=== reg7 ===
File: config.mk
export PLATFORM = sky130hd
export DESIGN_NAME = reg7
export DESIGN_NICKNAME = d
export VERILOG_FILES = /design/src/rtl/reg_pkg.sv /design/src/rtl/dff_en.sv /design/src/rtl/reg7.sv
export SDC_FILE = /design/constraint.sdc
export NUM_CORES = 1
export LEC_CHECK = 0
export ABC_AREA = 1
export CAP_MARGIN = 5
export CORE_AREA = 8 8 45 47
export CTS_BUF_LIST = sky130_fd_sc_hd__clkbuf_8
export DETAILED_ROUTE_END_ITERATION = 10
export DIE_AREA = 0 0 53 55
export PLACE_DENSITY = 0.59
export SYNTH_ARGS = -nofsm -noshare
export SYNTH_HDL_FRONTEND = slang
export SYNTH_SLANG_ARGS = --single-unit
File: constraint.sdc
create_clock -name clk -period 0.9 [get_ports clk]
set_clock_uncertainty 0.1 [all_clocks]
set_input_delay 0.09 -clock clk [delete_from_list [all_inputs] [get_ports clk]]
set_output_delay 0.09 -clock clk [all_outputs]
set_load 0.05 [all_outputs]
File: src/rtl/reg_pkg.sv
// Shared definitions for the datapath holding registers.
package reg_pkg;

  localparam int REG_DEFAULT_WIDTH = 7;

  typedef logic [REG_DEFAULT_WIDTH-1:0] reg_word_t;

  localparam reg_word_t REG_RESET_ZERO = 7'b000_0000;

endpackage : reg_pkg

File: src/rtl/dff_en.sv
// Single-bit D flip-flop with load enable and asynchronous active-high reset.
module dff_en #(
  parameter logic RST_VAL = 1'b0
) (
  input  logic clk,
  input  logic reset,
  input  logic en,
  input  logic d,
  output logic q
);

  // Storage bit: reset dominates, otherwise load on enable or hold.
  always_ff @(posedge clk or posedge reset) begin
    if (reset) begin
      q <= RST_VAL;
    end else if (en) begin
      q <= d;
    end else begin
      q <= q;
    end
  end

endmodule : dff_en

File: src/rtl/reg7.sv
// Parameterised enabled storage register built from dff_en cells.
// Optional even-parity protection is enabled by defining REG7_PARITY_EN.
module reg7
  import reg_pkg::*;
#(
  parameter int                 WIDTH     = REG_DEFAULT_WIDTH,
  parameter logic [WIDTH-1:0]   RESET_VAL = WIDTH'(REG_RESET_ZERO)
) (
  input  logic             clk,
  input  logic             reset,
  input  logic             en,
  input  logic [WIDTH-1:0] d,
  output logic [WIDTH-1:0] q
`ifdef REG7_PARITY_EN
  ,
  output logic             q_par,
  output logic             par_err
`endif
);

  // One independent cell per data bit; each takes its own reset value.
  for (genvar i = 0; i < WIDTH; i++) begin : gen_bits
    dff_en #(
      .RST_VAL (RESET_VAL[i])
    ) u_bit (
      .clk   (clk),
      .reset (reset),
      .en    (en),
      .d     (d[i]),
      .q     (q[i])
    );
  end

`ifdef REG7_PARITY_EN
  function automatic logic even_par(input logic [WIDTH-1:0] w);
    return ^w;
  endfunction

  logic par_d_s;

  assign par_d_s = even_par(d);

  // Parity cell shares reset/enable with the data cells so it always tracks q.
  dff_en #(
    .RST_VAL (even_par(RESET_VAL))
  ) u_par (
    .clk   (clk),
    .reset (reset),
    .en    (en),
    .d     (par_d_s),
    .q     (q_par)
  );

  assign par_err = even_par(q) ^ q_par;
`endif

endmodule : reg7

=== dmem_rr_arbiter ===
===== config.mk =====
export PLATFORM = sky130hd
export DESIGN_NAME = dmem_rr_arbiter
export DESIGN_NICKNAME = d
export VERILOG_FILES = /design/src/rtl/dmem_rr_arbiter.sv
export SDC_FILE = /design/constraint.sdc
export NUM_CORES = 1
export LEC_CHECK = 0
export CORE_ASPECT_RATIO = 1.5
export CORE_MARGIN = 2
export CORE_UTILIZATION = 34
export CTS_CLUSTER_DIAMETER = 100
export CTS_CLUSTER_SIZE = 8
export DETAILED_ROUTE_END_ITERATION = 8
export MAX_ROUTING_LAYER = met4
export PLACE_DENSITY = 0.8
export SYNTH_ARGS = -nofsm -noshare
export SYNTH_HDL_FRONTEND = slang
export SYNTH_SLANG_ARGS = --single-unit

===== constraint.sdc =====
create_clock -name clk_i -period 3.3 [get_ports clk_i]
set_input_delay 0.825 -clock clk_i [delete_from_list [all_inputs] [get_ports clk_i]]
set_output_delay 0.825 -clock clk_i [all_outputs]
set_load 0.05 [all_outputs]

===== src/rtl/dmem_rr_arbiter.sv =====
// Round-robin arbiter sharing one single-port data memory among four matrix cores (a..d).
// Grants one access per cycle while status_i == 2'b01; drains an in-flight read otherwise.
// Optional macro DMEM_ARB_STATS_EN adds a saturating stall counter output (stall_cnt_o).
module dmem_rr_arbiter #(
  parameter int unsigned DATA_W = 16,
  parameter int unsigned ADDR_W = 16
) (
  input  logic                  clk_i,
  input  logic                  rst_ni,
  input  logic [1:0]            status_i,
  input  logic [3:0]            req_i,
  input  logic [3:0]            we_i,
  input  logic [4*ADDR_W-1:0]   addr_i,
  input  logic [4*DATA_W-1:0]   wdata_i,
  output logic [3:0]            gnt_o,
  output logic [3:0]            rvalid_o,
  output logic [DATA_W-1:0]     rdata_o,
  output logic                  mem_en_o,
  output logic                  mem_we_o,
  output logic [ADDR_W-1:0]     mem_addr_o,
  output logic [DATA_W-1:0]     mem_wdata_o,
  input  logic [DATA_W-1:0]     mem_rdata_i,
`ifdef DMEM_ARB_STATS_EN
  output logic [15:0]           stall_cnt_o,
`endif
  output logic                  busy_o
);

  typedef enum logic [1:0] {StIdle, StArb, StDrain} state_e;

  state_e              state_q, state_d;
  logic [3:0]          gnt_q, gnt_d;
  logic [3:0]          rvalid_q, rvalid_d;
  logic                mem_en_q, mem_en_d;
  logic                mem_we_q, mem_we_d;
  logic [ADDR_W-1:0]   mem_addr_q, mem_addr_d;
  logic [DATA_W-1:0]   mem_wdata_q, mem_wdata_d;
  logic [1:0]          rr_ptr_q, rr_ptr_d;
  logic [1:0]          idx;
  logic                found;

  // Next-state, round-robin search and registered memory-port values.
  always_comb begin
    state_d     = state_q;
    gnt_d       = '0;
    mem_en_d    = 1'b0;
    mem_we_d    = 1'b0;
    mem_addr_d  = mem_addr_q;
    mem_wdata_d = mem_wdata_q;
    rr_ptr_d    = rr_ptr_q;
    idx         = '0;
    found       = 1'b0;
    // A read issued this cycle returns its data next cycle, whatever the state.
    rvalid_d    = gnt_q & {4{~mem_we_q}};
    unique case (state_q)
      StIdle: begin
        if (status_i == 2'b01) state_d = StArb;
      end
      StArb: begin
        if (status_i != 2'b01) begin
          state_d = (|gnt_q && !mem_we_q) ? StDrain : StIdle;
        end else begin
          for (int k = 0; k < 4; k++) begin
            idx = rr_ptr_q + k[1:0];
            if (!found && req_i[idx]) begin
              found       = 1'b1;
              gnt_d[idx]  = 1'b1;
              mem_en_d    = 1'b1;
              mem_we_d    = we_i[idx];
              mem_addr_d  = addr_i[idx*ADDR_W +: ADDR_W];
              mem_wdata_d = wdata_i[idx*DATA_W +: DATA_W];
              rr_ptr_d    = idx + 2'd1;
            end
          end
        end
      end
      StDrain: begin
        state_d = StIdle;
      end
      default: begin
        state_d = StIdle;
      end
    endcase
  end

  // State and output registers; reset aborts any access in flight.
  always_ff @(posedge clk_i or negedge rst_ni) begin
    if (!rst_ni) begin
      state_q     <= StIdle;
      gnt_q       <= '0;
      rvalid_q    <= '0;
      mem_en_q    <= 1'b0;
      mem_we_q    <= 1'b0;
      mem_addr_q  <= '0;
      mem_wdata_q <= '0;
      rr_ptr_q    <= '0;
    end else begin
      state_q     <= state_d;
      gnt_q       <= gnt_d;
      rvalid_q    <= rvalid_d;
      mem_en_q    <= mem_en_d;
      mem_we_q    <= mem_we_d;
      mem_addr_q  <= mem_addr_d;
      mem_wdata_q <= mem_wdata_d;
      rr_ptr_q    <= rr_ptr_d;
    end
  end

`ifdef DMEM_ARB_STATS_EN
  logic [15:0] stall_cnt_q, stall_cnt_d;

  // Count ARB cycles where some requester is left waiting; restart on each ARB entry.
  always_comb begin
    stall_cnt_d = stall_cnt_q;
    if (state_q == StIdle && state_d == StArb) begin
      stall_cnt_d = '0;
    end else if (state_q == StArb && |(req_i & ~gnt_d) && stall_cnt_q != 16'hFFFF) begin
      stall_cnt_d = stall_cnt_q + 16'd1;
    end
  end

  // Stall counter register.
  always_ff @(posedge clk_i or negedge rst_ni) begin
    if (!rst_ni) stall_cnt_q <= '0;
    else         stall_cnt_q <= stall_cnt_d;
  end

  assign stall_cnt_o = stall_cnt_q;
`endif

  assign gnt_o       = gnt_q;
  assign rvalid_o    = rvalid_q;
  assign rdata_o     = mem_rdata_i;
  assign mem_en_o    = mem_en_q;
  assign mem_we_o    = mem_we_q;
  assign mem_addr_o  = mem_addr_q;
  assign mem_wdata_o = mem_wdata_q;
  assign busy_o      = (state_q != StIdle);

endmodule

=== cordic_scheduler ===
==> src/rtl/cordic_scheduler.sv <==
// Round-robin scheduler that time-shares one iterative CORDIC rotation core between two requesters.
// Optional quadrant folding of the angle is enabled by defining CORDIC_QUAD_FOLD_EN.
module cordic_scheduler #(
   parameter int             W      = 17,
   parameter int             ITER   = 16,
   parameter logic [W-1:0]   X_INIT = W'(19896)
) (
   input  logic         clk,
   input  logic         rst_n,
   input  logic         req0_valid,
   input  logic [W-1:0] req0_theta,
   output logic         req0_ready,
   input  logic         req1_valid,
   input  logic [W-1:0] req1_theta,
   output logic         req1_ready,
   output logic         rsp_valid,
   input  logic         rsp_ready,
   output logic         rsp_id,
   output logic [W-1:0] rsp_x,
   output logic [W-1:0] rsp_y,
   output logic         busy,
   output logic         cor_rst,
   output logic [W-1:0] cor_x_i,
   output logic [W-1:0] cor_y_i,
   output logic [W-1:0] cor_theta_i,
   input  logic [W-1:0] cor_x_o,
   input  logic [W-1:0] cor_y_o,
   input  logic [W-1:0] cor_theta_o
);

   localparam int CW = (ITER > 1) ? $clog2(ITER) : 1;

   typedef enum logic [1:0] {S_IDLE, S_LOAD, S_RUN, S_DONE} state_t;

   state_t          r_state;
   state_t          w_next;
   logic            r_last_grant;
   logic            r_id;
   logic [W-1:0]    r_theta;
   logic [W-1:0]    r_cor_x;
   logic [CW-1:0]   r_iter_cnt;
   logic            r_rsp_id;
   logic [W-1:0]    r_rsp_x;
   logic [W-1:0]    r_rsp_y;
   logic            w_grant;
   logic            w_grant_id;
   logic [W-1:0]    w_theta_sel;
   logic [W-1:0]    w_theta_core;
   logic            w_last_iter;
   logic            w_unused;

   assign w_unused    = ^cor_theta_o;
   assign w_last_iter = (r_iter_cnt == CW'(ITER - 1));
   assign w_theta_sel = w_grant_id ? req1_theta : req0_theta;

   // NOTE: every always_comb output gets a default first so no path can infer a latch.
   always_comb begin
      w_next     = r_state;
      w_grant    = 1'b0;
      w_grant_id = 1'b0;
      req0_ready = 1'b0;
      req1_ready = 1'b0;
      case (r_state)
         S_IDLE: begin
            w_grant    = req0_valid | req1_valid;
            w_grant_id = (req0_valid && req1_valid) ? ~r_last_grant : req1_valid;
            if (w_grant) begin
               req0_ready = ~w_grant_id;
               req1_ready = w_grant_id;
               w_next     = S_LOAD;
            end
         end
         S_LOAD:  w_next = S_RUN;
         S_RUN:   if (w_last_iter) w_next = S_DONE;
         S_DONE:  if (rsp_ready) w_next = S_IDLE;
         default: w_next = S_IDLE;
      endcase
   end

`ifdef CORDIC_QUAD_FOLD_EN
   localparam logic signed [W-1:0] DEG90  = W'(23040);
   localparam logic signed [W-1:0] DEG180 = W'(46080);

   logic w_fold;
   logic r_fold;

   // Angles beyond +/-90 deg are rotated by 180 deg; the result is negated at capture.
   always_comb begin
      w_fold       = 1'b0;
      w_theta_core = w_theta_sel;
      if ($signed(w_theta_sel) > DEG90) begin
         w_fold       = 1'b1;
         w_theta_core = w_theta_sel - DEG180;
      end else if ($signed(w_theta_sel) < -DEG90) begin
         w_fold       = 1'b1;
         w_theta_core = w_theta_sel + DEG180;
      end
   end
`else
   assign w_theta_core = w_theta_sel;
`endif

   // NOTE: sequential state uses non-blocking assignments so all registers update from pre-edge values.
   always_ff @(posedge clk or negedge rst_n) begin
      if (!rst_n) begin
         r_state      <= S_IDLE;
         r_last_grant <= 1'b1;
         r_id         <= 1'b0;
         r_theta      <= '0;
         r_cor_x      <= '0;
         r_iter_cnt   <= '0;
         r_rsp_id     <= 1'b0;
         r_rsp_x      <= '0;
         r_rsp_y      <= '0;
`ifdef CORDIC_QUAD_FOLD_EN
         r_fold       <= 1'b0;
`endif
      end else begin
         r_state <= w_next;
         if (w_grant) begin
            r_theta      <= w_theta_core;
            r_id         <= w_grant_id;
            r_last_grant <= w_grant_id;
            r_cor_x      <= X_INIT;
`ifdef CORDIC_QUAD_FOLD_EN
            r_fold       <= w_fold;
`endif
         end
         if (r_state == S_LOAD) r_iter_cnt <= '0;
         if (r_state == S_RUN) begin
            r_iter_cnt <= r_iter_cnt + 1'b1;
            if (w_last_iter) begin
               r_rsp_id <= r_id;
`ifdef CORDIC_QUAD_FOLD_EN
               r_rsp_x  <= r_fold ? ('0 - cor_x_o) : cor_x_o;
               r_rsp_y  <= r_fold ? ('0 - cor_y_o) : cor_y_o;
`else
               r_rsp_x  <= cor_x_o;
               r_rsp_y  <= cor_y_o;
`endif
            end
         end
      end
   end

   assign rsp_valid   = (r_state == S_DONE);
   assign busy        = (r_state != S_IDLE);
   assign rsp_id      = r_rsp_id;
   assign rsp_x       = r_rsp_x;
   assign rsp_y       = r_rsp_y;
   assign cor_rst     = (r_state != S_RUN);
   assign cor_x_i     = r_cor_x;
   assign cor_y_i     = '0;
   assign cor_theta_i = r_theta;

endmodule

==> config.mk <==
export PLATFORM = sky130hd
export DESIGN_NAME = cordic_scheduler
export DESIGN_NICKNAME = d
export VERILOG_FILES = /design/src/rtl/cordic_scheduler.sv
export SDC_FILE = /design/constraint.sdc
export NUM_CORES = 1
export LEC_CHECK = 0
export CORE_UTILIZATION = 38
export DETAILED_ROUTE_END_ITERATION = 10
export MAX_ROUTING_LAYER = met4
export PLACE_DENSITY = 0.93
export SYNTH_ARGS = -nofsm -noshare
export SYNTH_HDL_FRONTEND = slang
export SYNTH_SLANG_ARGS = --single-unit
==> constraint.sdc <==
create_clock -name clk -period 2 [get_ports clk]
set_clock_uncertainty 0.2 [all_clocks]
set_input_delay 0.2 -clock clk [delete_from_list [all_inputs] [get_ports clk]]
set_output_delay 0.2 -clock clk [all_outputs]
set_load 0.01 [all_outputs]

==> layout pictures side by side <==
Clock wires, drivers and flops.
(a)
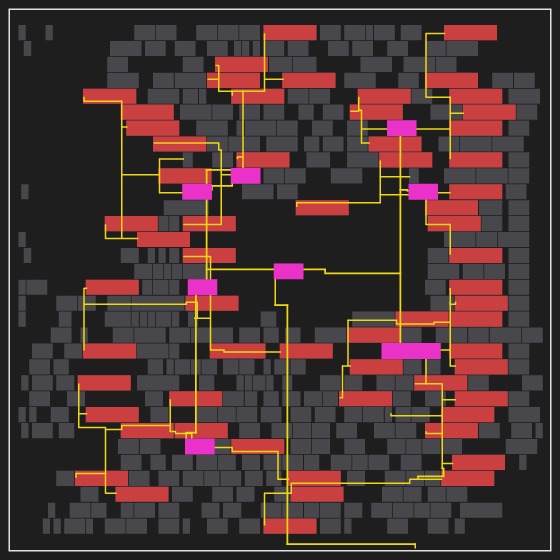
(b)
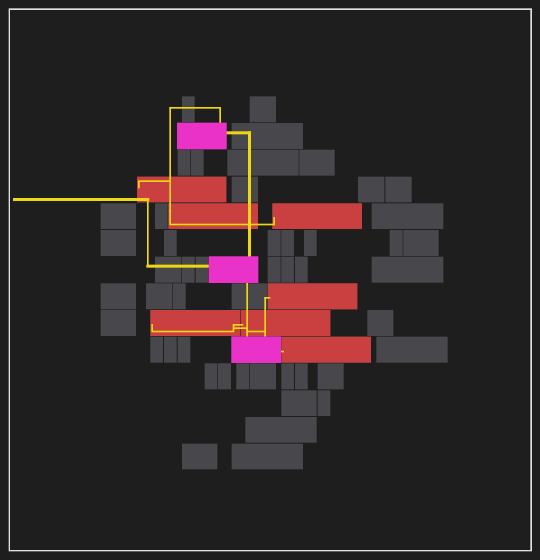
(c)
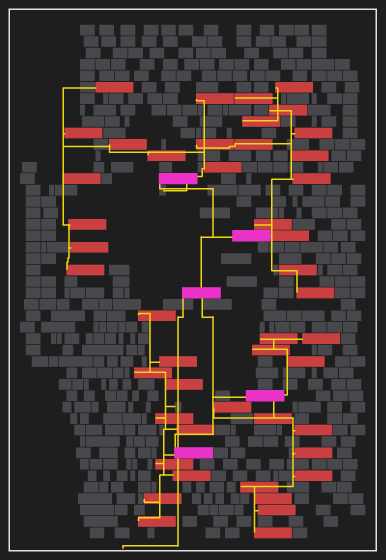
reg7 -> (b)
dmem_rr_arbiter -> (c)
cordic_scheduler -> (a)
- fewest sequential cells: (b)
- most sequential cells: (a)

Key to (c):
- clock drivers: magenta (count 5)
- flip-flops: red (count 46)
- clock wires: yellow (length 612 um)
- routed clock nets: 6

**reg7: routing congestion map**

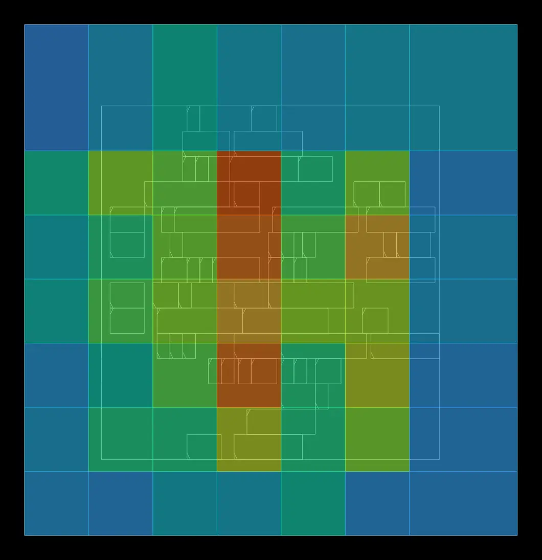
Wirelength per Cell: 9.64 um
gr busiest metal: met2
global-route usage over all layers: 5.88%
Finished Core Util: 45.1%

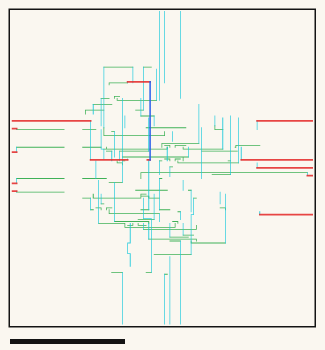
**Above:** reg7 (metal layers overlaid).
Scale bar: 20 um.
- metal 2: cyan (wire length 325 um)
- metal 4: blue (wire length 13.6 um)
- metal 3: red (wire length 68.4 um)
- metal 1: green (wire length 316 um)
Vias: 286
WL final: 723 um

==> results_dict.tcl, reg7 <==
# implementation run metrics
set metrics [dict create \
    tightest_slew_ns 0.253 \
    most_common_cell "nand2_1" \
    sequentialPower_mw 0.374 \
    r2r-start "gen_bits[4].u_bit.q" \
    final_area_um2 624 \
    initial_core_util_pct 23.5 \
    synthSimpleGateAreaFrac_pct 24.2 \
    rr_worst_depth 3 \
    gp_congestion 0.686 \
    dpl.cell_count 64 \
    post-route-period-util_pct 108 \
    violations "negative hold slack, negative setup slack" \
    io_pins 17 \
    outcome "complete, but fails checks" \
    mostFrequentLayoutCells "nand2_1 (21), clkdlybuf4s50_1 (9), buf_4 (9)" \
    timing.final.ws_setup_ns -0.0754 \
    ys_area_um2 325 \
    setup_violations 7 \
    wl_met3_um 68 \
    warning_count 28 \
    seq_area_share_pct 28.1 \
    hold_viol 7 \
    wl_met2_um 325 \
    ys_sh_aoi_pct 0 \
    hold_slack_ns -0.00966 \
    holdBufCountCts 0 \
    logic_area_um2 78.8 \
    top_cells_by_area "dfrtp_1 (54%), nand2_1 (24%), buf_4 (16%)" \
    swShare_pct 27.5 \
    post-cts-setup-buffer-count 3 \
]
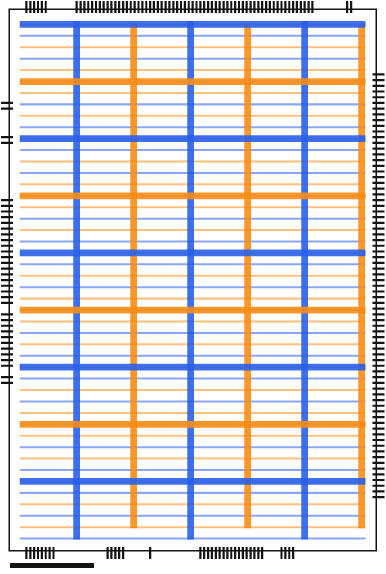
**Above:** dmem_rr_arbiter (PDN straps and rails).
Scale bar: 20 um. Pins as bars on the die edge.
- VSS: blue
- VDD: orange
- met1 rails: 46
- met5 straps: 9
- met4 straps: 6
- rows: 45
- signal pins: 215

==> results_dict.tcl, dmem_rr_arbiter <==
# implementation run metrics
set metrics [dict create \
    outcome "finished clean" \
    cts-root-buf "clkbuf_16" \
    final.setup_skew_ns 0.00525 \
    ys_top_cells_by_count "mux2i_1 (68), dfrtp_1 (46), nand2_1 (35)" \
    yosys_cells 317 \
    r2r-end "mem_addr_o[2]" \
    seq_area_share_pct 20.5 \
    syn_area_per_cell_um2 11.1 \
    routed.top_layer "met4" \
    taps 117 \
    logic_area_mm2 0.00208 \
    antenna_cells 0 \
    cts_resized 0 \
    p_leak_nw 2.43 \
    synthSimpleGateAreaFrac_pct 10.6 \
]
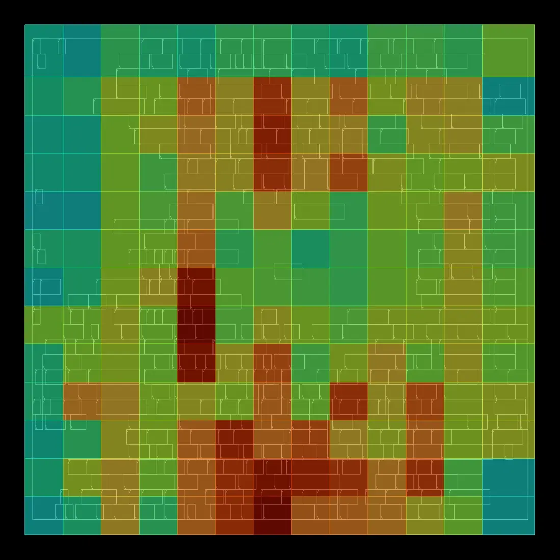
**Above:** cordic_scheduler (routing congestion map).
met1 Usage GRT: 21.6%
Wirelength per Cell: 16.3 um
gr busiest metal: met2
GR met2 Demand/Resource: 33.9%

==> results_dict.tcl, cordic_scheduler <==
# implementation run metrics
set metrics [dict create \
    gp_congestion 0.739 \
    top_logic_kind "multiplexers" \
    cp_num_buf_inv 2 \
    grt_max_degree 62 \
    hold_viol 0 \
    area_growth_pct 50.8 \
    n_all_buffers 155 \
    placed_area_mm2 0.00450 \
    final_util_pct 59.8 \
    antenna_cells 0 \
    endpoint "req0_ready" \
    worstSetupPathType "reg2out" \
    netlist_area_mm2 0.00310 \
    p_comb_share_pct 44.1 \
    rsz0062_at_grt "no" \
    cp_slowest_cell "dfrtp_1" \
    synthSimpleGateAreaFrac_pct 3.31 \
    setup_tns_ns 0 \
    sequentialPowerShare_pct 37.1 \
    outcome "finished clean" \
]

=== fft8_ctrl ===
$ cat src/rtl/fft_pkg.sv
// Shared types, constants and address helper for the 8-point FFT sequencer.
// The helper maps (stage, butterfly) to operand and twiddle addresses.
package fft_pkg;

    localparam int FFT_N     = 8;
    localparam int FFT_LOG2N = 3;
    localparam int ADDR_W    = 3;
    localparam int TW_W      = 2;

    typedef enum logic [1:0] {
        IDLE  = 2'd0,
        RUN   = 2'd1,
        DRAIN = 2'd2,
        DONE  = 2'd3
    } state_t;

    typedef struct packed {
        logic [ADDR_W-1:0] a;
        logic [ADDR_W-1:0] b;
        logic [TW_W-1:0]   k;
    } bf_t;

    // In-place DIT addressing: pairs are 'half' apart inside groups of 2*half.
    function automatic bf_t bf_addr(input logic [1:0] s, input logic [1:0] j);
        bf_t        r;
        logic [2:0] half;
        logic [2:0] pos;
        logic [2:0] grp;
        logic [2:0] kk;
        half = 3'd1 << s;
        pos  = {1'b0, j} & (half - 3'd1);
        grp  = {1'b0, j} >> s;
        r.a  = ((grp << s) << 1) + pos;
        r.b  = r.a + half;
        kk   = pos << (2'd2 - s);
        r.k  = kk[1:0];
        return r;
    endfunction

endpackage

$ cat src/rtl/fft_ctrl_delay.sv
// Clearable shift register aligning read-side strobes/addresses
// with butterfly results for write-back.
module fft_ctrl_delay #(
    parameter int WIDTH = 7,
    parameter int DEPTH = 3
) (
    input  logic             clk,
    input  logic             clr,
    input  logic [WIDTH-1:0] d,
    output logic [WIDTH-1:0] q
);

    logic [WIDTH-1:0] sr [DEPTH];

    // Shift every cycle; clear drops in-flight entries so nothing is written.
    always_ff @(posedge clk) begin
        if (clr) begin
            for (int i = 0; i < DEPTH; i++) sr[i] <= '0;
        end else begin
            sr[0] <= d;
            for (int i = 1; i < DEPTH; i++) sr[i] <= sr[i-1];
        end
    end

    assign q = sr[DEPTH-1];

endmodule

$ cat src/rtl/fft8_ctrl.sv
// Sequencer for an in-place radix-2 DIT 8-point FFT: issues 3 stages of
// 4 butterflies, drains the pipeline between stages, delays writes.
module fft8_ctrl
    import fft_pkg::*;
#(
    parameter int BF_LAT = 2,
    parameter int LOG2N  = 3
) (
    input  logic              clk,
    input  logic              rst,
    input  logic              start,
    output logic              busy,
    output logic              done,
    output logic              rd_en,
    output logic [ADDR_W-1:0] rd_addr_a,
    output logic [ADDR_W-1:0] rd_addr_b,
    output logic [TW_W-1:0]   tw_addr,
    output logic [1:0]        stage,
    output logic              wr_en,
    output logic [ADDR_W-1:0] wr_addr_a,
    output logic [ADDR_W-1:0] wr_addr_b
);

    localparam int         DEPTH    = 1 + BF_LAT;
    localparam logic [3:0] DLAST    = 4'(BF_LAT);
    localparam logic [1:0] LAST_STG = 2'(LOG2N - 1);
    localparam int         DW       = 1 + 2 * ADDR_W;

    state_t      state, state_nx;
    logic [1:0]  stg, stg_nx;
    logic [1:0]  j, j_nx;
    logic [3:0]  dcnt, dcnt_nx;
    bf_t         bf;
    logic [DW-1:0] wr_bus;

    // State, stage, butterfly and drain counters.
    always_ff @(posedge clk) begin
        if (rst) begin
            state <= IDLE;
            stg   <= '0;
            j     <= '0;
            dcnt  <= '0;
        end else begin
            state <= state_nx;
            stg   <= stg_nx;
            j     <= j_nx;
            dcnt  <= dcnt_nx;
        end
    end

    // Next-state: drain lasts DLAST+1 cycles so the last write lands first.
    always_comb begin
        state_nx = state;
        stg_nx   = stg;
        j_nx     = j;
        dcnt_nx  = dcnt;
        unique case (state)
            IDLE: begin
                if (start) begin
                    state_nx = RUN;
                    stg_nx   = '0;
                    j_nx     = '0;
                end
            end
            RUN: begin
                if (j == 2'd3) begin
                    state_nx = DRAIN;
                    dcnt_nx  = '0;
                end else begin
                    j_nx = j + 2'd1;
                end
            end
            DRAIN: begin
                if (dcnt == DLAST) begin
                    if (stg == LAST_STG) begin
                        state_nx = DONE;
                    end else begin
                        state_nx = RUN;
                        stg_nx   = stg + 2'd1;
                        j_nx     = '0;
                    end
                end else begin
                    dcnt_nx = dcnt + 4'd1;
                end
            end
            DONE: begin
                state_nx = IDLE;
            end
        endcase
    end

    assign bf        = bf_addr(stg, j);
    assign rd_en     = (state == RUN);
    assign rd_addr_a = rd_en ? bf.a : '0;
    assign rd_addr_b = rd_en ? bf.b : '0;
    assign tw_addr   = rd_en ? bf.k : '0;
    assign busy      = (state == RUN) || (state == DRAIN);
    assign done      = (state == DONE);
    assign stage     = busy ? stg : '0;

    fft_ctrl_delay #(
        .WIDTH(DW),
        .DEPTH(DEPTH)
    ) u_delay (
        .clk(clk),
        .clr(rst),
        .d  ({rd_en, rd_addr_a, rd_addr_b}),
        .q  (wr_bus)
    );

    assign wr_en     = wr_bus[DW-1];
    assign wr_addr_a = wr_bus[2*ADDR_W-1:ADDR_W];
    assign wr_addr_b = wr_bus[ADDR_W-1:0];

endmodule

$ cat config.mk
export PLATFORM = sky130hd
export DESIGN_NAME = fft8_ctrl
export DESIGN_NICKNAME = d
export VERILOG_FILES = /design/src/rtl/fft_pkg.sv /design/src/rtl/fft_ctrl_delay.sv /design/src/rtl/fft8_ctrl.sv
export SDC_FILE = /design/constraint.sdc
export NUM_CORES = 1
export LEC_CHECK = 0
export CORE_MARGIN = 4
export CORE_UTILIZATION = 29
export CTS_BUF_LIST = sky130_fd_sc_hd__clkbuf_8
export DETAILED_ROUTE_END_ITERATION = 8
export GPL_TIMING_DRIVEN = 0
export HOLD_SLACK_MARGIN = 0.06
export PLACE_DENSITY_LB_ADDON = 0.12
export SLEW_MARGIN = 20
export SYNTH_ARGS = -nofsm -noshare
export SYNTH_HDL_FRONTEND = slang
export SYNTH_SLANG_ARGS = --single-unit
$ cat constraint.sdc
create_clock -name clk -period 2.5 [get_ports clk]
set_input_delay 0.375 -clock clk [delete_from_list [all_inputs] [get_ports clk]]
set_output_delay 0.375 -clock clk [all_outputs]
set_load 0.03 [all_outputs]
=== hub75_bcm_driver ===
File: src/rtl/hub75_bcm_driver.sv
// HUB75 LED-matrix driver with binary-code-modulation colour depth.
// Shifts one bitplane per row pair, latches it, then lights it for BASE_ON<<plane clocks.
module hub75_bcm_driver #(
  parameter int COLS         = 32,
  parameter int ROW_BITS     = 4,
  parameter int DEPTH        = 4,
  parameter int BASE_ON      = 8,
  parameter int BLANK_CYCLES = 2
) (
  input  logic                     clk,
  input  logic                     reset,
  input  logic                     enable,
  input  logic [3*DEPTH-1:0]       pix_rgb1,
  input  logic [3*DEPTH-1:0]       pix_rgb2,
  output logic [$clog2(COLS)-1:0]  pix_col,
  output logic [ROW_BITS-1:0]      pix_row,
  output logic                     frame_start,
  output logic [2:0]               RGB1,
  output logic [2:0]               RGB2,
  output logic [ROW_BITS-1:0]      rowD,
  output logic                     SCLK,
  output logic                     LAT,
  output logic                     OE
);

  localparam int CB        = $clog2(COLS);
  localparam int PW        = (DEPTH > 1) ? $clog2(DEPTH) : 1;
  localparam int SHIFT_LEN = 2 * COLS + 2;
  localparam int MAX_ON    = BASE_ON << (DEPTH - 1);
  localparam int CW_ON     = $clog2(MAX_ON) + 1;
  localparam int CW_SH     = $clog2(SHIFT_LEN) + 1;
  localparam int CW_BL     = $clog2(BLANK_CYCLES + 1) + 1;
  localparam int CW_A      = (CW_ON > CW_SH) ? CW_ON : CW_SH;
  localparam int CW        = (CW_A > CW_BL) ? CW_A : CW_BL;

  typedef enum logic [2:0] {
    ST_IDLE    = 3'd0,
    ST_SHIFT   = 3'd1,
    ST_BLANK   = 3'd2,
    ST_LATCH   = 3'd3,
    ST_DISPLAY = 3'd4
  } state_t;

  state_t                state_r, state_n;
  logic [CW-1:0]         cnt_r, cnt_n;
  logic [ROW_BITS-1:0]   row_r, row_n;
  logic [PW-1:0]         plane_r, plane_n;
  logic [CW-1:0]         dlen_s;

  logic [CB-1:0]         pix_col_r, pix_col_s;
  logic [ROW_BITS-1:0]   pix_row_r, rowd_r, rowd_s;
  logic                  frame_start_r, frame_start_s;
  logic [2:0]            rgb1_r, rgb1_s, rgb2_r, rgb2_s;
  logic                  sclk_r, sclk_s, lat_r, lat_s, oe_r, oe_s;
  logic [3*DEPTH-1:0]    sh1_s, sh2_s;

  assign dlen_s = CW'(BASE_ON) << plane_r;
  assign sh1_s  = pix_rgb1 >> plane_r;
  assign sh2_s  = pix_rgb2 >> plane_r;

  // State register plus registered copies of every panel/RAM output
  always_ff @(posedge clk) begin
    if (reset) begin
      state_r       <= ST_IDLE;
      cnt_r         <= {CW{1'b0}};
      row_r         <= {ROW_BITS{1'b0}};
      plane_r       <= {PW{1'b0}};
      pix_col_r     <= {CB{1'b0}};
      pix_row_r     <= {ROW_BITS{1'b0}};
      rowd_r        <= {ROW_BITS{1'b0}};
      frame_start_r <= 1'b0;
      rgb1_r        <= 3'b000;
      rgb2_r        <= 3'b000;
      sclk_r        <= 1'b0;
      lat_r         <= 1'b0;
      oe_r          <= 1'b1;
    end else begin
      state_r       <= state_n;
      cnt_r         <= cnt_n;
      row_r         <= row_n;
      plane_r       <= plane_n;
      pix_col_r     <= pix_col_s;
      pix_row_r     <= row_n;
      rowd_r        <= rowd_s;
      frame_start_r <= frame_start_s;
      rgb1_r        <= rgb1_s;
      rgb2_r        <= rgb2_s;
      sclk_r        <= sclk_s;
      lat_r         <= lat_s;
      oe_r          <= oe_s;
    end
  end

  // Next-state, counters and row/plane sequencing
  always_comb begin
    state_n = state_r;
    cnt_n   = cnt_r + CW'(1'b1);
    row_n   = row_r;
    plane_n = plane_r;
    case (state_r)
      ST_IDLE: begin
        cnt_n   = {CW{1'b0}};
        row_n   = {ROW_BITS{1'b0}};
        plane_n = {PW{1'b0}};
        if (enable) state_n = ST_SHIFT;
        else        state_n = ST_IDLE;
      end
      ST_SHIFT: begin
        if (cnt_r == CW'(SHIFT_LEN - 1)) begin
          state_n = ST_BLANK;
          cnt_n   = {CW{1'b0}};
        end else begin
          state_n = ST_SHIFT;
        end
      end
      ST_BLANK: begin
        if (cnt_r == CW'(BLANK_CYCLES - 1)) begin
          state_n = ST_LATCH;
          cnt_n   = {CW{1'b0}};
        end else begin
          state_n = ST_BLANK;
        end
      end
      ST_LATCH: begin
        state_n = ST_DISPLAY;
        cnt_n   = {CW{1'b0}};
      end
      ST_DISPLAY: begin
        if (cnt_r == dlen_s - CW'(1'b1)) begin
          cnt_n = {CW{1'b0}};
          if (!enable) begin
            state_n = ST_IDLE;
            row_n   = {ROW_BITS{1'b0}};
            plane_n = {PW{1'b0}};
          end else if (plane_r < PW'(DEPTH - 1)) begin
            state_n = ST_SHIFT;
            plane_n = plane_r + PW'(1'b1);
          end else begin
            state_n = ST_SHIFT;
            plane_n = {PW{1'b0}};
            row_n   = row_r + ROW_BITS'(1'b1);
          end
        end else begin
          state_n = ST_DISPLAY;
        end
      end
      default: begin
        state_n = ST_IDLE;
        cnt_n   = {CW{1'b0}};
        row_n   = {ROW_BITS{1'b0}};
        plane_n = {PW{1'b0}};
      end
    endcase
  end

  // Output values for the cycle being entered; the RAM word read for column c
  // is captured entering cycle 2c+2 and held through the SCLK-high cycle 2c+3.
  always_comb begin
    oe_s          = 1'b1;
    lat_s         = 1'b0;
    sclk_s        = 1'b0;
    rgb1_s        = 3'b000;
    rgb2_s        = 3'b000;
    pix_col_s     = {CB{1'b0}};
    rowd_s        = rowd_r;
    frame_start_s = 1'b0;
    case (state_n)
      ST_SHIFT: begin
        if (cnt_n < CW'(2 * COLS)) pix_col_s = cnt_n[CB:1];
        else                       pix_col_s = {CB{1'b0}};
        if (cnt_n >= CW'(2)) begin
          if (cnt_n[0]) begin
            sclk_s = 1'b1;
            rgb1_s = rgb1_r;
            rgb2_s = rgb2_r;
          end else begin
            rgb1_s = {sh1_s[2*DEPTH], sh1_s[DEPTH], sh1_s[0]};
            rgb2_s = {sh2_s[2*DEPTH], sh2_s[DEPTH], sh2_s[0]};
          end
        end else begin
          sclk_s = 1'b0;
        end
        if (state_r != ST_SHIFT && row_n == {ROW_BITS{1'b0}} && plane_n == {PW{1'b0}})
          frame_start_s = 1'b1;
        else
          frame_start_s = 1'b0;
      end
      ST_LATCH: begin
        lat_s  = 1'b1;
        rowd_s = row_n;
      end
      ST_DISPLAY: oe_s = 1'b0;
      default:    oe_s = 1'b1;
    endcase
  end

  assign pix_col     = pix_col_r;
  assign pix_row     = pix_row_r;
  assign frame_start = frame_start_r;
  assign RGB1        = rgb1_r;
  assign RGB2        = rgb2_r;
  assign rowD        = rowd_r;
  assign SCLK        = sclk_r;
  assign LAT         = lat_r;
  assign OE          = oe_r;

endmodule

File: config.mk
export PLATFORM = sky130hd
export DESIGN_NAME = hub75_bcm_driver
export DESIGN_NICKNAME = d
export VERILOG_FILES = /design/src/rtl/hub75_bcm_driver.sv
export SDC_FILE = /design/constraint.sdc
export NUM_CORES = 1
export LEC_CHECK = 0
export CAP_MARGIN = 20
export CORE_MARGIN = 2
export CORE_UTILIZATION = 50
export CTS_CLUSTER_SIZE = 28
export DETAILED_ROUTE_END_ITERATION = 10
export PLACE_DENSITY = 0.91
export SETUP_SLACK_MARGIN = 0.02
export SLEW_MARGIN = 15
export SYNTH_ARGS = -nofsm -noshare
export SYNTH_HDL_FRONTEND = slang
export SYNTH_SLANG_ARGS = --single-unit
File: constraint.sdc
create_clock -name clk -period 5.5 [get_ports clk]
set_input_delay 0.825 -clock clk [delete_from_list [all_inputs] [get_ports clk]]
set_output_delay 0.825 -clock clk [all_outputs]
set_load 0.03 [all_outputs]
=== wb_scratch_responder ===
<file path="src/rtl/wb_scratch_responder_pkg.sv">
// rtl/wb_scratch_responder_pkg.sv - word indices, FSM encoding and byte-lane merge shared by the responder
package wb_scratch_responder_pkg;

  localparam logic [11:0] WBR_IDX_ID    = 12'hFFF;
  localparam logic [11:0] WBR_IDX_CNT   = 12'hFFE;
  localparam logic [11:0] WBR_IDX_STALL = 12'hFFD;

  typedef enum logic [1:0] {
    IDLE = 2'd0,
    WAIT = 2'd1,
    ACK  = 2'd2
  } wbr_state_e;

  function automatic logic [31:0] lane_merge(input logic [31:0] old_word,
                                             input logic [31:0] new_word,
                                             input logic [3:0]  sel);
    logic [31:0] res;
    for (int n = 0; n < 4; n++) begin
      res[8*n +: 8] = sel[n] ? new_word[8*n +: 8] : old_word[8*n +: 8];
    end
    return res;
  endfunction

endpackage

</file>
<file path="src/rtl/wb_scratch_responder_regfile.sv">
// rtl/wb_scratch_responder_regfile.sv - DEPTH x 32 scratch words, byte-lane write, async read by word index
module wb_resp_regfile
  import wb_scratch_responder_pkg::*;
#(
  parameter int DEPTH = 8
) (
  input  logic        clk_i,
  input  logic        rst_i,
  input  logic        wr_en_i,
  input  logic [11:0] wr_idx_i,
  input  logic [3:0]  wr_sel_i,
  input  logic [31:0] wr_data_i,
  input  logic [11:0] rd_idx_i,
  output logic [31:0] rd_data_o
);

  localparam int AW = (DEPTH > 1) ? $clog2(DEPTH) : 1;

  logic [31:0] mem_q [DEPTH];
  logic        wr_hit;
  logic        rd_hit;

  // Indices at or beyond DEPTH fall through to the top-level read mux
  assign wr_hit = (wr_idx_i < 12'(DEPTH));
  assign rd_hit = (rd_idx_i < 12'(DEPTH));

  always_ff @(posedge clk_i) begin
    if (rst_i) begin
      for (int k = 0; k < DEPTH; k++) begin
        mem_q[k] <= '0;
      end
    end else if (wr_en_i && wr_hit) begin
      mem_q[wr_idx_i[AW-1:0]] <= lane_merge(mem_q[wr_idx_i[AW-1:0]], wr_data_i, wr_sel_i);
    end
  end

  assign rd_data_o = rd_hit ? mem_q[rd_idx_i[AW-1:0]] : 32'h0;

endmodule

</file>
<file path="src/rtl/wb_scratch_responder.sv">
// rtl/wb_scratch_responder.sv - Wishbone classic scratch/ID/counter responder with programmable wait states
// Optional WBRESP_STALL_EN adds a 4-bit run-time stall register at word index 12'hFFD.
module wb_scratch_responder
  import wb_scratch_responder_pkg::*;
#(
  parameter int          DEPTH       = 8,
  parameter int          WAIT_STATES = 0,
  parameter logic [31:0] ID_VALUE    = 32'h55534244
) (
  input  logic        ctrlCd_clk,
  input  logic        ctrlCd_reset,
  input  logic        wb_CYC,
  input  logic        wb_STB,
  input  logic        wb_WE,
  input  logic [13:0] wb_ADR,
  input  logic [3:0]  wb_SEL,
  input  logic [31:0] wb_DAT_MOSI,
  output logic        wb_ACK,
  output logic [31:0] wb_DAT_MISO,
  output logic        busy
);

  wbr_state_e  state_q, state_d;
  logic        we_q;
  logic [11:0] idx_q;
  logic [3:0]  sel_q;
  logic [31:0] wdat_q;
  logic [4:0]  wcnt_q;
  logic [15:0] cnt_q;
  logic        ack_q;
  logic [31:0] miso_q;
  logic [3:0]  stall;
  logic [4:0]  total_waits;
  logic        accept;
  logic        in_ack;
  logic [11:0] rd_idx;
  logic        rd_we;
  logic [31:0] rf_rdata;
  logic [31:0] rd_data;
  logic        unused_adr;

  assign unused_adr  = ^wb_ADR[1:0];
  assign total_waits = 5'(WAIT_STATES) + {1'b0, stall};

  always_ff @(posedge ctrlCd_clk) begin
    if (ctrlCd_reset) state_q <= IDLE;
    else              state_q <= state_d;
  end

  always_comb begin
    state_d = state_q;
    case (state_q)
      IDLE: if (wb_CYC && wb_STB) state_d = (total_waits == 5'd0) ? ACK : WAIT;
      WAIT: begin
        if (!wb_CYC)               state_d = IDLE;
        else if (wcnt_q <= 5'd1)   state_d = ACK;
      end
      ACK:     state_d = IDLE;
      default: state_d = IDLE;
    endcase
  end

  always_comb begin
    accept = (state_q == IDLE) && wb_CYC && wb_STB;
    in_ack = (state_q == ACK);
    busy   = (state_q == WAIT) || (state_q == ACK);
  end

  // Read data is registered on entry to ACK, so in IDLE it must come straight off the bus
  assign rd_idx = (state_q == IDLE) ? wb_ADR[13:2] : idx_q;
  assign rd_we  = (state_q == IDLE) ? wb_WE : we_q;

  always_ff @(posedge ctrlCd_clk) begin
    if (ctrlCd_reset) begin
      we_q   <= 1'b0;
      idx_q  <= '0;
      sel_q  <= '0;
      wdat_q <= '0;
      wcnt_q <= '0;
    end else if (accept) begin
      we_q   <= wb_WE;
      idx_q  <= wb_ADR[13:2];
      sel_q  <= wb_SEL;
      wdat_q <= wb_DAT_MOSI;
      wcnt_q <= total_waits;
    end else if (state_q == WAIT) begin
      wcnt_q <= wcnt_q - 5'd1;
    end
  end

  // Clear wins over the increment when the counter itself is written
  always_ff @(posedge ctrlCd_clk) begin
    if (ctrlCd_reset) begin
      cnt_q <= '0;
    end else if (in_ack) begin
      if (we_q && (idx_q == WBR_IDX_CNT) && (sel_q != 4'h0)) cnt_q <= '0;
      else                                                   cnt_q <= cnt_q + 16'd1;
    end
  end

`ifdef WBRESP_STALL_EN
  logic [3:0] stall_q;

  always_ff @(posedge ctrlCd_clk) begin
    if (ctrlCd_reset) begin
      stall_q <= '0;
    end else if (in_ack && we_q && (idx_q == WBR_IDX_STALL) && sel_q[0]) begin
      stall_q <= wdat_q[3:0];
    end
  end

  assign stall = stall_q;
`else
  assign stall = 4'd0;
`endif

  wb_resp_regfile #(
    .DEPTH(DEPTH)
  ) u_regfile (
    .clk_i     (ctrlCd_clk),
    .rst_i     (ctrlCd_reset),
    .wr_en_i   (in_ack && we_q),
    .wr_idx_i  (idx_q),
    .wr_sel_i  (sel_q),
    .wr_data_i (wdat_q),
    .rd_idx_i  (rd_idx),
    .rd_data_o (rf_rdata)
  );

  // The counter read reports the value after its own increment
  always_comb begin
    rd_data = rf_rdata;
    case (rd_idx)
      WBR_IDX_ID:    rd_data = ID_VALUE;
      WBR_IDX_CNT:   rd_data = {16'h0, cnt_q + 16'd1};
`ifdef WBRESP_STALL_EN
      WBR_IDX_STALL: rd_data = {28'h0, stall};
`endif
      default:       rd_data = rf_rdata;
    endcase
  end

  always_ff @(posedge ctrlCd_clk) begin
    if (ctrlCd_reset) begin
      ack_q  <= 1'b0;
      miso_q <= '0;
    end else begin
      ack_q  <= (state_d == ACK);
      miso_q <= ((state_d == ACK) && !rd_we) ? rd_data : 32'h0;
    end
  end

  assign wb_ACK      = ack_q;
  assign wb_DAT_MISO = miso_q;

endmodule

</file>
<file path="config.mk">
export PLATFORM = sky130hd
export DESIGN_NAME = wb_scratch_responder
export DESIGN_NICKNAME = d
export VERILOG_FILES = /design/src/rtl/wb_scratch_responder_pkg.sv /design/src/rtl/wb_scratch_responder_regfile.sv /design/src/rtl/wb_scratch_responder.sv
export SDC_FILE = /design/constraint.sdc
export NUM_CORES = 1
export LEC_CHECK = 0
export ABC_AREA = 1
export CORE_AREA = 3 3 233 235
export DETAILED_ROUTE_END_ITERATION = 16
export DIE_AREA = 0 0 236 238
export SYNTH_ARGS = -nofsm -noshare
export SYNTH_HDL_FRONTEND = slang
export SYNTH_SLANG_ARGS = --single-unit
</file>
<file path="constraint.sdc">
create_clock -name ctrlCd_clk -period 4.8 [get_ports ctrlCd_clk]
set_clock_uncertainty 0.2 [all_clocks]
set_input_delay 1.2 -clock ctrlCd_clk [delete_from_list [all_inputs] [get_ports ctrlCd_clk]]
set_output_delay 1.2 -clock ctrlCd_clk [all_outputs]
set_load 0.01 [all_outputs]
</file>

==> gallery <==
Clock wires, drivers and flops.
shot_01.png
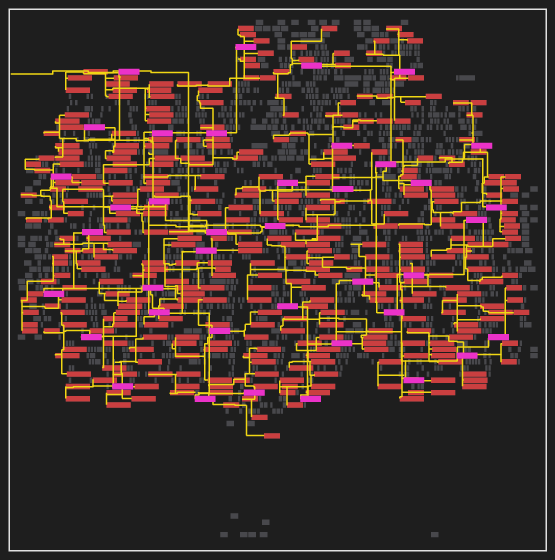
shot_02.png
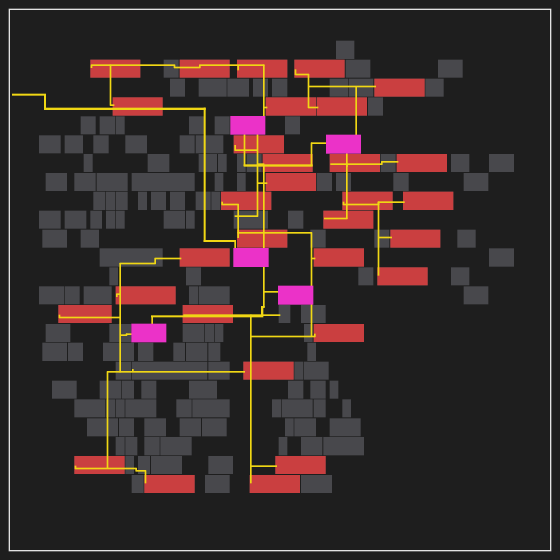
shot_03.png
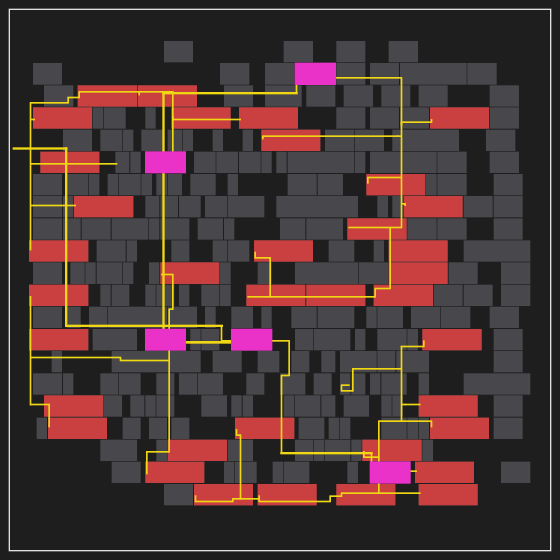
- wb_scratch_responder = shot_01.png
- fft8_ctrl = shot_02.png
- hub75_bcm_driver = shot_03.png
The one with the most sequential cells is shot_01.png.

Key to shot_02.png:
- clock wires: yellow (length 434 um)
- clock drivers: magenta (count 5)
- flip-flops: red (count 31)
- routed clock nets: 6

**wb_scratch_responder: metal layers overlaid**

Scale bar: 50 um.
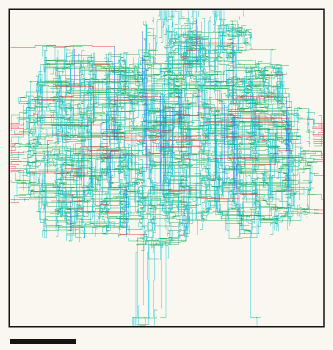
- metal 3: red (wire length 2350 um)
- metal 4: blue (wire length 1390 um)
- metal 1: green (wire length 18900 um)
- metal 2: cyan (wire length 20.4 mm)
Vias: 12830
WL final: 43.1 mm

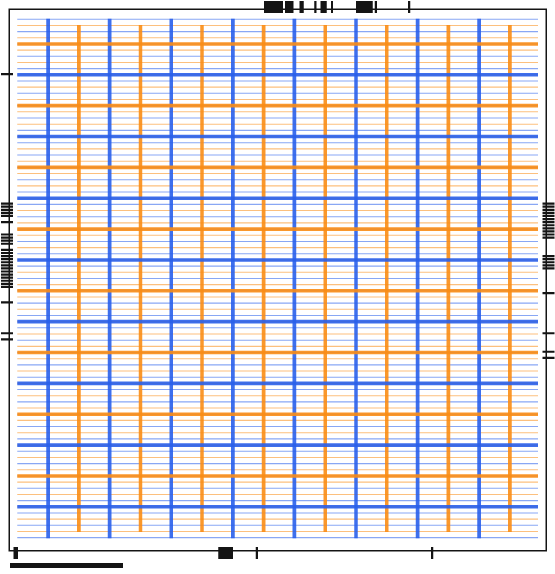
**Above:** wb_scratch_responder (PDN straps and rails).
Scale bar: 50 um. Pins as bars on the die edge.
- VDD: orange
- VSS: blue
- rows: 84
- met5 straps: 16
die width: 236 um
die y size: 238 um
Max VDD drop: 0.000229 V
CORE AREA: 0.0524 mm^2

==> results_dict.tcl, wb_scratch_responder <==
# implementation run metrics
set metrics [dict create \
    outcome "finished clean" \
    ys_sh_aoi_pct 5.19 \
    chipArea_mm2 0.0562 \
    use_met1_pct 19.4 \
    netlist_area_mm2 0.0168 \
    io_pins 89 \
    gr-total-overflow 0 \
    endpoint_kind "register" \
    ys_top_cells_by_count "nand2_1 (559), nor2_1 (300), edfxtp_1 (256)" \
    ys_area_mm2 0.0168 \
    synth.cellmix.adderShare_pct 0.448 \
    relSlewSlack_pct 20.7 \
    cts_tree "done" \
    hold_slack_ns 0.280 \
    start_kind "primary input" \
    final_util_pct 37.2 \
    nClkBuffers 58 \
    power-per-cell-area_mw_per_mm2 365 \
    ys_ff 361 \
    cts-root-buf "clkbuf_16" \
    synthSimpleGateAreaFrac_pct 28.8 \
    portBuffers 86 \
]
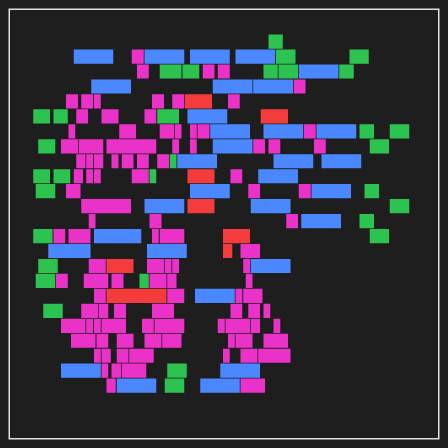
**Above:** fft8_ctrl (placed cells, one colour a class).
- clock drivers and dummy loads: red (cells 8; share of their area 6.6%)
- other buffers and delay cells: green (cells 31; share of their area 15%)
- combinational and other logic: magenta (cells 105; share of their area 43%)
- flops: blue (cells 31; share of their area 35%)

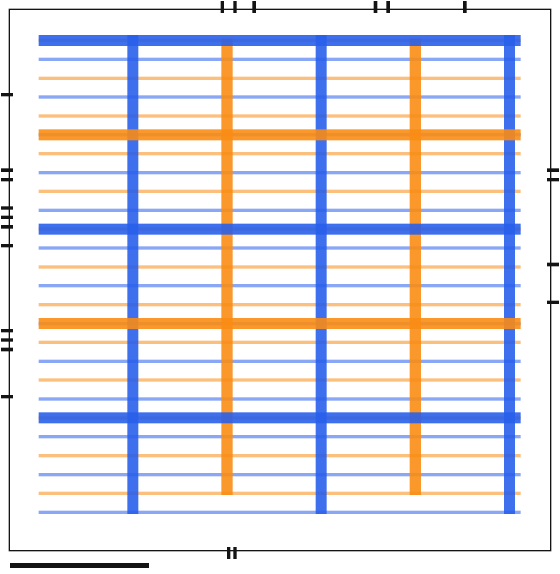
**Above:** fft8_ctrl (PDN straps and rails).
Scale bar: 20 um. Pins as bars on the die edge.
- VDD: orange
- VSS: blue
- met1 rails: 26
- met4 straps: 5
die width: 77.8 um
die y size: 77.8 um
Max VDD drop: 0.000490 V

==> results_dict.tcl, fft8_ctrl <==
# implementation run metrics
set metrics [dict create \
    final.setup_skew_ns 0.00541 \
    placed_area_mm2 0.00172 \
    crit_chain "inv_1 > ha_1 > xnor2_1 > and2_1 > ha_4 > xor2_1 > and2_1 > buf_4" \
    p_comb_share_pct 30.3 \
    routed.top_layer "met4" \
    firstDrtPassIters 4 \
    post-route-period-util_pct 96.3 \
    pg_clk_mw 0.507 \
    taps 67 \
    wl_met2_mm 1.19 \
    seq_area_share_pct 33.6 \
    wl_met1_mm 1.22 \
    outcome "finished clean" \
    wl_mm 2.57 \
    synth-xor-area-share_pct 3.10 \
    sequentialPowerShare_pct 36.5 \
    flops 31 \
    netlist_area_mm2 0.00141 \
    min_path_type "reg2reg" \
    ys_top_cells_by_count "dfxtp_1 (31), nor2b_1 (20), ha_1 (12), nor2_1 (12)" \
    clk_pin_slew_ns 0.07 \
    relSlewSlack_pct 65.4 \
    use_met2_pct 15.0 \
    p_sw_mw 0.483 \
    dpl.cell_count 234 \
    grt_usage_pct 9.49 \
]
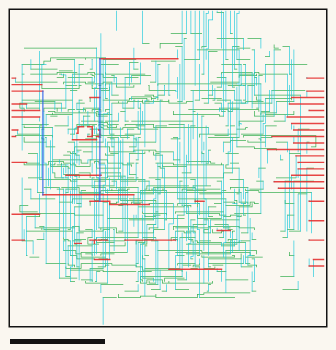
**Above:** hub75_bcm_driver (metal layers overlaid).
Scale bar: 20 um.
- metal 1: green (wire length 1910 um)
- metal 4: blue (wire length 51.7 um)
- metal 3: red (wire length 278 um)
- metal 2: cyan (wire length 2080 um)
WL final: 4.32 mm
global-route usage over all layers: 21.3%
Vias: 1652
Wirelength per Cell: 14.4 um

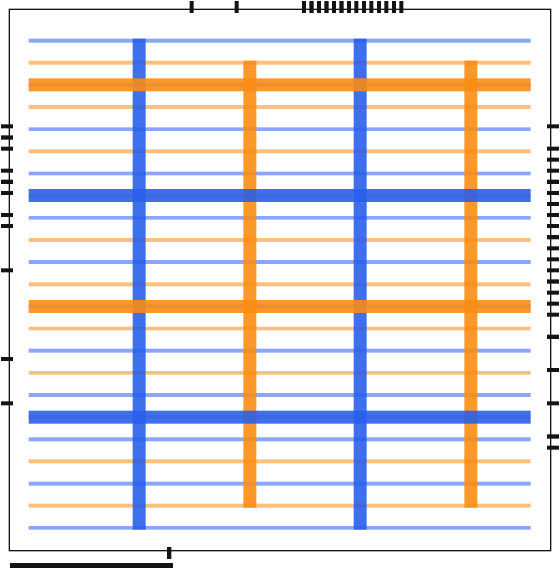
**Above:** hub75_bcm_driver (PDN straps and rails).
Scale bar: 20 um. Pins as bars on the die edge.
- VSS: blue
- VDD: orange
- met4 straps: 4
- met1 rails: 23
- met5 straps: 4
- signal pins: 50

==> results_dict.tcl, hub75_bcm_driver <==
# implementation run metrics
set metrics [dict create \
    core_mm2 0.00369 \
    p_sw_mw 0.151 \
    regMostFlops "cnt_r" \
    outcome "finished clean" \
    largest_reg_flops 8 \
    cts_made_buffers 5 \
    die_x_um 66.3 \
    synth-xor-area-share_pct 6.31 \
    synthSimpleGateAreaFrac_pct 23.4 \
    min_path_cells 2 \
    maxCapViolations 0 \
    rr_worst_depth 8 \
    nMultiInputCombCells 152 \
    numClockSinks 36 \
    endpoint_kind "register" \
    hold_path_startpoint "rowD[2]" \
    num_rows 22 \
    clock.fmax_ghz 0.360 \
    synth.cellmix.adderShare_pct 3.87 \
    busiest_layer "met2" \
    timing.final.ws_setup_ns 2.72 \
    relSlewSlack_pct 55.4 \
    worstPathArrival_ns 3.01 \
    wl_met1_mm 1.91 \
    yosys_warnings 0 \
    mostFrequentLayoutCells "clkdlybuf4s50_1 (49), nor2_1 (39), dfxtp_1 (36)" \
    netlist_instances 206 \
    ys_sh_aoi_pct 14.4 \
    fin_crit_ns 2.78 \
    flops 36 \
]

=== instr_reg_fifo_flat ===
==> config.mk <==
export PLATFORM = sky130hd
export DESIGN_NAME = instr_reg_fifo_flat
export DESIGN_NICKNAME = d
export VERILOG_FILES = /design/src/rtl/instr_reg_fifo_if.sv /design/src/rtl/instr_reg_fifo.sv /design/src/flat_wrapper.sv
export SDC_FILE = /design/constraint.sdc
export NUM_CORES = 1
export LEC_CHECK = 0
export CORE_MARGIN = 3
export CORE_UTILIZATION = 47
export DETAILED_ROUTE_END_ITERATION = 8
export PLACE_DENSITY = 0.67
export SETUP_SLACK_MARGIN = 0.4
export SLEW_MARGIN = 0
export SYNTH_ARGS = -nofsm -noshare
export SYNTH_HDL_FRONTEND = slang
export SYNTH_SLANG_ARGS = --single-unit
==> constraint.sdc <==
create_clock -name clk -period 5.8 [get_ports clk]
set_input_delay 0.58 -clock clk [delete_from_list [all_inputs] [get_ports clk]]
set_output_delay 0.58 -clock clk [all_outputs]
set_load 0.01 [all_outputs]
==> src/rtl/instr_reg_fifo_if.sv <==
// rtl/instr_reg_fifo_if.sv - fetch/decode handshake bundle for the tagged instruction FIFO
interface instr_reg_fifo_if #(
    parameter int WIDTH = 16,
    parameter int TAG_W = 2,
    parameter int DEPTH = 4
);
    localparam int CNT_W = $clog2(DEPTH + 1);

    logic [WIDTH-1:0] in_data;
    logic             in_valid;
    logic             in_ready;
    logic [TAG_W-1:0] phase;
    logic             flush;
    logic [WIDTH-1:0] out_instr;
    logic             out_valid;
    logic             out_ready;
    logic [CNT_W-1:0] count;
    logic             tag_err;

    modport master (
        output in_data, in_valid, phase, flush, out_ready,
        input  in_ready, out_instr, out_valid, count, tag_err
    );

    modport slave (
        input  in_data, in_valid, phase, flush, out_ready,
        output in_ready, out_instr, out_valid, count, tag_err
    );
endinterface

==> src/rtl/instr_reg_fifo.sv <==
// rtl/instr_reg_fifo.sv - phase-tagged instruction FIFO; optional zero-latency path via INSTR_REG_FALLTHROUGH_EN
module instr_reg_fifo #(
    parameter int WIDTH = 16,
    parameter int TAG_W = 2,
    parameter int DEPTH = 4
) (
    input  logic            clk,
    input  logic            rst_n,
    instr_reg_fifo_if.slave bus
);
    localparam int PTR_W = $clog2(DEPTH);
    localparam int CNT_W = $clog2(DEPTH + 1);

    logic [WIDTH-1:0] mem [DEPTH];
    logic [PTR_W-1:0] rd_ptr;
    logic [PTR_W-1:0] wr_ptr;
    logic [CNT_W-1:0] cnt;
    logic             tag_err_q;

    logic match;
    logic full;
    logic empty;
    logic hs;
    logic bypass;
    logic push;
    logic pop;
    logic drop;

    always_comb begin
        match = (bus.in_data[WIDTH-1 -: TAG_W] == bus.phase);
        full  = (cnt == CNT_W'(DEPTH));
        empty = (cnt == '0);
        hs    = bus.in_valid && !full;
`ifdef INSTR_REG_FALLTHROUGH_EN
        // A matching word arriving at an empty FIFO that decode takes right away never touches memory.
        bypass = empty && bus.in_valid && match && bus.out_ready;
`else
        bypass = 1'b0;
`endif
        push = hs && match && !bypass && !bus.flush;
        pop  = !empty && bus.out_ready && !bus.flush;
        drop = hs && !match && !bus.flush;
    end

    always_ff @(posedge clk or negedge rst_n) begin
        if (!rst_n) begin
            rd_ptr    <= '0;
            wr_ptr    <= '0;
            cnt       <= '0;
            tag_err_q <= 1'b0;
        end else if (bus.flush) begin
            rd_ptr    <= '0;
            wr_ptr    <= '0;
            cnt       <= '0;
            tag_err_q <= 1'b0;
        end else begin
            tag_err_q <= drop;
            if (push) begin
                wr_ptr <= wr_ptr + PTR_W'(1);
            end
            if (pop) begin
                rd_ptr <= rd_ptr + PTR_W'(1);
            end
            case ({push, pop})
                2'b10:   cnt <= cnt + CNT_W'(1);
                2'b01:   cnt <= cnt - CNT_W'(1);
                default: cnt <= cnt;
            endcase
        end
    end

    always_ff @(posedge clk) begin
        if (push) begin
            mem[wr_ptr] <= bus.in_data;
        end
    end

    always_comb begin
        bus.in_ready = !full;
        bus.count    = cnt;
        bus.tag_err  = tag_err_q;
        bus.out_valid = !empty;
        bus.out_instr = empty ? '0 : mem[rd_ptr];
`ifdef INSTR_REG_FALLTHROUGH_EN
        if (empty && bus.in_valid && match) begin
            bus.out_valid = 1'b1;
            bus.out_instr = bus.in_data;
        end
`endif
    end
endmodule

==> src/flat_wrapper.sv <==
// flat-port wrapper written by rule: the top's interface ports become plain ports
module instr_reg_fifo_flat 
#(
    parameter int WIDTH = 16,
    parameter int TAG_W = 2,
    parameter int DEPTH = 4
)
  (clk, rst_n, bus_in_data, bus_in_valid, bus_phase, bus_flush, bus_out_ready, bus_in_ready, bus_out_instr, bus_out_valid, bus_count, bus_tag_err);
  instr_reg_fifo_if #(.WIDTH(WIDTH), .TAG_W(TAG_W), .DEPTH(DEPTH)) bus_i ();
  input  logic clk;
  input  logic rst_n;
  input wire logic [$bits(bus_i.in_data)-1:0] bus_in_data;
  input wire logic [$bits(bus_i.in_valid)-1:0] bus_in_valid;
  input wire logic [$bits(bus_i.phase)-1:0] bus_phase;
  input wire logic [$bits(bus_i.flush)-1:0] bus_flush;
  input wire logic [$bits(bus_i.out_ready)-1:0] bus_out_ready;
  output wire logic [$bits(bus_i.in_ready)-1:0] bus_in_ready;
  output wire logic [$bits(bus_i.out_instr)-1:0] bus_out_instr;
  output wire logic [$bits(bus_i.out_valid)-1:0] bus_out_valid;
  output wire logic [$bits(bus_i.count)-1:0] bus_count;
  output wire logic [$bits(bus_i.tag_err)-1:0] bus_tag_err;
  assign bus_i.in_data = bus_in_data;
  assign bus_i.in_valid = bus_in_valid;
  assign bus_i.phase = bus_phase;
  assign bus_i.flush = bus_flush;
  assign bus_i.out_ready = bus_out_ready;
  assign bus_in_ready = bus_i.in_ready;
  assign bus_out_instr = bus_i.out_instr;
  assign bus_out_valid = bus_i.out_valid;
  assign bus_count = bus_i.count;
  assign bus_tag_err = bus_i.tag_err;
  instr_reg_fifo #(.WIDTH(WIDTH), .TAG_W(TAG_W), .DEPTH(DEPTH)) u_core (.clk(clk), .rst_n(rst_n), .bus(bus_i));
endmodule
=== uart_rx_cfg_flat ===
`config.mk`:
```
export PLATFORM = sky130hd
export DESIGN_NAME = uart_rx_cfg_flat
export DESIGN_NICKNAME = d
export VERILOG_FILES = /design/src/rtl/uart_rx_cfg_pkg.sv /design/src/rtl/uart_rx_cfg_if.sv /design/src/rtl/uart_rx_cfg_sampler.sv /design/src/rtl/uart_rx_cfg.sv /design/src/flat_wrapper.sv
export SDC_FILE = /design/constraint.sdc
export NUM_CORES = 1
export LEC_CHECK = 0
export CAP_MARGIN = 5
export CORE_UTILIZATION = 41
export DETAILED_ROUTE_END_ITERATION = 10
export SLEW_MARGIN = 25
export SYNTH_ARGS = -nofsm -noshare
export SYNTH_HDL_FRONTEND = slang
export SYNTH_SLANG_ARGS = --single-unit
```
`constraint.sdc`:
```
create_clock -name CLK -period 3.05 [get_ports CLK]
set_clock_uncertainty 0.2 [all_clocks]
set_input_delay 0.61 -clock CLK [delete_from_list [all_inputs] [get_ports CLK]]
set_output_delay 0.61 -clock CLK [all_outputs]
set_load 0.05 [all_outputs]
```
`src/rtl/uart_rx_cfg_pkg.sv`:
```
// Shared types and constants for the configurable UART receiver.
package uart_rx_pkg;

  typedef enum logic [2:0] {IDLE, START, DATA, PARITY, STOP} rx_state_e;

  localparam logic PAR_EVEN = 1'b0;
  localparam logic PAR_ODD  = 1'b1;

  localparam int DATA_LEN_MIN = 5;
  localparam int DATA_LEN_MAX = 9;

  // Out-of-range lengths fall back to the full word width.
  function automatic logic [3:0] clamp_len(input logic [3:0] len, input int max_len);
    if (int'(len) < DATA_LEN_MIN || int'(len) > max_len) return 4'(max_len);
    return len;
  endfunction

endpackage

```
`src/rtl/uart_rx_cfg_if.sv`:
```
// Serial line, frame configuration and received-word outputs of uart_rx_cfg.
interface uart_rx_cfg_if #(
  parameter int DATA_W  = 8,
  parameter int PRESC_W = 6
);
  logic               RX_IN;
  logic [PRESC_W-1:0] PRESCALE;
  logic [3:0]         DATA_LEN;
  logic               PAR_EN;
  logic               PAR_TYP;
  logic               STOP2;
  logic [DATA_W-1:0]  P_DATA;
  logic               DATA_VALID;
  logic               PAR_ERR;
  logic               STP_ERR;

  modport master (
    output RX_IN, PRESCALE, DATA_LEN, PAR_EN, PAR_TYP, STOP2,
    input  P_DATA, DATA_VALID, PAR_ERR, STP_ERR
  );

  modport slave (
    input  RX_IN, PRESCALE, DATA_LEN, PAR_EN, PAR_TYP, STOP2,
    output P_DATA, DATA_VALID, PAR_ERR, STP_ERR
  );
endinterface

```
`src/rtl/uart_rx_cfg_sampler.sv`:
```
// Per-bit edge counter with a 3-sample majority vote around the bit centre.
module uart_rx_sampler #(
  parameter int PRESC_W = 6
) (
  input  logic               clk,
  input  logic               rst_n,
  input  logic               en_i,
  input  logic               rx_s_i,
  input  logic [PRESC_W-1:0] prescale_i,
  output logic               sample_o,
  output logic               dec_o,
  output logic               bit_end_o
);
  localparam logic [PRESC_W-1:0] ONE = PRESC_W'(1);

  logic [PRESC_W-1:0] edge_cnt_q, edge_cnt_d, mid;
  logic [1:0]         smp_q, smp_d;

  assign mid = prescale_i >> 1;

  always_comb begin
    edge_cnt_d = '0;
    if (en_i && edge_cnt_q != prescale_i - ONE) edge_cnt_d = edge_cnt_q + ONE;
    smp_d = smp_q;
    if (edge_cnt_q == mid - ONE) smp_d[0] = rx_s_i;
    if (edge_cnt_q == mid)       smp_d[1] = rx_s_i;
  end

  always_ff @(posedge clk or negedge rst_n) begin
    if (!rst_n) begin
      edge_cnt_q <= '0;
      smp_q      <= '0;
    end else begin
      edge_cnt_q <= edge_cnt_d;
      smp_q      <= smp_d;
    end
  end

  // Third sample is taken live so the vote is ready at mid+1.
  assign sample_o  = (smp_q[0] & smp_q[1]) | (smp_q[0] & rx_s_i) | (smp_q[1] & rx_s_i);
  assign dec_o     = en_i && (edge_cnt_q == mid + ONE);
  assign bit_end_o = en_i && (edge_cnt_q == prescale_i - ONE);

endmodule

```
`src/rtl/uart_rx_cfg.sv`:
```
// UART receiver with configurable length, parity and stop bits; one word per valid frame.
module uart_rx_cfg
  import uart_rx_pkg::*;
#(
  parameter int DATA_W      = 8,
  parameter int PRESC_W     = 6,
  parameter int SYNC_STAGES = 2
) (
  input  logic          CLK,
  input  logic          RST,
  uart_rx_cfg_if.slave  bus
);
  rx_state_e              state_q, state_d;
  logic [SYNC_STAGES-1:0] sync_q;
  logic                   rx_s;
  logic [PRESC_W-1:0]     presc_q, presc_d;
  logic [3:0]             len_q, len_d, bit_cnt_q, bit_cnt_d;
  logic                   par_en_q, par_en_d, par_typ_q, par_typ_d, stop2_q, stop2_d;
  logic [DATA_W-1:0]      data_q, data_d, p_data_q, p_data_d;
  logic                   par_bad_q, par_bad_d, stp_bad_q, stp_bad_d, armed_q, armed_d;
  logic                   valid_q, valid_d, perr_q, perr_d, serr_q, serr_d;
  logic                   sample, dec, bit_end, start_go, frame_end, stp_fin;

  always_ff @(posedge CLK or negedge RST) begin
    if (!RST) sync_q <= '1;
    else      sync_q <= {sync_q[SYNC_STAGES-2:0], bus.RX_IN};
  end
  assign rx_s = sync_q[SYNC_STAGES-1];

  uart_rx_sampler #(.PRESC_W(PRESC_W)) u_sampler (
    .clk        (CLK),
    .rst_n      (RST),
    .en_i       (state_q != IDLE),
    .rx_s_i     (rx_s),
    .prescale_i (presc_q),
    .sample_o   (sample),
    .dec_o      (dec),
    .bit_end_o  (bit_end)
  );

  // A break frame disarms IDLE until the line has been seen high again.
  assign start_go  = (state_q == IDLE) && armed_q && !rx_s;
  assign frame_end = (state_q == STOP) && dec && (!stop2_q || bit_cnt_q == 4'd1);
  assign stp_fin   = stp_bad_q | ~sample;

  always_ff @(posedge CLK or negedge RST) begin
    if (!RST) state_q <= IDLE;
    else      state_q <= state_d;
  end

  always_comb begin
    state_d = state_q;
    case (state_q)
      IDLE:    if (start_go) state_d = START;
      START:   if (dec && sample) state_d = IDLE;
               else if (bit_end)  state_d = DATA;
      DATA:    if (bit_end && bit_cnt_q == len_q - 4'd1) state_d = par_en_q ? PARITY : STOP;
      PARITY:  if (bit_end) state_d = STOP;
      STOP:    if (frame_end) state_d = IDLE;
      default: state_d = IDLE;
    endcase
  end

  always_comb begin
    presc_d   = presc_q;
    len_d     = len_q;
    par_en_d  = par_en_q;
    par_typ_d = par_typ_q;
    stop2_d   = stop2_q;
    data_d    = data_q;
    par_bad_d = par_bad_q;
    stp_bad_d = stp_bad_q;
    armed_d   = armed_q;
    p_data_d  = p_data_q;
    valid_d   = 1'b0;
    perr_d    = 1'b0;
    serr_d    = 1'b0;
    bit_cnt_d = bit_cnt_q;
    if (state_d != state_q) bit_cnt_d = '0;
    else if (bit_end)       bit_cnt_d = bit_cnt_q + 4'd1;
    if (start_go) begin
      presc_d   = bus.PRESCALE;
      len_d     = clamp_len(bus.DATA_LEN, DATA_W);
      par_en_d  = bus.PAR_EN;
      par_typ_d = bus.PAR_TYP;
      stop2_d   = bus.STOP2;
      data_d    = '0;
      par_bad_d = 1'b0;
      stp_bad_d = 1'b0;
    end
    if (state_q == IDLE && rx_s) armed_d = 1'b1;
    if (state_q == DATA && dec) begin
      for (int i = 0; i < DATA_W; i++)
        if (bit_cnt_q == 4'(i)) data_d[i] = sample;
    end
    if (state_q == PARITY && dec) par_bad_d = ((^data_q) ^ sample) != par_typ_q;
    if (state_q == STOP && dec && !sample) stp_bad_d = 1'b1;
    if (frame_end) begin
      if (!par_bad_q && !stp_fin) begin
        valid_d  = 1'b1;
        p_data_d = data_q;
      end else begin
        perr_d = par_bad_q;
        serr_d = stp_fin;
        if (stp_fin) armed_d = 1'b0;
      end
    end
  end

  always_ff @(posedge CLK or negedge RST) begin
    if (!RST) begin
      presc_q   <= '0;
      len_q     <= '0;
      bit_cnt_q <= '0;
      par_en_q  <= 1'b0;
      par_typ_q <= PAR_EVEN;
      stop2_q   <= 1'b0;
      data_q    <= '0;
      par_bad_q <= 1'b0;
      stp_bad_q <= 1'b0;
      armed_q   <= 1'b1;
      p_data_q  <= '0;
      valid_q   <= 1'b0;
      perr_q    <= 1'b0;
      serr_q    <= 1'b0;
    end else begin
      presc_q   <= presc_d;
      len_q     <= len_d;
      bit_cnt_q <= bit_cnt_d;
      par_en_q  <= par_en_d;
      par_typ_q <= par_typ_d;
      stop2_q   <= stop2_d;
      data_q    <= data_d;
      par_bad_q <= par_bad_d;
      stp_bad_q <= stp_bad_d;
      armed_q   <= armed_d;
      p_data_q  <= p_data_d;
      valid_q   <= valid_d;
      perr_q    <= perr_d;
      serr_q    <= serr_d;
    end
  end

  assign bus.P_DATA     = p_data_q;
  assign bus.DATA_VALID = valid_q;
  assign bus.PAR_ERR    = perr_q;
  assign bus.STP_ERR    = serr_q;

endmodule

```
`src/flat_wrapper.sv`:
```
// flat-port wrapper written by rule: the top's interface ports become plain ports
module uart_rx_cfg_flat import uart_rx_pkg::*;
#(
  parameter int DATA_W      = 8,
  parameter int PRESC_W     = 6,
  parameter int SYNC_STAGES = 2
)
  (CLK, RST, bus_RX_IN, bus_PRESCALE, bus_DATA_LEN, bus_PAR_EN, bus_PAR_TYP, bus_STOP2, bus_P_DATA, bus_DATA_VALID, bus_PAR_ERR, bus_STP_ERR);
  uart_rx_cfg_if #(.DATA_W(DATA_W), .PRESC_W(PRESC_W)) bus_i ();
  input  logic CLK;
  input  logic RST;
  input wire logic [$bits(bus_i.RX_IN)-1:0] bus_RX_IN;
  input wire logic [$bits(bus_i.PRESCALE)-1:0] bus_PRESCALE;
  input wire logic [$bits(bus_i.DATA_LEN)-1:0] bus_DATA_LEN;
  input wire logic [$bits(bus_i.PAR_EN)-1:0] bus_PAR_EN;
  input wire logic [$bits(bus_i.PAR_TYP)-1:0] bus_PAR_TYP;
  input wire logic [$bits(bus_i.STOP2)-1:0] bus_STOP2;
  output wire logic [$bits(bus_i.P_DATA)-1:0] bus_P_DATA;
  output wire logic [$bits(bus_i.DATA_VALID)-1:0] bus_DATA_VALID;
  output wire logic [$bits(bus_i.PAR_ERR)-1:0] bus_PAR_ERR;
  output wire logic [$bits(bus_i.STP_ERR)-1:0] bus_STP_ERR;
  assign bus_i.RX_IN = bus_RX_IN;
  assign bus_i.PRESCALE = bus_PRESCALE;
  assign bus_i.DATA_LEN = bus_DATA_LEN;
  assign bus_i.PAR_EN = bus_PAR_EN;
  assign bus_i.PAR_TYP = bus_PAR_TYP;
  assign bus_i.STOP2 = bus_STOP2;
  assign bus_P_DATA = bus_i.P_DATA;
  assign bus_DATA_VALID = bus_i.DATA_VALID;
  assign bus_PAR_ERR = bus_i.PAR_ERR;
  assign bus_STP_ERR = bus_i.STP_ERR;
  uart_rx_cfg #(.DATA_W(DATA_W), .PRESC_W(PRESC_W), .SYNC_STAGES(SYNC_STAGES)) u_core (.CLK(CLK), .RST(RST), .bus(bus_i));
endmodule
```
=== uart_tx_engine ===
**config.mk**
```make
export PLATFORM = sky130hd
export DESIGN_NAME = uart_tx_engine
export DESIGN_NICKNAME = d
export VERILOG_FILES = /design/src/rtl/uart_tx_engine.sv
export SDC_FILE = /design/constraint.sdc
export NUM_CORES = 1
export LEC_CHECK = 0
export CORE_ASPECT_RATIO = 0.5
export CORE_MARGIN = 4
export CORE_UTILIZATION = 55
export CTS_CLUSTER_DIAMETER = 60
export CTS_CLUSTER_SIZE = 12
export DETAILED_ROUTE_END_ITERATION = 10
export PLACE_DENSITY = 0.81
export SETUP_SLACK_MARGIN = 0.02
export SYNTH_ARGS = -nofsm -noshare
export SYNTH_HDL_FRONTEND = slang
export SYNTH_SLANG_ARGS = --single-unit
```
**constraint.sdc**
```tcl
create_clock -name clk -period 5.7 [get_ports clk]
set_input_delay 1.14 -clock clk [delete_from_list [all_inputs] [get_ports clk]]
set_output_delay 1.14 -clock clk [all_outputs]
set_load 0.1 [all_outputs]
```
**src/rtl/uart_tx_engine.sv**
```systemverilog
// uart_tx_engine: 11-bit-time UART frame serializer with runtime data/parity/baud configuration.
module uart_tx_engine (
  input  logic        clk,
  input  logic        rst,
  input  logic        load,
  input  logic [7:0]  din,
  input  logic        eight,
  input  logic        pen,
  input  logic        ohel,
  input  logic [18:0] baud_k,
  output logic        tx,
  output logic        txrdy,
  output logic        tx_done
);
  typedef enum logic {IDLE, SHIFT} state_t;
  state_t      r_state, w_state_nxt;
  logic [9:0]  r_shift, w_shift_nxt;
  logic [3:0]  r_bit_cnt, w_bit_cnt_nxt;
  logic [18:0] r_baud_k, w_baud_k_nxt, r_baud_cnt, w_baud_cnt_nxt, w_k;
  logic        r_tx, w_tx_nxt, r_txrdy, w_txrdy_nxt, r_done, w_done_nxt;
  logic        w_par, w_bit8, w_bit9;
  assign w_k    = (baud_k == '0) ? 19'd1 : baud_k;
  assign w_par  = (eight ? ^din : ^din[6:0]) ^ ohel;
  assign w_bit8 = eight ? din[7] : (pen ? w_par : 1'b1);
  assign w_bit9 = (eight && pen) ? w_par : 1'b1;
  always_comb begin
    w_state_nxt    = r_state;
    w_shift_nxt    = r_shift;
    w_bit_cnt_nxt  = r_bit_cnt;
    w_baud_k_nxt   = r_baud_k;
    w_baud_cnt_nxt = r_baud_cnt;
    w_tx_nxt       = r_tx;
    w_txrdy_nxt    = r_txrdy;
    w_done_nxt     = 1'b0;
    if (r_state == IDLE) begin
      if (r_txrdy && load) begin
        w_state_nxt    = SHIFT;
        w_shift_nxt    = {1'b1, w_bit9, w_bit8, din[6:0]};
        w_bit_cnt_nxt  = '0;
        w_baud_k_nxt   = w_k;
        w_baud_cnt_nxt = w_k - 19'd1;
        w_tx_nxt       = 1'b0;
        w_txrdy_nxt    = 1'b0;
      end
    end else if (r_baud_cnt != '0) begin
      w_baud_cnt_nxt = r_baud_cnt - 19'd1;
    end else if (r_bit_cnt == 4'd10) begin
      w_state_nxt = IDLE;
      w_tx_nxt    = 1'b1;
      w_txrdy_nxt = 1'b1;
      w_done_nxt  = 1'b1;
    end else begin
      // Bit boundary: present the next frame bit and restart the bit timer.
      w_bit_cnt_nxt  = r_bit_cnt + 4'd1;
      w_tx_nxt       = r_shift[0];
      w_shift_nxt    = {1'b1, r_shift[9:1]};
      w_baud_cnt_nxt = r_baud_k - 19'd1;
    end
  end
  always_ff @(posedge clk) begin
    if (!rst) begin
      r_state    <= IDLE;
      r_shift    <= '1;
      r_bit_cnt  <= '0;
      r_baud_k   <= '0;
      r_baud_cnt <= '0;
      r_tx       <= 1'b1;
      r_txrdy    <= 1'b1;
      r_done     <= 1'b0;
    end else begin
      r_state    <= w_state_nxt;
      r_shift    <= w_shift_nxt;
      r_bit_cnt  <= w_bit_cnt_nxt;
      r_baud_k   <= w_baud_k_nxt;
      r_baud_cnt <= w_baud_cnt_nxt;
      r_tx       <= w_tx_nxt;
      r_txrdy    <= w_txrdy_nxt;
      r_done     <= w_done_nxt;
    end
  end
  assign tx      = r_tx;
  assign txrdy   = r_txrdy;
  assign tx_done = r_done;
endmodule

```
=== logit_sar ===
==> src/rtl/sigmoid_pkg.sv <==
// Shared Q-format constants, PLAN segment parameters and FSM state type for the
// sigmoid / logit datapaths.
package sigmoid_pkg;

  localparam int XW = 8;   // x: signed Q3.4, 1.0 = 16
  localparam int PW = 16;  // p: signed Q1.14, 1.0 = 16384

  localparam logic [PW-1:0] ONE_Q14 = 16'd16384;

  // Breakpoints on |x| in Q3.4 (9 bits so |-8.0| = 128 fits)
  localparam logic [XW:0] BP_SAT = 9'd80;  // 5.0
  localparam logic [XW:0] BP_HI  = 9'd38;  // 2.375
  localparam logic [XW:0] BP_MID = 9'd16;  // 1.0

  // Segment offsets in Q1.14
  localparam logic [PW-1:0] OFS_HI  = 16'd13824;  // 0.84375
  localparam logic [PW-1:0] OFS_MID = 16'd10240;  // 0.625
  localparam logic [PW-1:0] OFS_LO  = 16'd8192;   // 0.5

  // Result codes that mark a saturated logit
  localparam logic [XW-1:0] X_MAX = 8'h7F;
  localparam logic [XW-1:0] X_MIN = 8'h80;

  typedef enum logic [1:0] {IDLE, SEARCH, DONE} state_t;

  // Probabilities outside [0, 1.0] are pinned to the nearest end.
  function automatic logic [PW-1:0] clamp_p(input logic [PW-1:0] p);
    if (p[PW-1])          return '0;
    else if (p > ONE_Q14) return ONE_Q14;
    else                  return p;
  endfunction

endpackage

==> src/rtl/sigmoid_plan_eval.sv <==
// Combinational PLAN sigmoid: signed Q3.4 x -> Q1.14 f(x). Same arithmetic as
// the forward unit, so the inverse search lands on bit-identical codes.
module sigmoid_plan_eval
  import sigmoid_pkg::*;
(
  input  logic [XW-1:0] x,
  output logic [PW-1:0] f
);

  logic [XW:0]   a;
  logic [PW-1:0] fa;

  // NOTE: every signal written in always_comb gets a value on every path, so no latch is inferred.
  always_comb begin
    // Sign-extend before negating so x = -128 gives |x| = 128
    a = x[XW-1] ? (9'd0 - {1'b1, x}) : {1'b0, x};

    if (a >= BP_SAT)      fa = ONE_Q14;
    else if (a >= BP_HI)  fa = (PW'(a) << 5) + OFS_HI;   // a/32 + 0.84375
    else if (a >= BP_MID) fa = (PW'(a) << 7) + OFS_MID;  // a/8  + 0.625
    else                  fa = (PW'(a) << 8) + OFS_LO;   // a/4  + 0.5

    // fa never exceeds 1.0, so the mirrored half stays inside [0, 1.0]
    f = x[XW-1] ? (ONE_Q14 - fa) : fa;
  end

endmodule

==> src/rtl/logit_sar.sv <==
// Inverse PLAN sigmoid: successive-approximation search for the largest Q3.4 x
// with f(x) <= p, one bit per clock after a one-cycle input conditioning step.
module logit_sar
  import sigmoid_pkg::*;
(
  input  logic          clk,
  input  logic          rst,
  input  logic          start,
  input  logic [PW-1:0] p_in,
  output logic          busy,
  output logic          done,
  output logic [XW-1:0] x_out,
  output logic          sat
);

  state_t        state, state_nx;
  logic [XW:0]   mask;     // bit XW marks the clamp step, then one-hot trial bit
  logic [XW-1:0] u;        // offset-binary code, x = u - 128
  logic [PW-1:0] p_q;
  logic [XW-1:0] trial, u_next, x_next;
  logic [PW-1:0] f_trial;
  logic          accept;

  assign accept = start && (state == IDLE || state == DONE);
  assign trial  = u | mask[XW-1:0];
  assign busy   = (state == SEARCH);
  assign done   = (state == DONE);

  // Offset code to two's complement is an MSB flip
  sigmoid_plan_eval u_eval (
    .x (trial ^ X_MIN),
    .f (f_trial)
  );

  assign u_next = (f_trial <= p_q) ? trial : u;
  assign x_next = u_next ^ X_MIN;

  always_comb begin
    state_nx = state;
    case (state)
      IDLE:    if (start) state_nx = SEARCH;
      SEARCH:  if (mask[0]) state_nx = DONE;
      DONE:    state_nx = start ? SEARCH : IDLE;
      default: state_nx = IDLE;
    endcase
  end

  // NOTE: sequential state uses non-blocking assignments so every register samples pre-edge values.
  always_ff @(posedge clk or posedge rst) begin
    if (rst) begin
      state <= IDLE;
      mask  <= '0;
      u     <= '0;
      p_q   <= '0;
      x_out <= '0;
      sat   <= 1'b0;
    end else begin
      state <= state_nx;
      if (accept) begin
        p_q  <= p_in;
        u    <= '0;
        mask <= {1'b1, {XW{1'b0}}};
      end else if (state == SEARCH) begin
        mask <= mask >> 1;
        // First search cycle conditions the raw sample, keeping p_in's path a plain load
        if (mask[XW]) p_q <= clamp_p(p_q);
        else          u   <= u_next;
        if (mask[0]) begin
          x_out <= x_next;
          sat   <= (x_next == X_MAX) || (x_next == X_MIN);
        end
      end
    end
  end

endmodule

==> config.mk <==
export PLATFORM = sky130hd
export DESIGN_NAME = logit_sar
export DESIGN_NICKNAME = d
export VERILOG_FILES = /design/src/rtl/sigmoid_pkg.sv /design/src/rtl/sigmoid_plan_eval.sv /design/src/rtl/logit_sar.sv
export SDC_FILE = /design/constraint.sdc
export NUM_CORES = 1
export LEC_CHECK = 0
export CORE_ASPECT_RATIO = 1.75
export CORE_MARGIN = 4
export CORE_UTILIZATION = 52
export CTS_CLUSTER_DIAMETER = 150
export DETAILED_ROUTE_END_ITERATION = 10
export PLACE_DENSITY = 0.77
export SKIP_LAST_GASP = 1
export SYNTH_ARGS = -nofsm -noshare
export SYNTH_HDL_FRONTEND = slang
export SYNTH_SLANG_ARGS = --single-unit
==> constraint.sdc <==
create_clock -name clk -period 5.1 [get_ports clk]
set_input_delay 1.02 -clock clk [delete_from_list [all_inputs] [get_ports clk]]
set_output_delay 1.02 -clock clk [all_outputs]
set_load 0.03 [all_outputs]

==> gallery <==
Placed cells, one colour a class.
picture 1
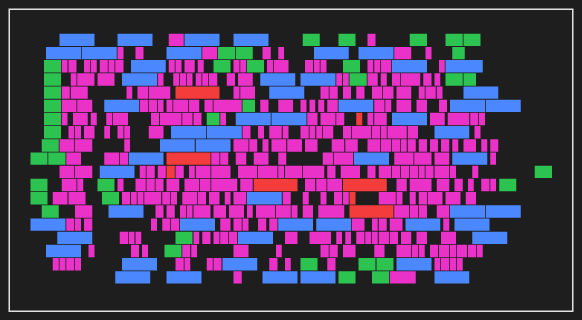
picture 2
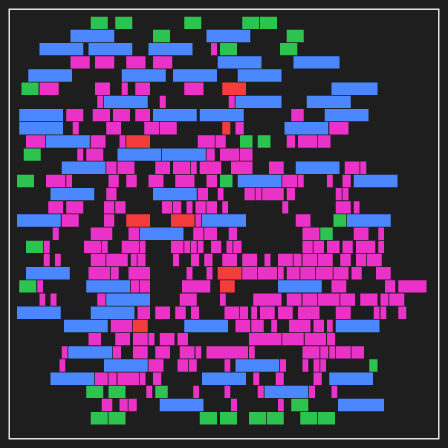
picture 3
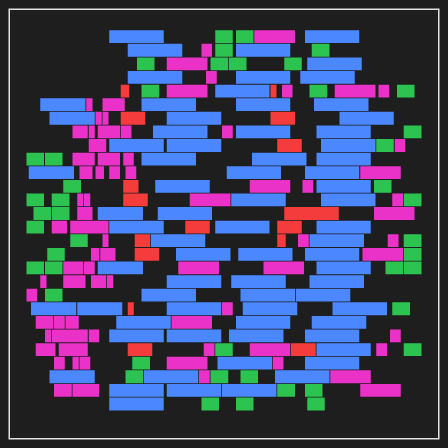
picture 4
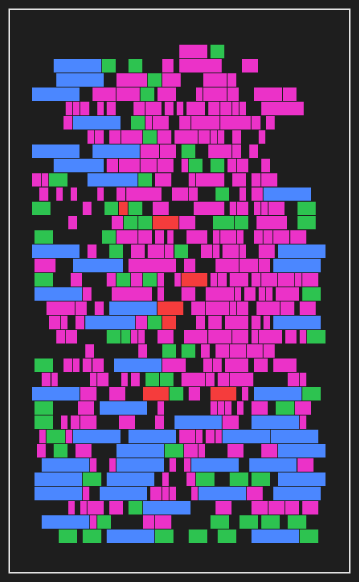
- uart_rx_cfg_flat = picture 2
- logit_sar = picture 4
- uart_tx_engine = picture 1
- instr_reg_fifo_flat = picture 3

Key to picture 3:
- combinational and other logic: magenta (cells 76; share of their area 23%)
- flops: blue (cells 72; share of their area 59%)
- clock drivers and dummy loads: red (cells 16; share of their area 5.3%)
- other buffers and delay cells: green (cells 44; share of their area 12%)

**logit_sar: clock wires, drivers and flops**

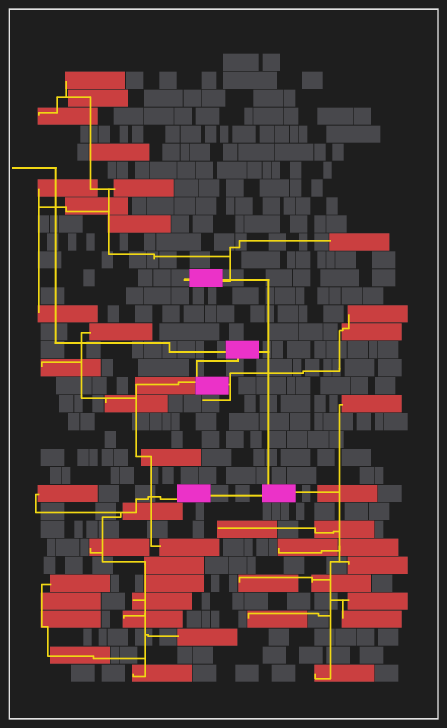
- clock drivers: magenta (count 5)
- flip-flops: red (count 44)
- clock wires: yellow (length 586 um)
- flops lie: spread over the die
Late-Pin Clk Latency: 0.30 ns
Layout Skew: 0.00257 ns

==> results_dict.tcl, logit_sar <==
# implementation run metrics
set metrics [dict create \
    taps 74 \
    hold_path_startpoint "x_out[4]" \
    n_all_buffers 63 \
    grt_max_degree 45 \
    outcome "finished clean" \
    drive_above_1_share_pct 23.3 \
    min_path_type "reg2reg" \
    cp_max_fo 6 \
    r2r-start "u[1]" \
    firstDrtPassIters 4 \
    logic_area_mm2 0.00178 \
    dp_slack_ns 0.146 \
    wl_met1_mm 3.13 \
    r2r-end "sat" \
    final_net_count 407 \
    mostFrequentLayoutCells "dfrtp_1 (40), buf_4 (32), nor2_1 (29), clkdlybuf4s50_1 (29), a21oi_1 (27)" \
    use_met1_pct 26.7 \
    gr-total-overflow 0 \
    vias 2788 \
    regMostFlops "p_q" \
]
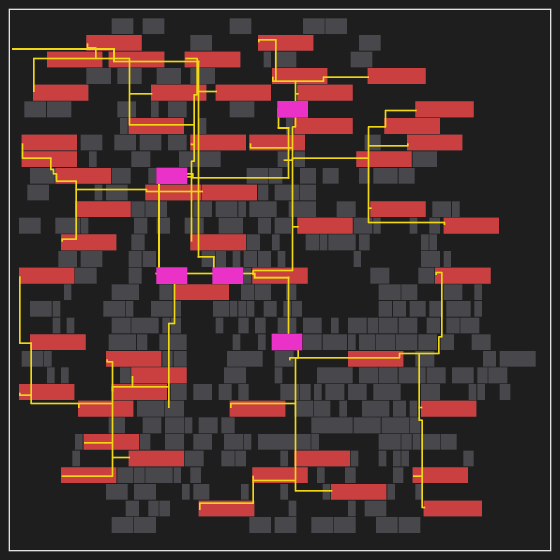
**Above:** uart_rx_cfg_flat (clock wires, drivers and flops).
- flip-flops: red (count 52)
- clock drivers: magenta (count 5)
- clock wires: yellow (length 670 um)
- flops lie: spread over the die
- routed clock nets: 6

==> results_dict.tcl, uart_rx_cfg_flat <==
# implementation run metrics
set metrics [dict create \
    holdBufCountCts 0 \
    initial_core_util_pct 42.4 \
    gr-total-overflow 0 \
    rr_worst_depth 8 \
    n_all_buffers 32 \
    ys_area_mm2 0.00306 \
    ys_sh_aoi_pct 10.1 \
    fill_cells 700 \
    warning_count 31 \
    ys_ff 52 \
    final_area_mm2 0.00350 \
    outcome "finished clean" \
    cts_tree "done" \
    gp_congestion 0.862 \
    mux_area_share_pct 7.70 \
]
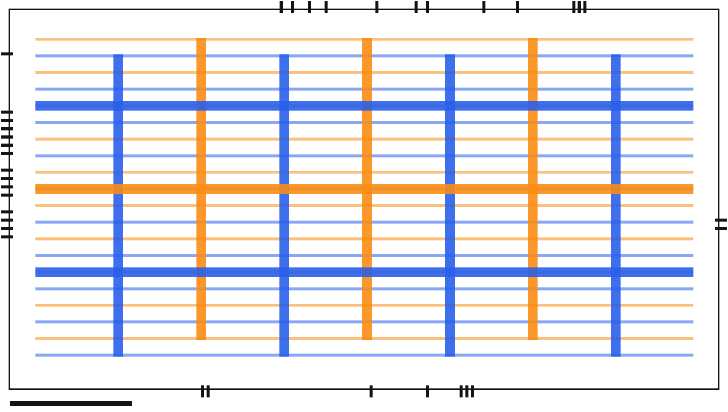
**Above:** uart_tx_engine (PDN straps and rails).
Scale bar: 20 um. Pins as bars on the die edge.
- VDD: orange
- VSS: blue
- met1 rails: 20
- met5 straps: 3
- met4 straps: 7

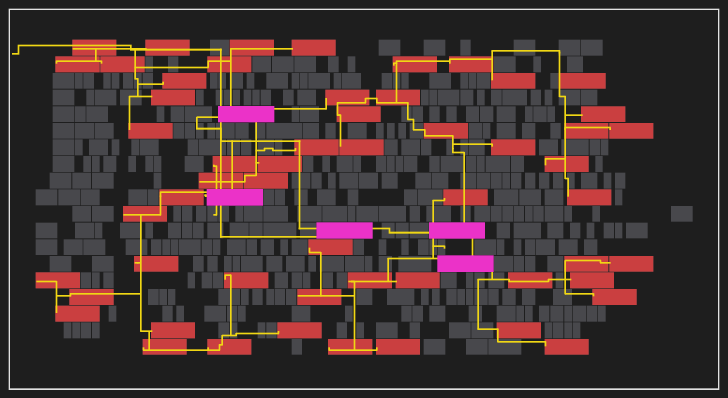
**Above:** uart_tx_engine (clock wires, drivers and flops).
- clock wires: yellow (length 701 um)
- clock drivers: magenta (count 5)
- flip-flops: red (count 55)
- flops lie: spread over the die
- routed clock nets: 6
Late-Pin Clk Latency: 0.30 ns
Layout Skew: 0.00785 ns

==> results_dict.tcl, uart_tx_engine <==
# implementation run metrics
set metrics [dict create \
    outcome "finished clean" \
    rr_worst_depth 9 \
    most_common_cell "nand2_1" \
    top_cells_by_area "dfxtp_1 (34%), nand2_1 (8.0%), a21oi_1 (7.0%)" \
    taps 73 \
    post-cts-setup-buffer-count 0 \
    firstDrtPassIters 6 \
    yosys_warnings 0 \
    relSlewSlack_pct 26.1 \
    clock.fmax_ghz 0.261 \
    core_mm2 0.00556 \
    final_net_count 467 \
    comb_share_pct 53.0 \
    initial_core_util_pct 57.5 \
    final_area_mm2 0.00367 \
    syn-num-nets 447 \
]
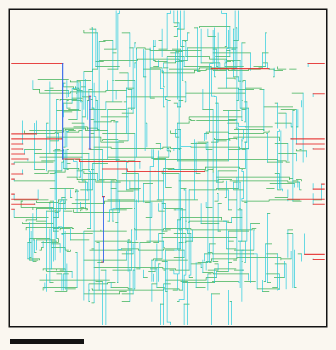
**Above:** instr_reg_fifo_flat (metal layers overlaid).
Scale bar: 20 um.
- metal 3: red (wire length 185 um)
- metal 1: green (wire length 1980 um)
- metal 2: cyan (wire length 2730 um)
- metal 4: blue (wire length 57.8 um)
Wirelength per Cell: 17.5 um
global-route usage over all layers: 15.0%
Vias: 1483
WL final: 4.95 mm

==> results_dict.tcl, instr_reg_fifo_flat <==
# implementation run metrics
set metrics [dict create \
    outcome "finished clean" \
    r2r-start "u_core.bus.count[0]" \
    fin_crit_ns 3.25 \
    cts_resized 0 \
    cts.path.max_buffers 2 \
    ant_nets 0 \
    timing.final.ws_setup_ns 2.55 \
    startpoint "u_core.rd_ptr[0]" \
    crit_chain "mux4_2 > and2_1 > clkdlybuf4s50_1" \
    yosys_warnings 0 \
    comb_share_pct 22.2 \
    setup_violations 0 \
    warning_count 29 \
    antenna_found_initial 0 \
    cts_made_buffers 9 \
    most_common_cell "edfxtp_1" \
    post-cts-setup-buffer-count 0 \
    ys_area_mm2 0.00298 \
]

=== pe_out_collector ===
**pe_out_collector: metal layers overlaid**

Scale bar: 50 um.
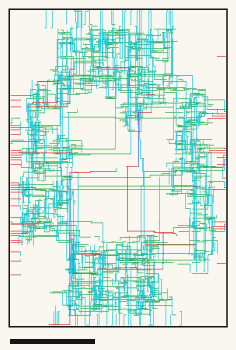

==> src/rtl/pea_pkg.sv <==
// Shared PE-array definitions: data width, output FIFO depth and output stream type.
package pea_pkg;

   localparam int N_BITS         = 32;
   localparam int OUT_FIFO_DEPTH = 4;

   typedef struct packed {
      logic [N_BITS-1:0] data;
      logic              valid;
   } out_stream_t;

endpackage

==> src/rtl/pea_sync_fifo.sv <==
// Synchronous first-word-fall-through FIFO with synchronous clear.
// Full/empty come from the occupancy count; pointers wrap naturally.
module pea_sync_fifo
   import pea_pkg::*;
#(
   parameter int    WIDTH = N_BITS,
   parameter int    DEPTH = OUT_FIFO_DEPTH,
   localparam int   CNT_W = $clog2(DEPTH) + 1,
   localparam int   PTR_W = $clog2(DEPTH)
) (
   input  logic             clk_i,
   input  logic             rst_i,
   input  logic             clear_i,
   input  logic             push_i,
   input  logic             pop_i,
   input  logic [WIDTH-1:0] wdata_i,
   output logic [WIDTH-1:0] rdata_o,
   output logic [CNT_W-1:0] count_o,
   output logic [CNT_W-1:0] count_next_o,
   output logic             full_o,
   output logic             empty_o
);

   localparam logic [CNT_W-1:0] DEPTH_C = CNT_W'(DEPTH);

   logic [WIDTH-1:0] mem_q [DEPTH];
   logic [WIDTH-1:0] mem_d [DEPTH];
   logic [PTR_W-1:0] wr_ptr_q, wr_ptr_d;
   logic [PTR_W-1:0] rd_ptr_q, rd_ptr_d;
   logic [CNT_W-1:0] count_q, count_d;
   logic             push_ok, pop_ok;

   // Guards keep the storage consistent even if a caller misbehaves.
   assign push_ok = push_i && (count_q != DEPTH_C);
   assign pop_ok  = pop_i && (count_q != '0);

   always_comb begin
      mem_d    = mem_q;
      wr_ptr_d = wr_ptr_q;
      rd_ptr_d = rd_ptr_q;
      count_d  = count_q;
      if (clear_i) begin
         wr_ptr_d = '0;
         rd_ptr_d = '0;
         count_d  = '0;
      end else begin
         if (push_ok) begin
            mem_d[wr_ptr_q] = wdata_i;
            wr_ptr_d        = wr_ptr_q + 1'b1;
         end
         if (pop_ok) begin
            rd_ptr_d = rd_ptr_q + 1'b1;
         end
         case ({push_ok, pop_ok})
            2'b10:   count_d = count_q + 1'b1;
            2'b01:   count_d = count_q - 1'b1;
            default: count_d = count_q;
         endcase
      end
   end

   always_ff @(posedge clk_i or posedge rst_i) begin
      if (rst_i) begin
         mem_q    <= '{default: '0};
         wr_ptr_q <= '0;
         rd_ptr_q <= '0;
         count_q  <= '0;
      end else begin
         mem_q    <= mem_d;
         wr_ptr_q <= wr_ptr_d;
         rd_ptr_q <= rd_ptr_d;
         count_q  <= count_d;
      end
   end

   assign rdata_o      = mem_q[rd_ptr_q];
   assign count_o      = count_q;
   assign count_next_o = count_d;
   assign full_o       = (count_q == DEPTH_C);
   assign empty_o      = (count_q == '0);

endmodule

==> src/rtl/pe_out_collector.sv <==
// Collects one PE output into a FIFO, back-pressures the array and re-exports a ready/valid stream.
// Optional stall counter enabled by PE_OUT_COLLECTOR_PERF_EN.
module pe_out_collector
   import pea_pkg::*;
#(
   parameter int  DEPTH = OUT_FIFO_DEPTH,
   localparam int CNT_W = $clog2(DEPTH) + 1
) (
   input  logic              clk_i,
   input  logic              rst_i,
   input  logic              clear_i,
   input  logic [N_BITS-1:0] pe_res_i,
   input  logic              pe_valid_i,
   output logic              pea_ready_o,
   output logic [N_BITS-1:0] data_o,
   output logic              valid_o,
   input  logic              ready_i,
   output logic [CNT_W-1:0]  count_o,
   output logic [31:0]       stall_cycles_o
);

   localparam logic [CNT_W-1:0] DEPTH_C = CNT_W'(DEPTH);

   out_stream_t      stream;
   logic             push, pop;
   logic             fifo_full, fifo_empty;
   logic [CNT_W-1:0] count_next;
   logic             pea_ready_q, pea_ready_d;

   assign push = pe_valid_i && pea_ready_q;
   assign pop  = stream.valid && ready_i;

   pea_sync_fifo #(
      .WIDTH (N_BITS),
      .DEPTH (DEPTH)
   ) u_fifo (
      .clk_i        (clk_i),
      .rst_i        (rst_i),
      .clear_i      (clear_i),
      .push_i       (push),
      .pop_i        (pop),
      .wdata_i      (pe_res_i),
      .rdata_o      (stream.data),
      .count_o      (count_o),
      .count_next_o (count_next),
      .full_o       (fifo_full),
      .empty_o      (fifo_empty)
   );

   assign stream.valid = !fifo_empty;

   // count_next is already zero on clear, so ready returns to 1 with it.
   always_comb begin
      pea_ready_d = (count_next < DEPTH_C);
   end

   always_ff @(posedge clk_i or posedge rst_i) begin
      if (rst_i) begin
         pea_ready_q <= 1'b1;
      end else begin
         pea_ready_q <= pea_ready_d;
      end
   end

   assign pea_ready_o = pea_ready_q;
   assign data_o      = stream.data;
   assign valid_o     = stream.valid;

`ifdef PE_OUT_COLLECTOR_PERF_EN
   logic [31:0] stall_q, stall_d;

   always_comb begin
      stall_d = stall_q;
      if (clear_i) begin
         stall_d = '0;
      end else if (pe_valid_i && !pea_ready_q && (stall_q != '1)) begin
         stall_d = stall_q + 1'b1;
      end
   end

   always_ff @(posedge clk_i or posedge rst_i) begin
      if (rst_i) begin
         stall_q <= '0;
      end else begin
         stall_q <= stall_d;
      end
   end

   assign stall_cycles_o = stall_q;
`else
   assign stall_cycles_o = '0;
`endif

`ifndef SYNTHESIS
   a_no_overflow: assert property (@(posedge clk_i) disable iff (rst_i) !(push && fifo_full));
`endif

endmodule
==> config.mk <==
export PLATFORM = sky130hd
export DESIGN_NAME = pe_out_collector
export DESIGN_NICKNAME = d
export VERILOG_FILES = /design/src/rtl/pea_pkg.sv /design/src/rtl/pea_sync_fifo.sv /design/src/rtl/pe_out_collector.sv
export SDC_FILE = /design/constraint.sdc
export NUM_CORES = 1
export LEC_CHECK = 0
export CAP_MARGIN = 20
export CORE_ASPECT_RATIO = 1.5
export CORE_MARGIN = 5
export CORE_UTILIZATION = 33
export CTS_CLUSTER_DIAMETER = 30
export DETAILED_ROUTE_END_ITERATION = 8
export DONT_BUFFER_PORTS = 1
export HOLD_SLACK_MARGIN = 0.08
export SETUP_SLACK_MARGIN = 0.02
export SYNTH_ARGS = -nofsm -noshare
export SYNTH_HDL_FRONTEND = slang
export SYNTH_SLANG_ARGS = --single-unit
==> constraint.sdc <==
create_clock -name clk_i -period 4.5 [get_ports clk_i]
set_clock_uncertainty 0.15 [all_clocks]
set_input_delay 0.45 -clock clk_i [delete_from_list [all_inputs] [get_ports clk_i]]
set_output_delay 0.45 -clock clk_i [all_outputs]
set_load 0.005 [all_outputs]
=== uart_tx_frame ===
[src/rtl/uart_pkg.sv]
// Shared types and helpers for the serial frame transmitter.
package uart_pkg;

    localparam int PAR_NONE = 0;
    localparam int PAR_ODD  = 1;
    localparam int PAR_EVEN = 2;

    typedef enum logic [2:0] {
        IDLE,
        START,
        DATA,
        PARITY,
        STOP
    } tx_state_t;

    // Bits on the line for one frame: start + data + optional parity + stop.
    function automatic int frame_bits(input int data_bits, input int parity_mode,
                                      input int stop_bits);
        return 1 + data_bits + ((parity_mode != PAR_NONE) ? 1 : 0) + stop_bits;
    endfunction

endpackage

[src/rtl/uart_baud_gen.sv]
// Bit-period timer: counts 0..CLKS_PER_BIT-1 and flags the last count.
module uart_baud_gen #(
    parameter int CLKS_PER_BIT = 16
) (
    input  logic clk,
    input  logic reset_n,
    input  logic clear,
    output logic bit_tick
);

    localparam int CNT_W = (CLKS_PER_BIT > 1) ? $clog2(CLKS_PER_BIT) : 1;
    localparam logic [CNT_W-1:0] LAST = CNT_W'(CLKS_PER_BIT - 1);

    logic [CNT_W-1:0] cnt_q;

    always_ff @(posedge clk or negedge reset_n) begin
        if (!reset_n) begin
            cnt_q <= '0;
        end else if (clear || bit_tick) begin
            cnt_q <= '0;
        end else begin
            cnt_q <= cnt_q + 1'b1;
        end
    end

    assign bit_tick = (cnt_q == LAST);

endmodule

[src/rtl/uart_tx_frame.sv]
// Serial frame transmitter: start, LSB-first data, optional parity, stop bit(s).
module uart_tx_frame
    import uart_pkg::*;
#(
    parameter int DATA_BITS    = 8,
    parameter int CLKS_PER_BIT = 16,
    parameter int PARITY_MODE  = 0,
    parameter int STOP_BITS    = 1
) (
    input  logic                 clk,
    input  logic                 reset_n,
    input  logic [DATA_BITS-1:0] tx_data,
    input  logic                 tx_valid,
    output logic                 tx_ready,
    output logic                 tx,
    output logic                 busy,
    output logic                 done
);

    generate
        if (DATA_BITS < 5 || DATA_BITS > 9 || CLKS_PER_BIT < 2 ||
            PARITY_MODE < PAR_NONE || PARITY_MODE > PAR_EVEN ||
            STOP_BITS < 1 || STOP_BITS > 2) begin : g_bad_param
            $error("uart_tx_frame: illegal parameter value");
        end
    endgenerate

    localparam int BIT_CNT_W = 4;
    localparam logic [BIT_CNT_W-1:0] LAST_DATA = BIT_CNT_W'(DATA_BITS - 1);
    localparam logic [BIT_CNT_W-1:0] LAST_STOP = BIT_CNT_W'(STOP_BITS - 1);

    tx_state_t              state_q, state_d;
    logic [DATA_BITS-1:0]   shift_q, shift_d;
    logic [BIT_CNT_W-1:0]   bit_cnt_q, bit_cnt_d;
    logic                   parity_q, parity_d;
    logic                   tx_q, tx_d;
    logic                   bit_tick;
    logic                   baud_clear;

    // Holding the timer at zero in IDLE makes the start bit exactly one period.
    assign baud_clear = (state_q == IDLE);

    uart_baud_gen #(
        .CLKS_PER_BIT(CLKS_PER_BIT)
    ) u_baud (
        .clk      (clk),
        .reset_n  (reset_n),
        .clear    (baud_clear),
        .bit_tick (bit_tick)
    );

    always_ff @(posedge clk or negedge reset_n) begin
        if (!reset_n) begin
            state_q   <= IDLE;
            shift_q   <= '0;
            bit_cnt_q <= '0;
            parity_q  <= 1'b0;
            tx_q      <= 1'b1;
        end else begin
            state_q   <= state_d;
            shift_q   <= shift_d;
            bit_cnt_q <= bit_cnt_d;
            parity_q  <= parity_d;
            tx_q      <= tx_d;
        end
    end

    // tx_d is the line level for the state being entered, so tx stays a pure flop output.
    always_comb begin
        state_d   = state_q;
        shift_d   = shift_q;
        bit_cnt_d = bit_cnt_q;
        parity_d  = parity_q;
        tx_d      = tx_q;
        done      = 1'b0;
        case (state_q)
            IDLE: begin
                tx_d = 1'b1;
                if (tx_valid) begin
                    shift_d   = tx_data;
                    parity_d  = (PARITY_MODE == PAR_ODD) ? ~(^tx_data) : (^tx_data);
                    bit_cnt_d = '0;
                    tx_d      = 1'b0;
                    state_d   = START;
                end
            end
            START: begin
                if (bit_tick) begin
                    tx_d      = shift_q[0];
                    shift_d   = shift_q >> 1;
                    bit_cnt_d = '0;
                    state_d   = DATA;
                end
            end
            DATA: begin
                if (bit_tick) begin
                    if (bit_cnt_q == LAST_DATA) begin
                        bit_cnt_d = '0;
                        if (PARITY_MODE != PAR_NONE) begin
                            tx_d    = parity_q;
                            state_d = PARITY;
                        end else begin
                            tx_d    = 1'b1;
                            state_d = STOP;
                        end
                    end else begin
                        bit_cnt_d = bit_cnt_q + 1'b1;
                        tx_d      = shift_q[0];
                        shift_d   = shift_q >> 1;
                    end
                end
            end
            PARITY: begin
                if (bit_tick) begin
                    tx_d      = 1'b1;
                    bit_cnt_d = '0;
                    state_d   = STOP;
                end
            end
            STOP: begin
                if (bit_tick) begin
                    if (bit_cnt_q == LAST_STOP) begin
                        done      = 1'b1;
                        tx_d      = 1'b1;
                        bit_cnt_d = '0;
                        state_d   = IDLE;
                    end else begin
                        bit_cnt_d = bit_cnt_q + 1'b1;
                    end
                end
            end
            default: begin
                tx_d    = 1'b1;
                state_d = IDLE;
            end
        endcase
    end

    assign tx       = tx_q;
    assign tx_ready = (state_q == IDLE);
    assign busy     = (state_q != IDLE);

endmodule

[config.mk]
export PLATFORM = sky130hd
export DESIGN_NAME = uart_tx_frame
export DESIGN_NICKNAME = d
export VERILOG_FILES = /design/src/rtl/uart_pkg.sv /design/src/rtl/uart_baud_gen.sv /design/src/rtl/uart_tx_frame.sv
export SDC_FILE = /design/constraint.sdc
export NUM_CORES = 1
export LEC_CHECK = 0
export CORE_MARGIN = 8
export CORE_UTILIZATION = 59
export DETAILED_ROUTE_END_ITERATION = 8
export GPL_TIMING_DRIVEN = 0
export PLACE_DENSITY = 0.84
export SLEW_MARGIN = 20
export SYNTH_ARGS = -nofsm -noshare
export SYNTH_HDL_FRONTEND = slang
export SYNTH_SLANG_ARGS = --single-unit
[constraint.sdc]
create_clock -name clk -period 3.2 [get_ports clk]
set_input_delay 0.64 -clock clk [delete_from_list [all_inputs] [get_ports clk]]
set_output_delay 0.64 -clock clk [all_outputs]
set_load 0.02 [all_outputs]
=== video_copper ===
`src/rtl/video_copper.sv`:
```
// Raster-synchronised register-write sequencer: replays a CPU-loaded command list every frame
// onto the video IO register port, yielding to the CPU whenever it is using the port.
module video_copper #(
  parameter int unsigned DEPTH_LOG2 = 6
) (
  input  logic                  clk,
  input  logic                  reset_n,
  input  logic [3:0]            cpu_io_addr,
  input  logic [7:0]            cpu_io_wrdata,
  input  logic                  cpu_io_wren,
  input  logic                  cpu_io_rden,
  input  logic [DEPTH_LOG2-1:0] lst_addr,
  input  logic [20:0]           lst_wrdata,
  input  logic                  lst_wren,
  input  logic                  enable,
  input  logic [7:0]            vpos,
  input  logic                  vblank,
  output logic [3:0]            io_addr,
  output logic [7:0]            io_wrdata,
  output logic                  io_wren,
  output logic                  busy,
  output logic [DEPTH_LOG2-1:0] cur_idx
);

  localparam int unsigned Depth = 1 << DEPTH_LOG2;
  localparam logic [DEPTH_LOG2-1:0] LastIdx = DEPTH_LOG2'(Depth - 1);

  typedef enum logic [2:0] {
    StIdle,
    StFetch,
    StWait,
    StWrite,
    StDone
  } state_e;

  typedef struct packed {
    logic       last;
    logic [7:0] line;
    logic [3:0] addr;
    logic [7:0] data;
  } cmd_t;

  cmd_t                  list_mem [Depth];
  cmd_t                  cmd_q;
  state_e                state_q, state_d;
  logic [DEPTH_LOG2-1:0] idx_q, idx_d;
  logic                  vblank_q;
  logic                  busy_q, busy_d;
  logic [DEPTH_LOG2-1:0] cur_idx_q;

  logic cpu_claim;
  logic restart;
  logic grant;

  // List RAM with registered read; the read port is only sampled while fetching, so an
  // entry already captured in cmd_q is unaffected by later list writes.
  always_ff @(posedge clk) begin
    if (lst_wren) begin
      list_mem[lst_addr] <= cmd_t'(lst_wrdata);
    end
    if (state_q == StFetch) begin
      cmd_q <= list_mem[idx_q];
    end
  end

  assign cpu_claim = cpu_io_wren | cpu_io_rden;
  assign restart   = enable & vblank & ~vblank_q;
  // A restart or disable in the same cycle drops the pending write.
  assign grant     = (state_q == StWrite) & ~cpu_claim & enable & ~restart;

  always_comb begin
    state_d = state_q;
    idx_d   = idx_q;
    if (!enable) begin
      state_d = StIdle;
      idx_d   = '0;
    end else if (restart) begin
      state_d = StFetch;
      idx_d   = '0;
    end else begin
      case (state_q)
        StFetch: state_d = StWait;
        StWait: begin
          if (cmd_q.last) begin
            state_d = StDone;
          end else if (vpos == cmd_q.line) begin
            state_d = StWrite;
          end
        end
        StWrite: begin
          if (grant) begin
            if (idx_q == LastIdx) begin
              state_d = StDone;
            end else begin
              idx_d   = idx_q + 1'b1;
              state_d = StFetch;
            end
          end
        end
        default: ;
      endcase
    end
    busy_d = (state_d == StFetch) | (state_d == StWait) | (state_d == StWrite);
  end

  always_ff @(posedge clk or negedge reset_n) begin
    if (!reset_n) begin
      state_q   <= StIdle;
      idx_q     <= '0;
      vblank_q  <= 1'b0;
      busy_q    <= 1'b0;
      cur_idx_q <= '0;
    end else begin
      state_q   <= state_d;
      idx_q     <= idx_d;
      vblank_q  <= vblank;
      busy_q    <= busy_d;
      cur_idx_q <= idx_d;
    end
  end

  always_comb begin
    io_addr   = cpu_io_addr;
    io_wrdata = cpu_io_wrdata;
    io_wren   = cpu_io_wren;
    if (grant) begin
      io_addr   = cmd_q.addr;
      io_wrdata = cmd_q.data;
      io_wren   = 1'b1;
    end
  end

  assign busy    = busy_q;
  assign cur_idx = cur_idx_q;

endmodule

```
`config.mk`:
```
export PLATFORM = sky130hd
export DESIGN_NAME = video_copper
export DESIGN_NICKNAME = d
export VERILOG_FILES = /design/src/rtl/video_copper.sv
export SDC_FILE = /design/constraint.sdc
export NUM_CORES = 1
export LEC_CHECK = 0
export CORE_MARGIN = 5
export CORE_UTILIZATION = 55
export DETAILED_ROUTE_END_ITERATION = 10
export PLACE_DENSITY_LB_ADDON = 0.1
export SLEW_MARGIN = 20
export SYNTH_ARGS = -nofsm -noshare
export SYNTH_HDL_FRONTEND = slang
export SYNTH_SLANG_ARGS = --single-unit
```
`constraint.sdc`:
```
create_clock -name clk -period 2.2 [get_ports clk]
set_input_delay 0.22 -clock clk [delete_from_list [all_inputs] [get_ports clk]]
set_output_delay 0.22 -clock clk [all_outputs]
set_load 0.01 [all_outputs]
```

==> notes/layouts.md <==
Pictures saved along the way, in no particular order.

Routing congestion map.
image #1
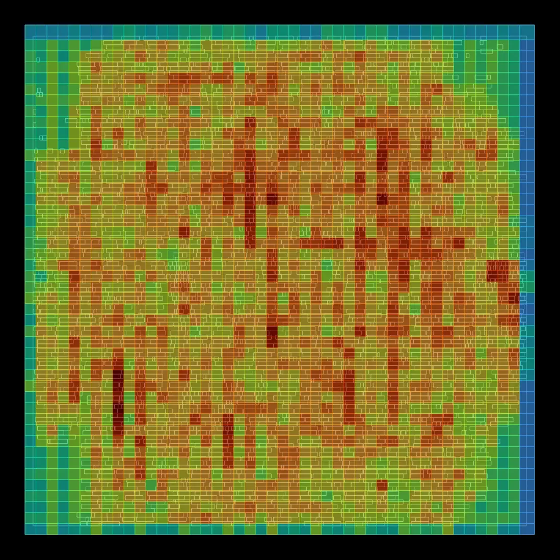
image #2
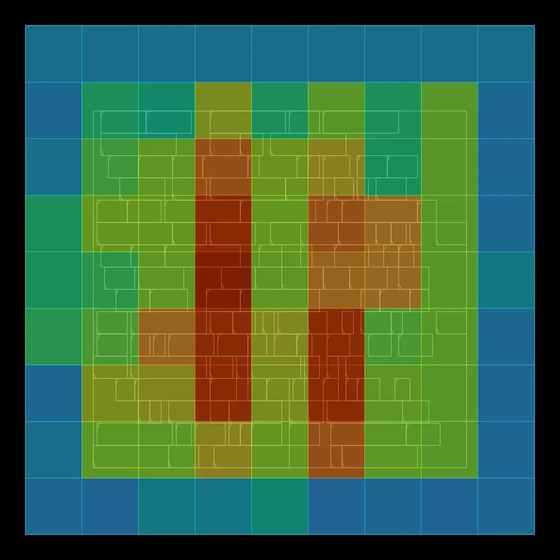
image #3
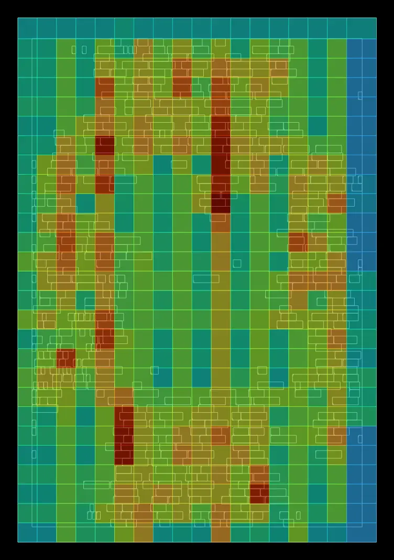
| from | picture |
|---|---|
| pe_out_collector | image #3 |
| uart_tx_frame | image #2 |
| video_copper | image #1 |
Of these, lowest utilization: image #3
Of these, most wire per cell: image #1

**video_copper: clock wires, drivers and flops**

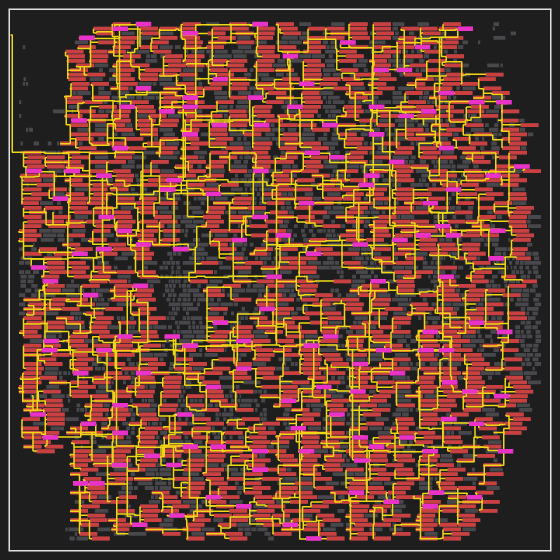
- clock wires: yellow (length 14900 um)
- clock drivers: magenta (count 142)
- flip-flops: red (count 1376)
- flops lie: spread over the die
- routed clock nets: 143
Late-Pin Clk Latency: 0.75 ns
clock network fraction of design power: 43.5%

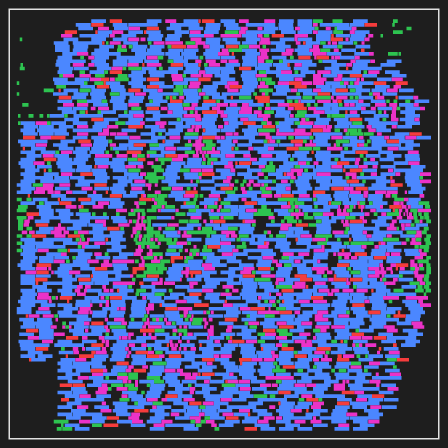
**Above:** video_copper (placed cells, one colour a class).
- other buffers and delay cells: green (cells 556; share of their area 10%)
- combinational and other logic: magenta (cells 927; share of their area 19%)
- clock drivers and dummy loads: red (cells 254; share of their area 6.9%)
- flops: blue (cells 1376; share of their area 64%)
CORE AREA: 0.0952 mm^2
Rows: 113
Finished Core Util: 69.9%
sequential share of cell area: 62.0%
finished layout cell area: 0.0665 mm^2

==> results_dict.tcl, video_copper <==
# implementation run metrics
set metrics [dict create \
    worstPathArrival_ns 2.51 \
    reg2reg_slack_ns -0.47 \
    outcome "complete, but fails checks" \
    lay_top_count "edfxtp_1" \
    nClkBuffers 178 \
    min_path_type "in2reg" \
    p_comb_share_pct 2.0 \
    sequentialPowerShare_pct 54.5 \
    holdBufCountCts 8 \
    cts-root-buf "clkbuf_16" \
    worstSetupPathType "reg2out" \
    wl_met3_mm 14.7 \
    synth.largest_area_cell "edfxtp_1" \
    area_growth_pct 26.1 \
    cts_resized 385 \
    timing.final.ws_setup_ns -0.526 \
    violations "negative setup slack" \
    crit_required_ns 1.98 \
    antenna_found_initial 8 \
    min_path_cells 2 \
    logic_area_mm2 0.0124 \
    power.total_mw 53.4 \
    viasPerCell 6.44 \
    synth.cellmix.adderShare_pct 0.0237 \
    netlist_instances 2448 \
    syn-num-nets 2503 \
    setup_violations 37 \
    gr-total-overflow 0 \
    initial_core_util_pct 55.5 \
    wl_met2_mm 69.6 \
]
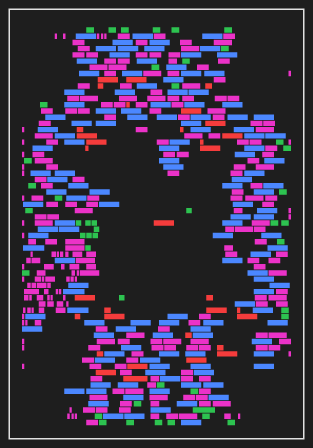
**Above:** pe_out_collector (placed cells, one colour a class).
- clock drivers and dummy loads: red (cells 32; share of their area 7.3%)
- flops: blue (cells 136; share of their area 45%)
- other buffers and delay cells: green (cells 45; share of their area 5.8%)
- combinational and other logic: magenta (cells 243; share of their area 42%)

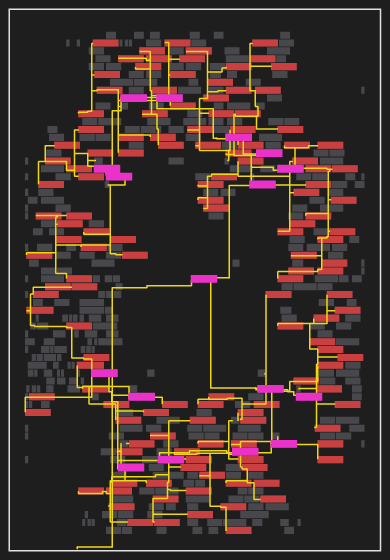
**Above:** pe_out_collector (clock wires, drivers and flops).
- clock drivers: magenta (count 17)
- flip-flops: red (count 136)
- clock wires: yellow (length 1980 um)
- routed clock nets: 18

## Picture notes: 'metal layers overlaid' of pe_out_collector
- metal 3: red (wire length 648 um)
- metal 4: blue (wire length 245 um)
- metal 2: cyan (wire length 7630 um)
- metal 1: green (wire length 5900 um)

==> results_dict.tcl, pe_out_collector <==
# implementation run metrics
set metrics [dict create \
    nClkBuffers 17 \
    tightest_slew_ns 0.985 \
    grt_first_pass_wirelength_mm 23.3 \
    path_delay_family "flip-flops" \
    drc 0 \
    vias 3425 \
    largest_reg_flops 128 \
    rsz0062_at_grt "no" \
    numClockSinks 136 \
    outcome "finished clean" \
    syn_area_per_cell_um2 17.1 \
    firstDrtPassIters 4 \
    wl_met1_mm 5.90 \
    ys_seq_share_pct 49.5 \
    drive_above_1_share_pct 47.4 \
    ys_sh_aoi_pct 0.745 \
    synthSimpleGateAreaFrac_pct 3.00 \
    initial_core_util_pct 33.6 \
    synth.cellmix.adderShare_pct 1.45 \
    p_leak_nw 3.49 \
    async_reset_ff_share_pct 100 \
    clock.fmax_ghz 0.335 \
]
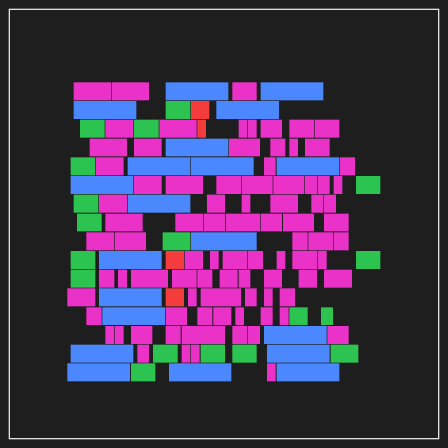
**Above:** uart_tx_frame (placed cells, one colour a class).
- flops: blue (cells 20; share of their area 35%)
- other buffers and delay cells: green (cells 18; share of their area 12%)
- combinational and other logic: magenta (cells 87; share of their area 51%)
- clock drivers and dummy loads: red (cells 4; share of their area 1.8%)
sequential share of cell area: 34.5%
CORE AREA: 0.00198 mm^2

==> results_dict.tcl, uart_tx_frame <==
# implementation run metrics
set metrics [dict create \
    worstSetupPathType "reg2out" \
    top_cells_by_area "dfrtp_1 (38%), mux2_4 (8.4%), mux2_2 (6.3%)" \
    clockPowerShare_pct 10.8 \
    endpoint_kind "output port" \
    synth-xor-area-share_pct 2.09 \
    fin_crit_ns 2.77 \
    syn_area_per_cell_um2 11.3 \
    cts_tree "done" \
    netlist_instances 111 \
    maxCapViolations 0 \
    clk_pin_slew_ns 0.10 \
    outcome "finished clean" \
    nMultiInputCombCells 82 \
    max_stage_delay_ns 0.59 \
    lay_top_count "dfrtp_1" \
    grt_pass1_vias 909 \
    internal-power_mw 0.725 \
]


==> screenshots <==
Routing congestion map.
Plate I
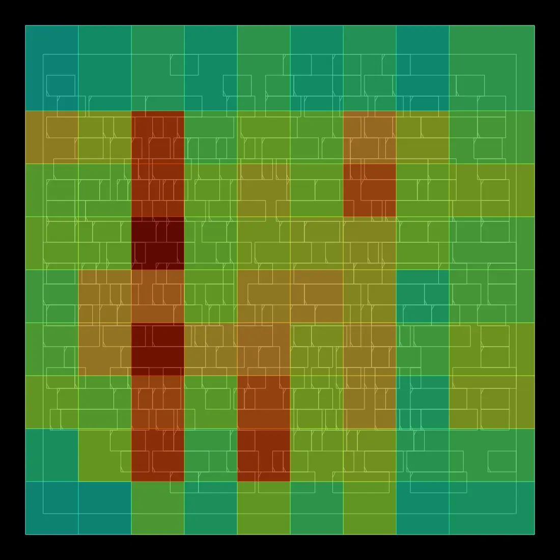
Plate II
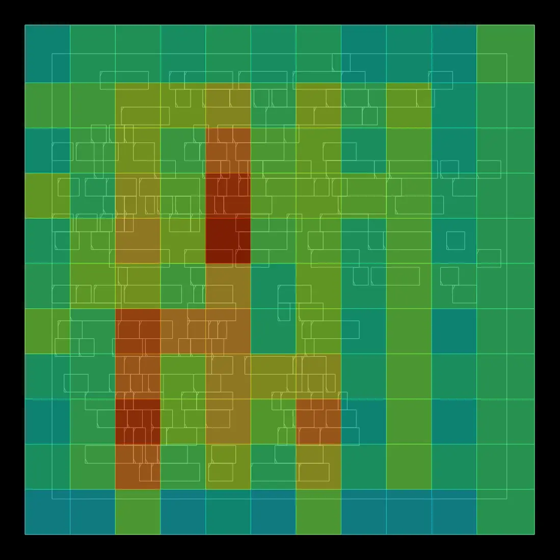
Plate III
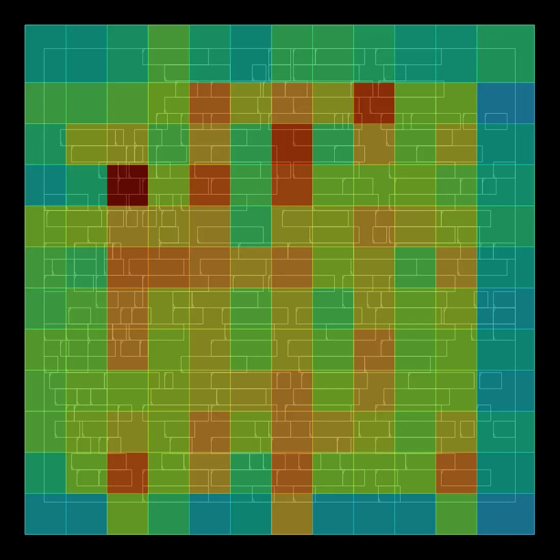
Plate IV
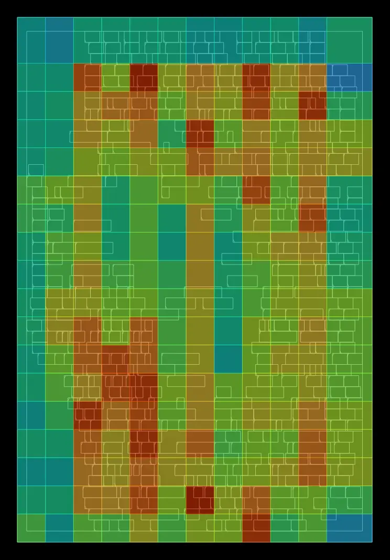
Plate V
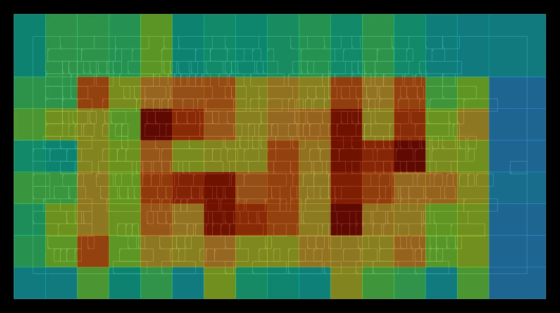
Plate VI
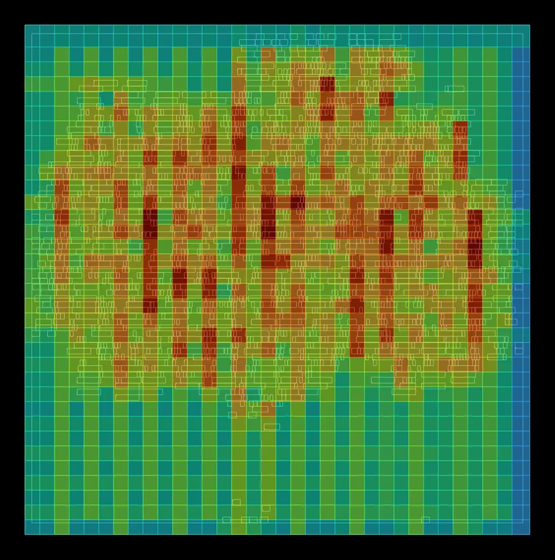
- highest track usage: Plate V
- Plate II = fft8_ctrl
- Plate V = uart_tx_engine
- Plate IV = dmem_rr_arbiter
- Plate VI = wb_scratch_responder
- Plate III = instr_reg_fifo_flat
- Plate I = hub75_bcm_driver


==> notes/layouts.md <==
Pictures saved along the way, in no particular order.

Placed cells, one colour a class.
panel A
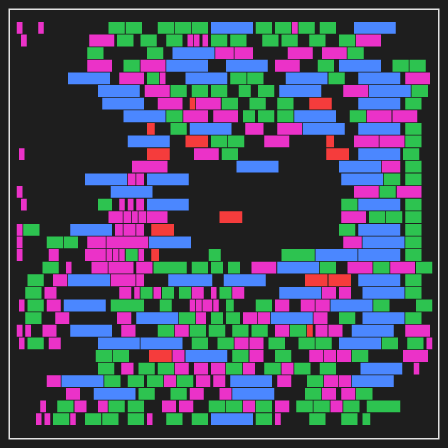
panel B
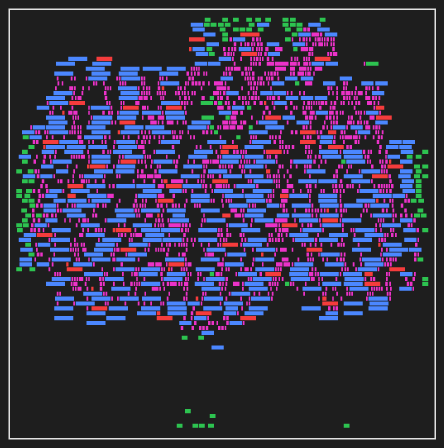
panel C
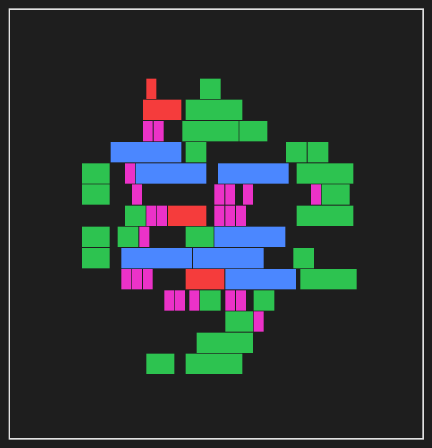
panel D
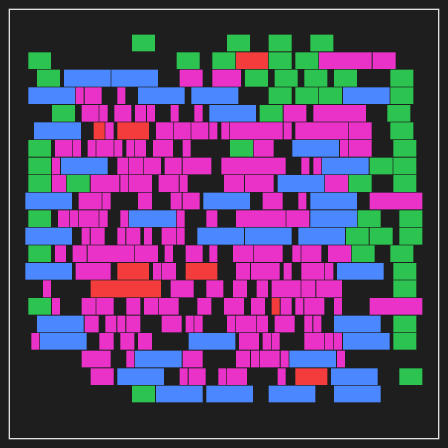
panel E
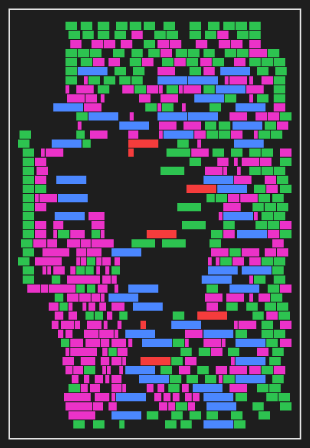
Panel C is reg7.
Panel D is hub75_bcm_driver.
Panel E is dmem_rr_arbiter.
Panel B is wb_scratch_responder.
Panel A is cordic_scheduler.

Power figures rest on the tool's default switching activity, not on a simulated workload.
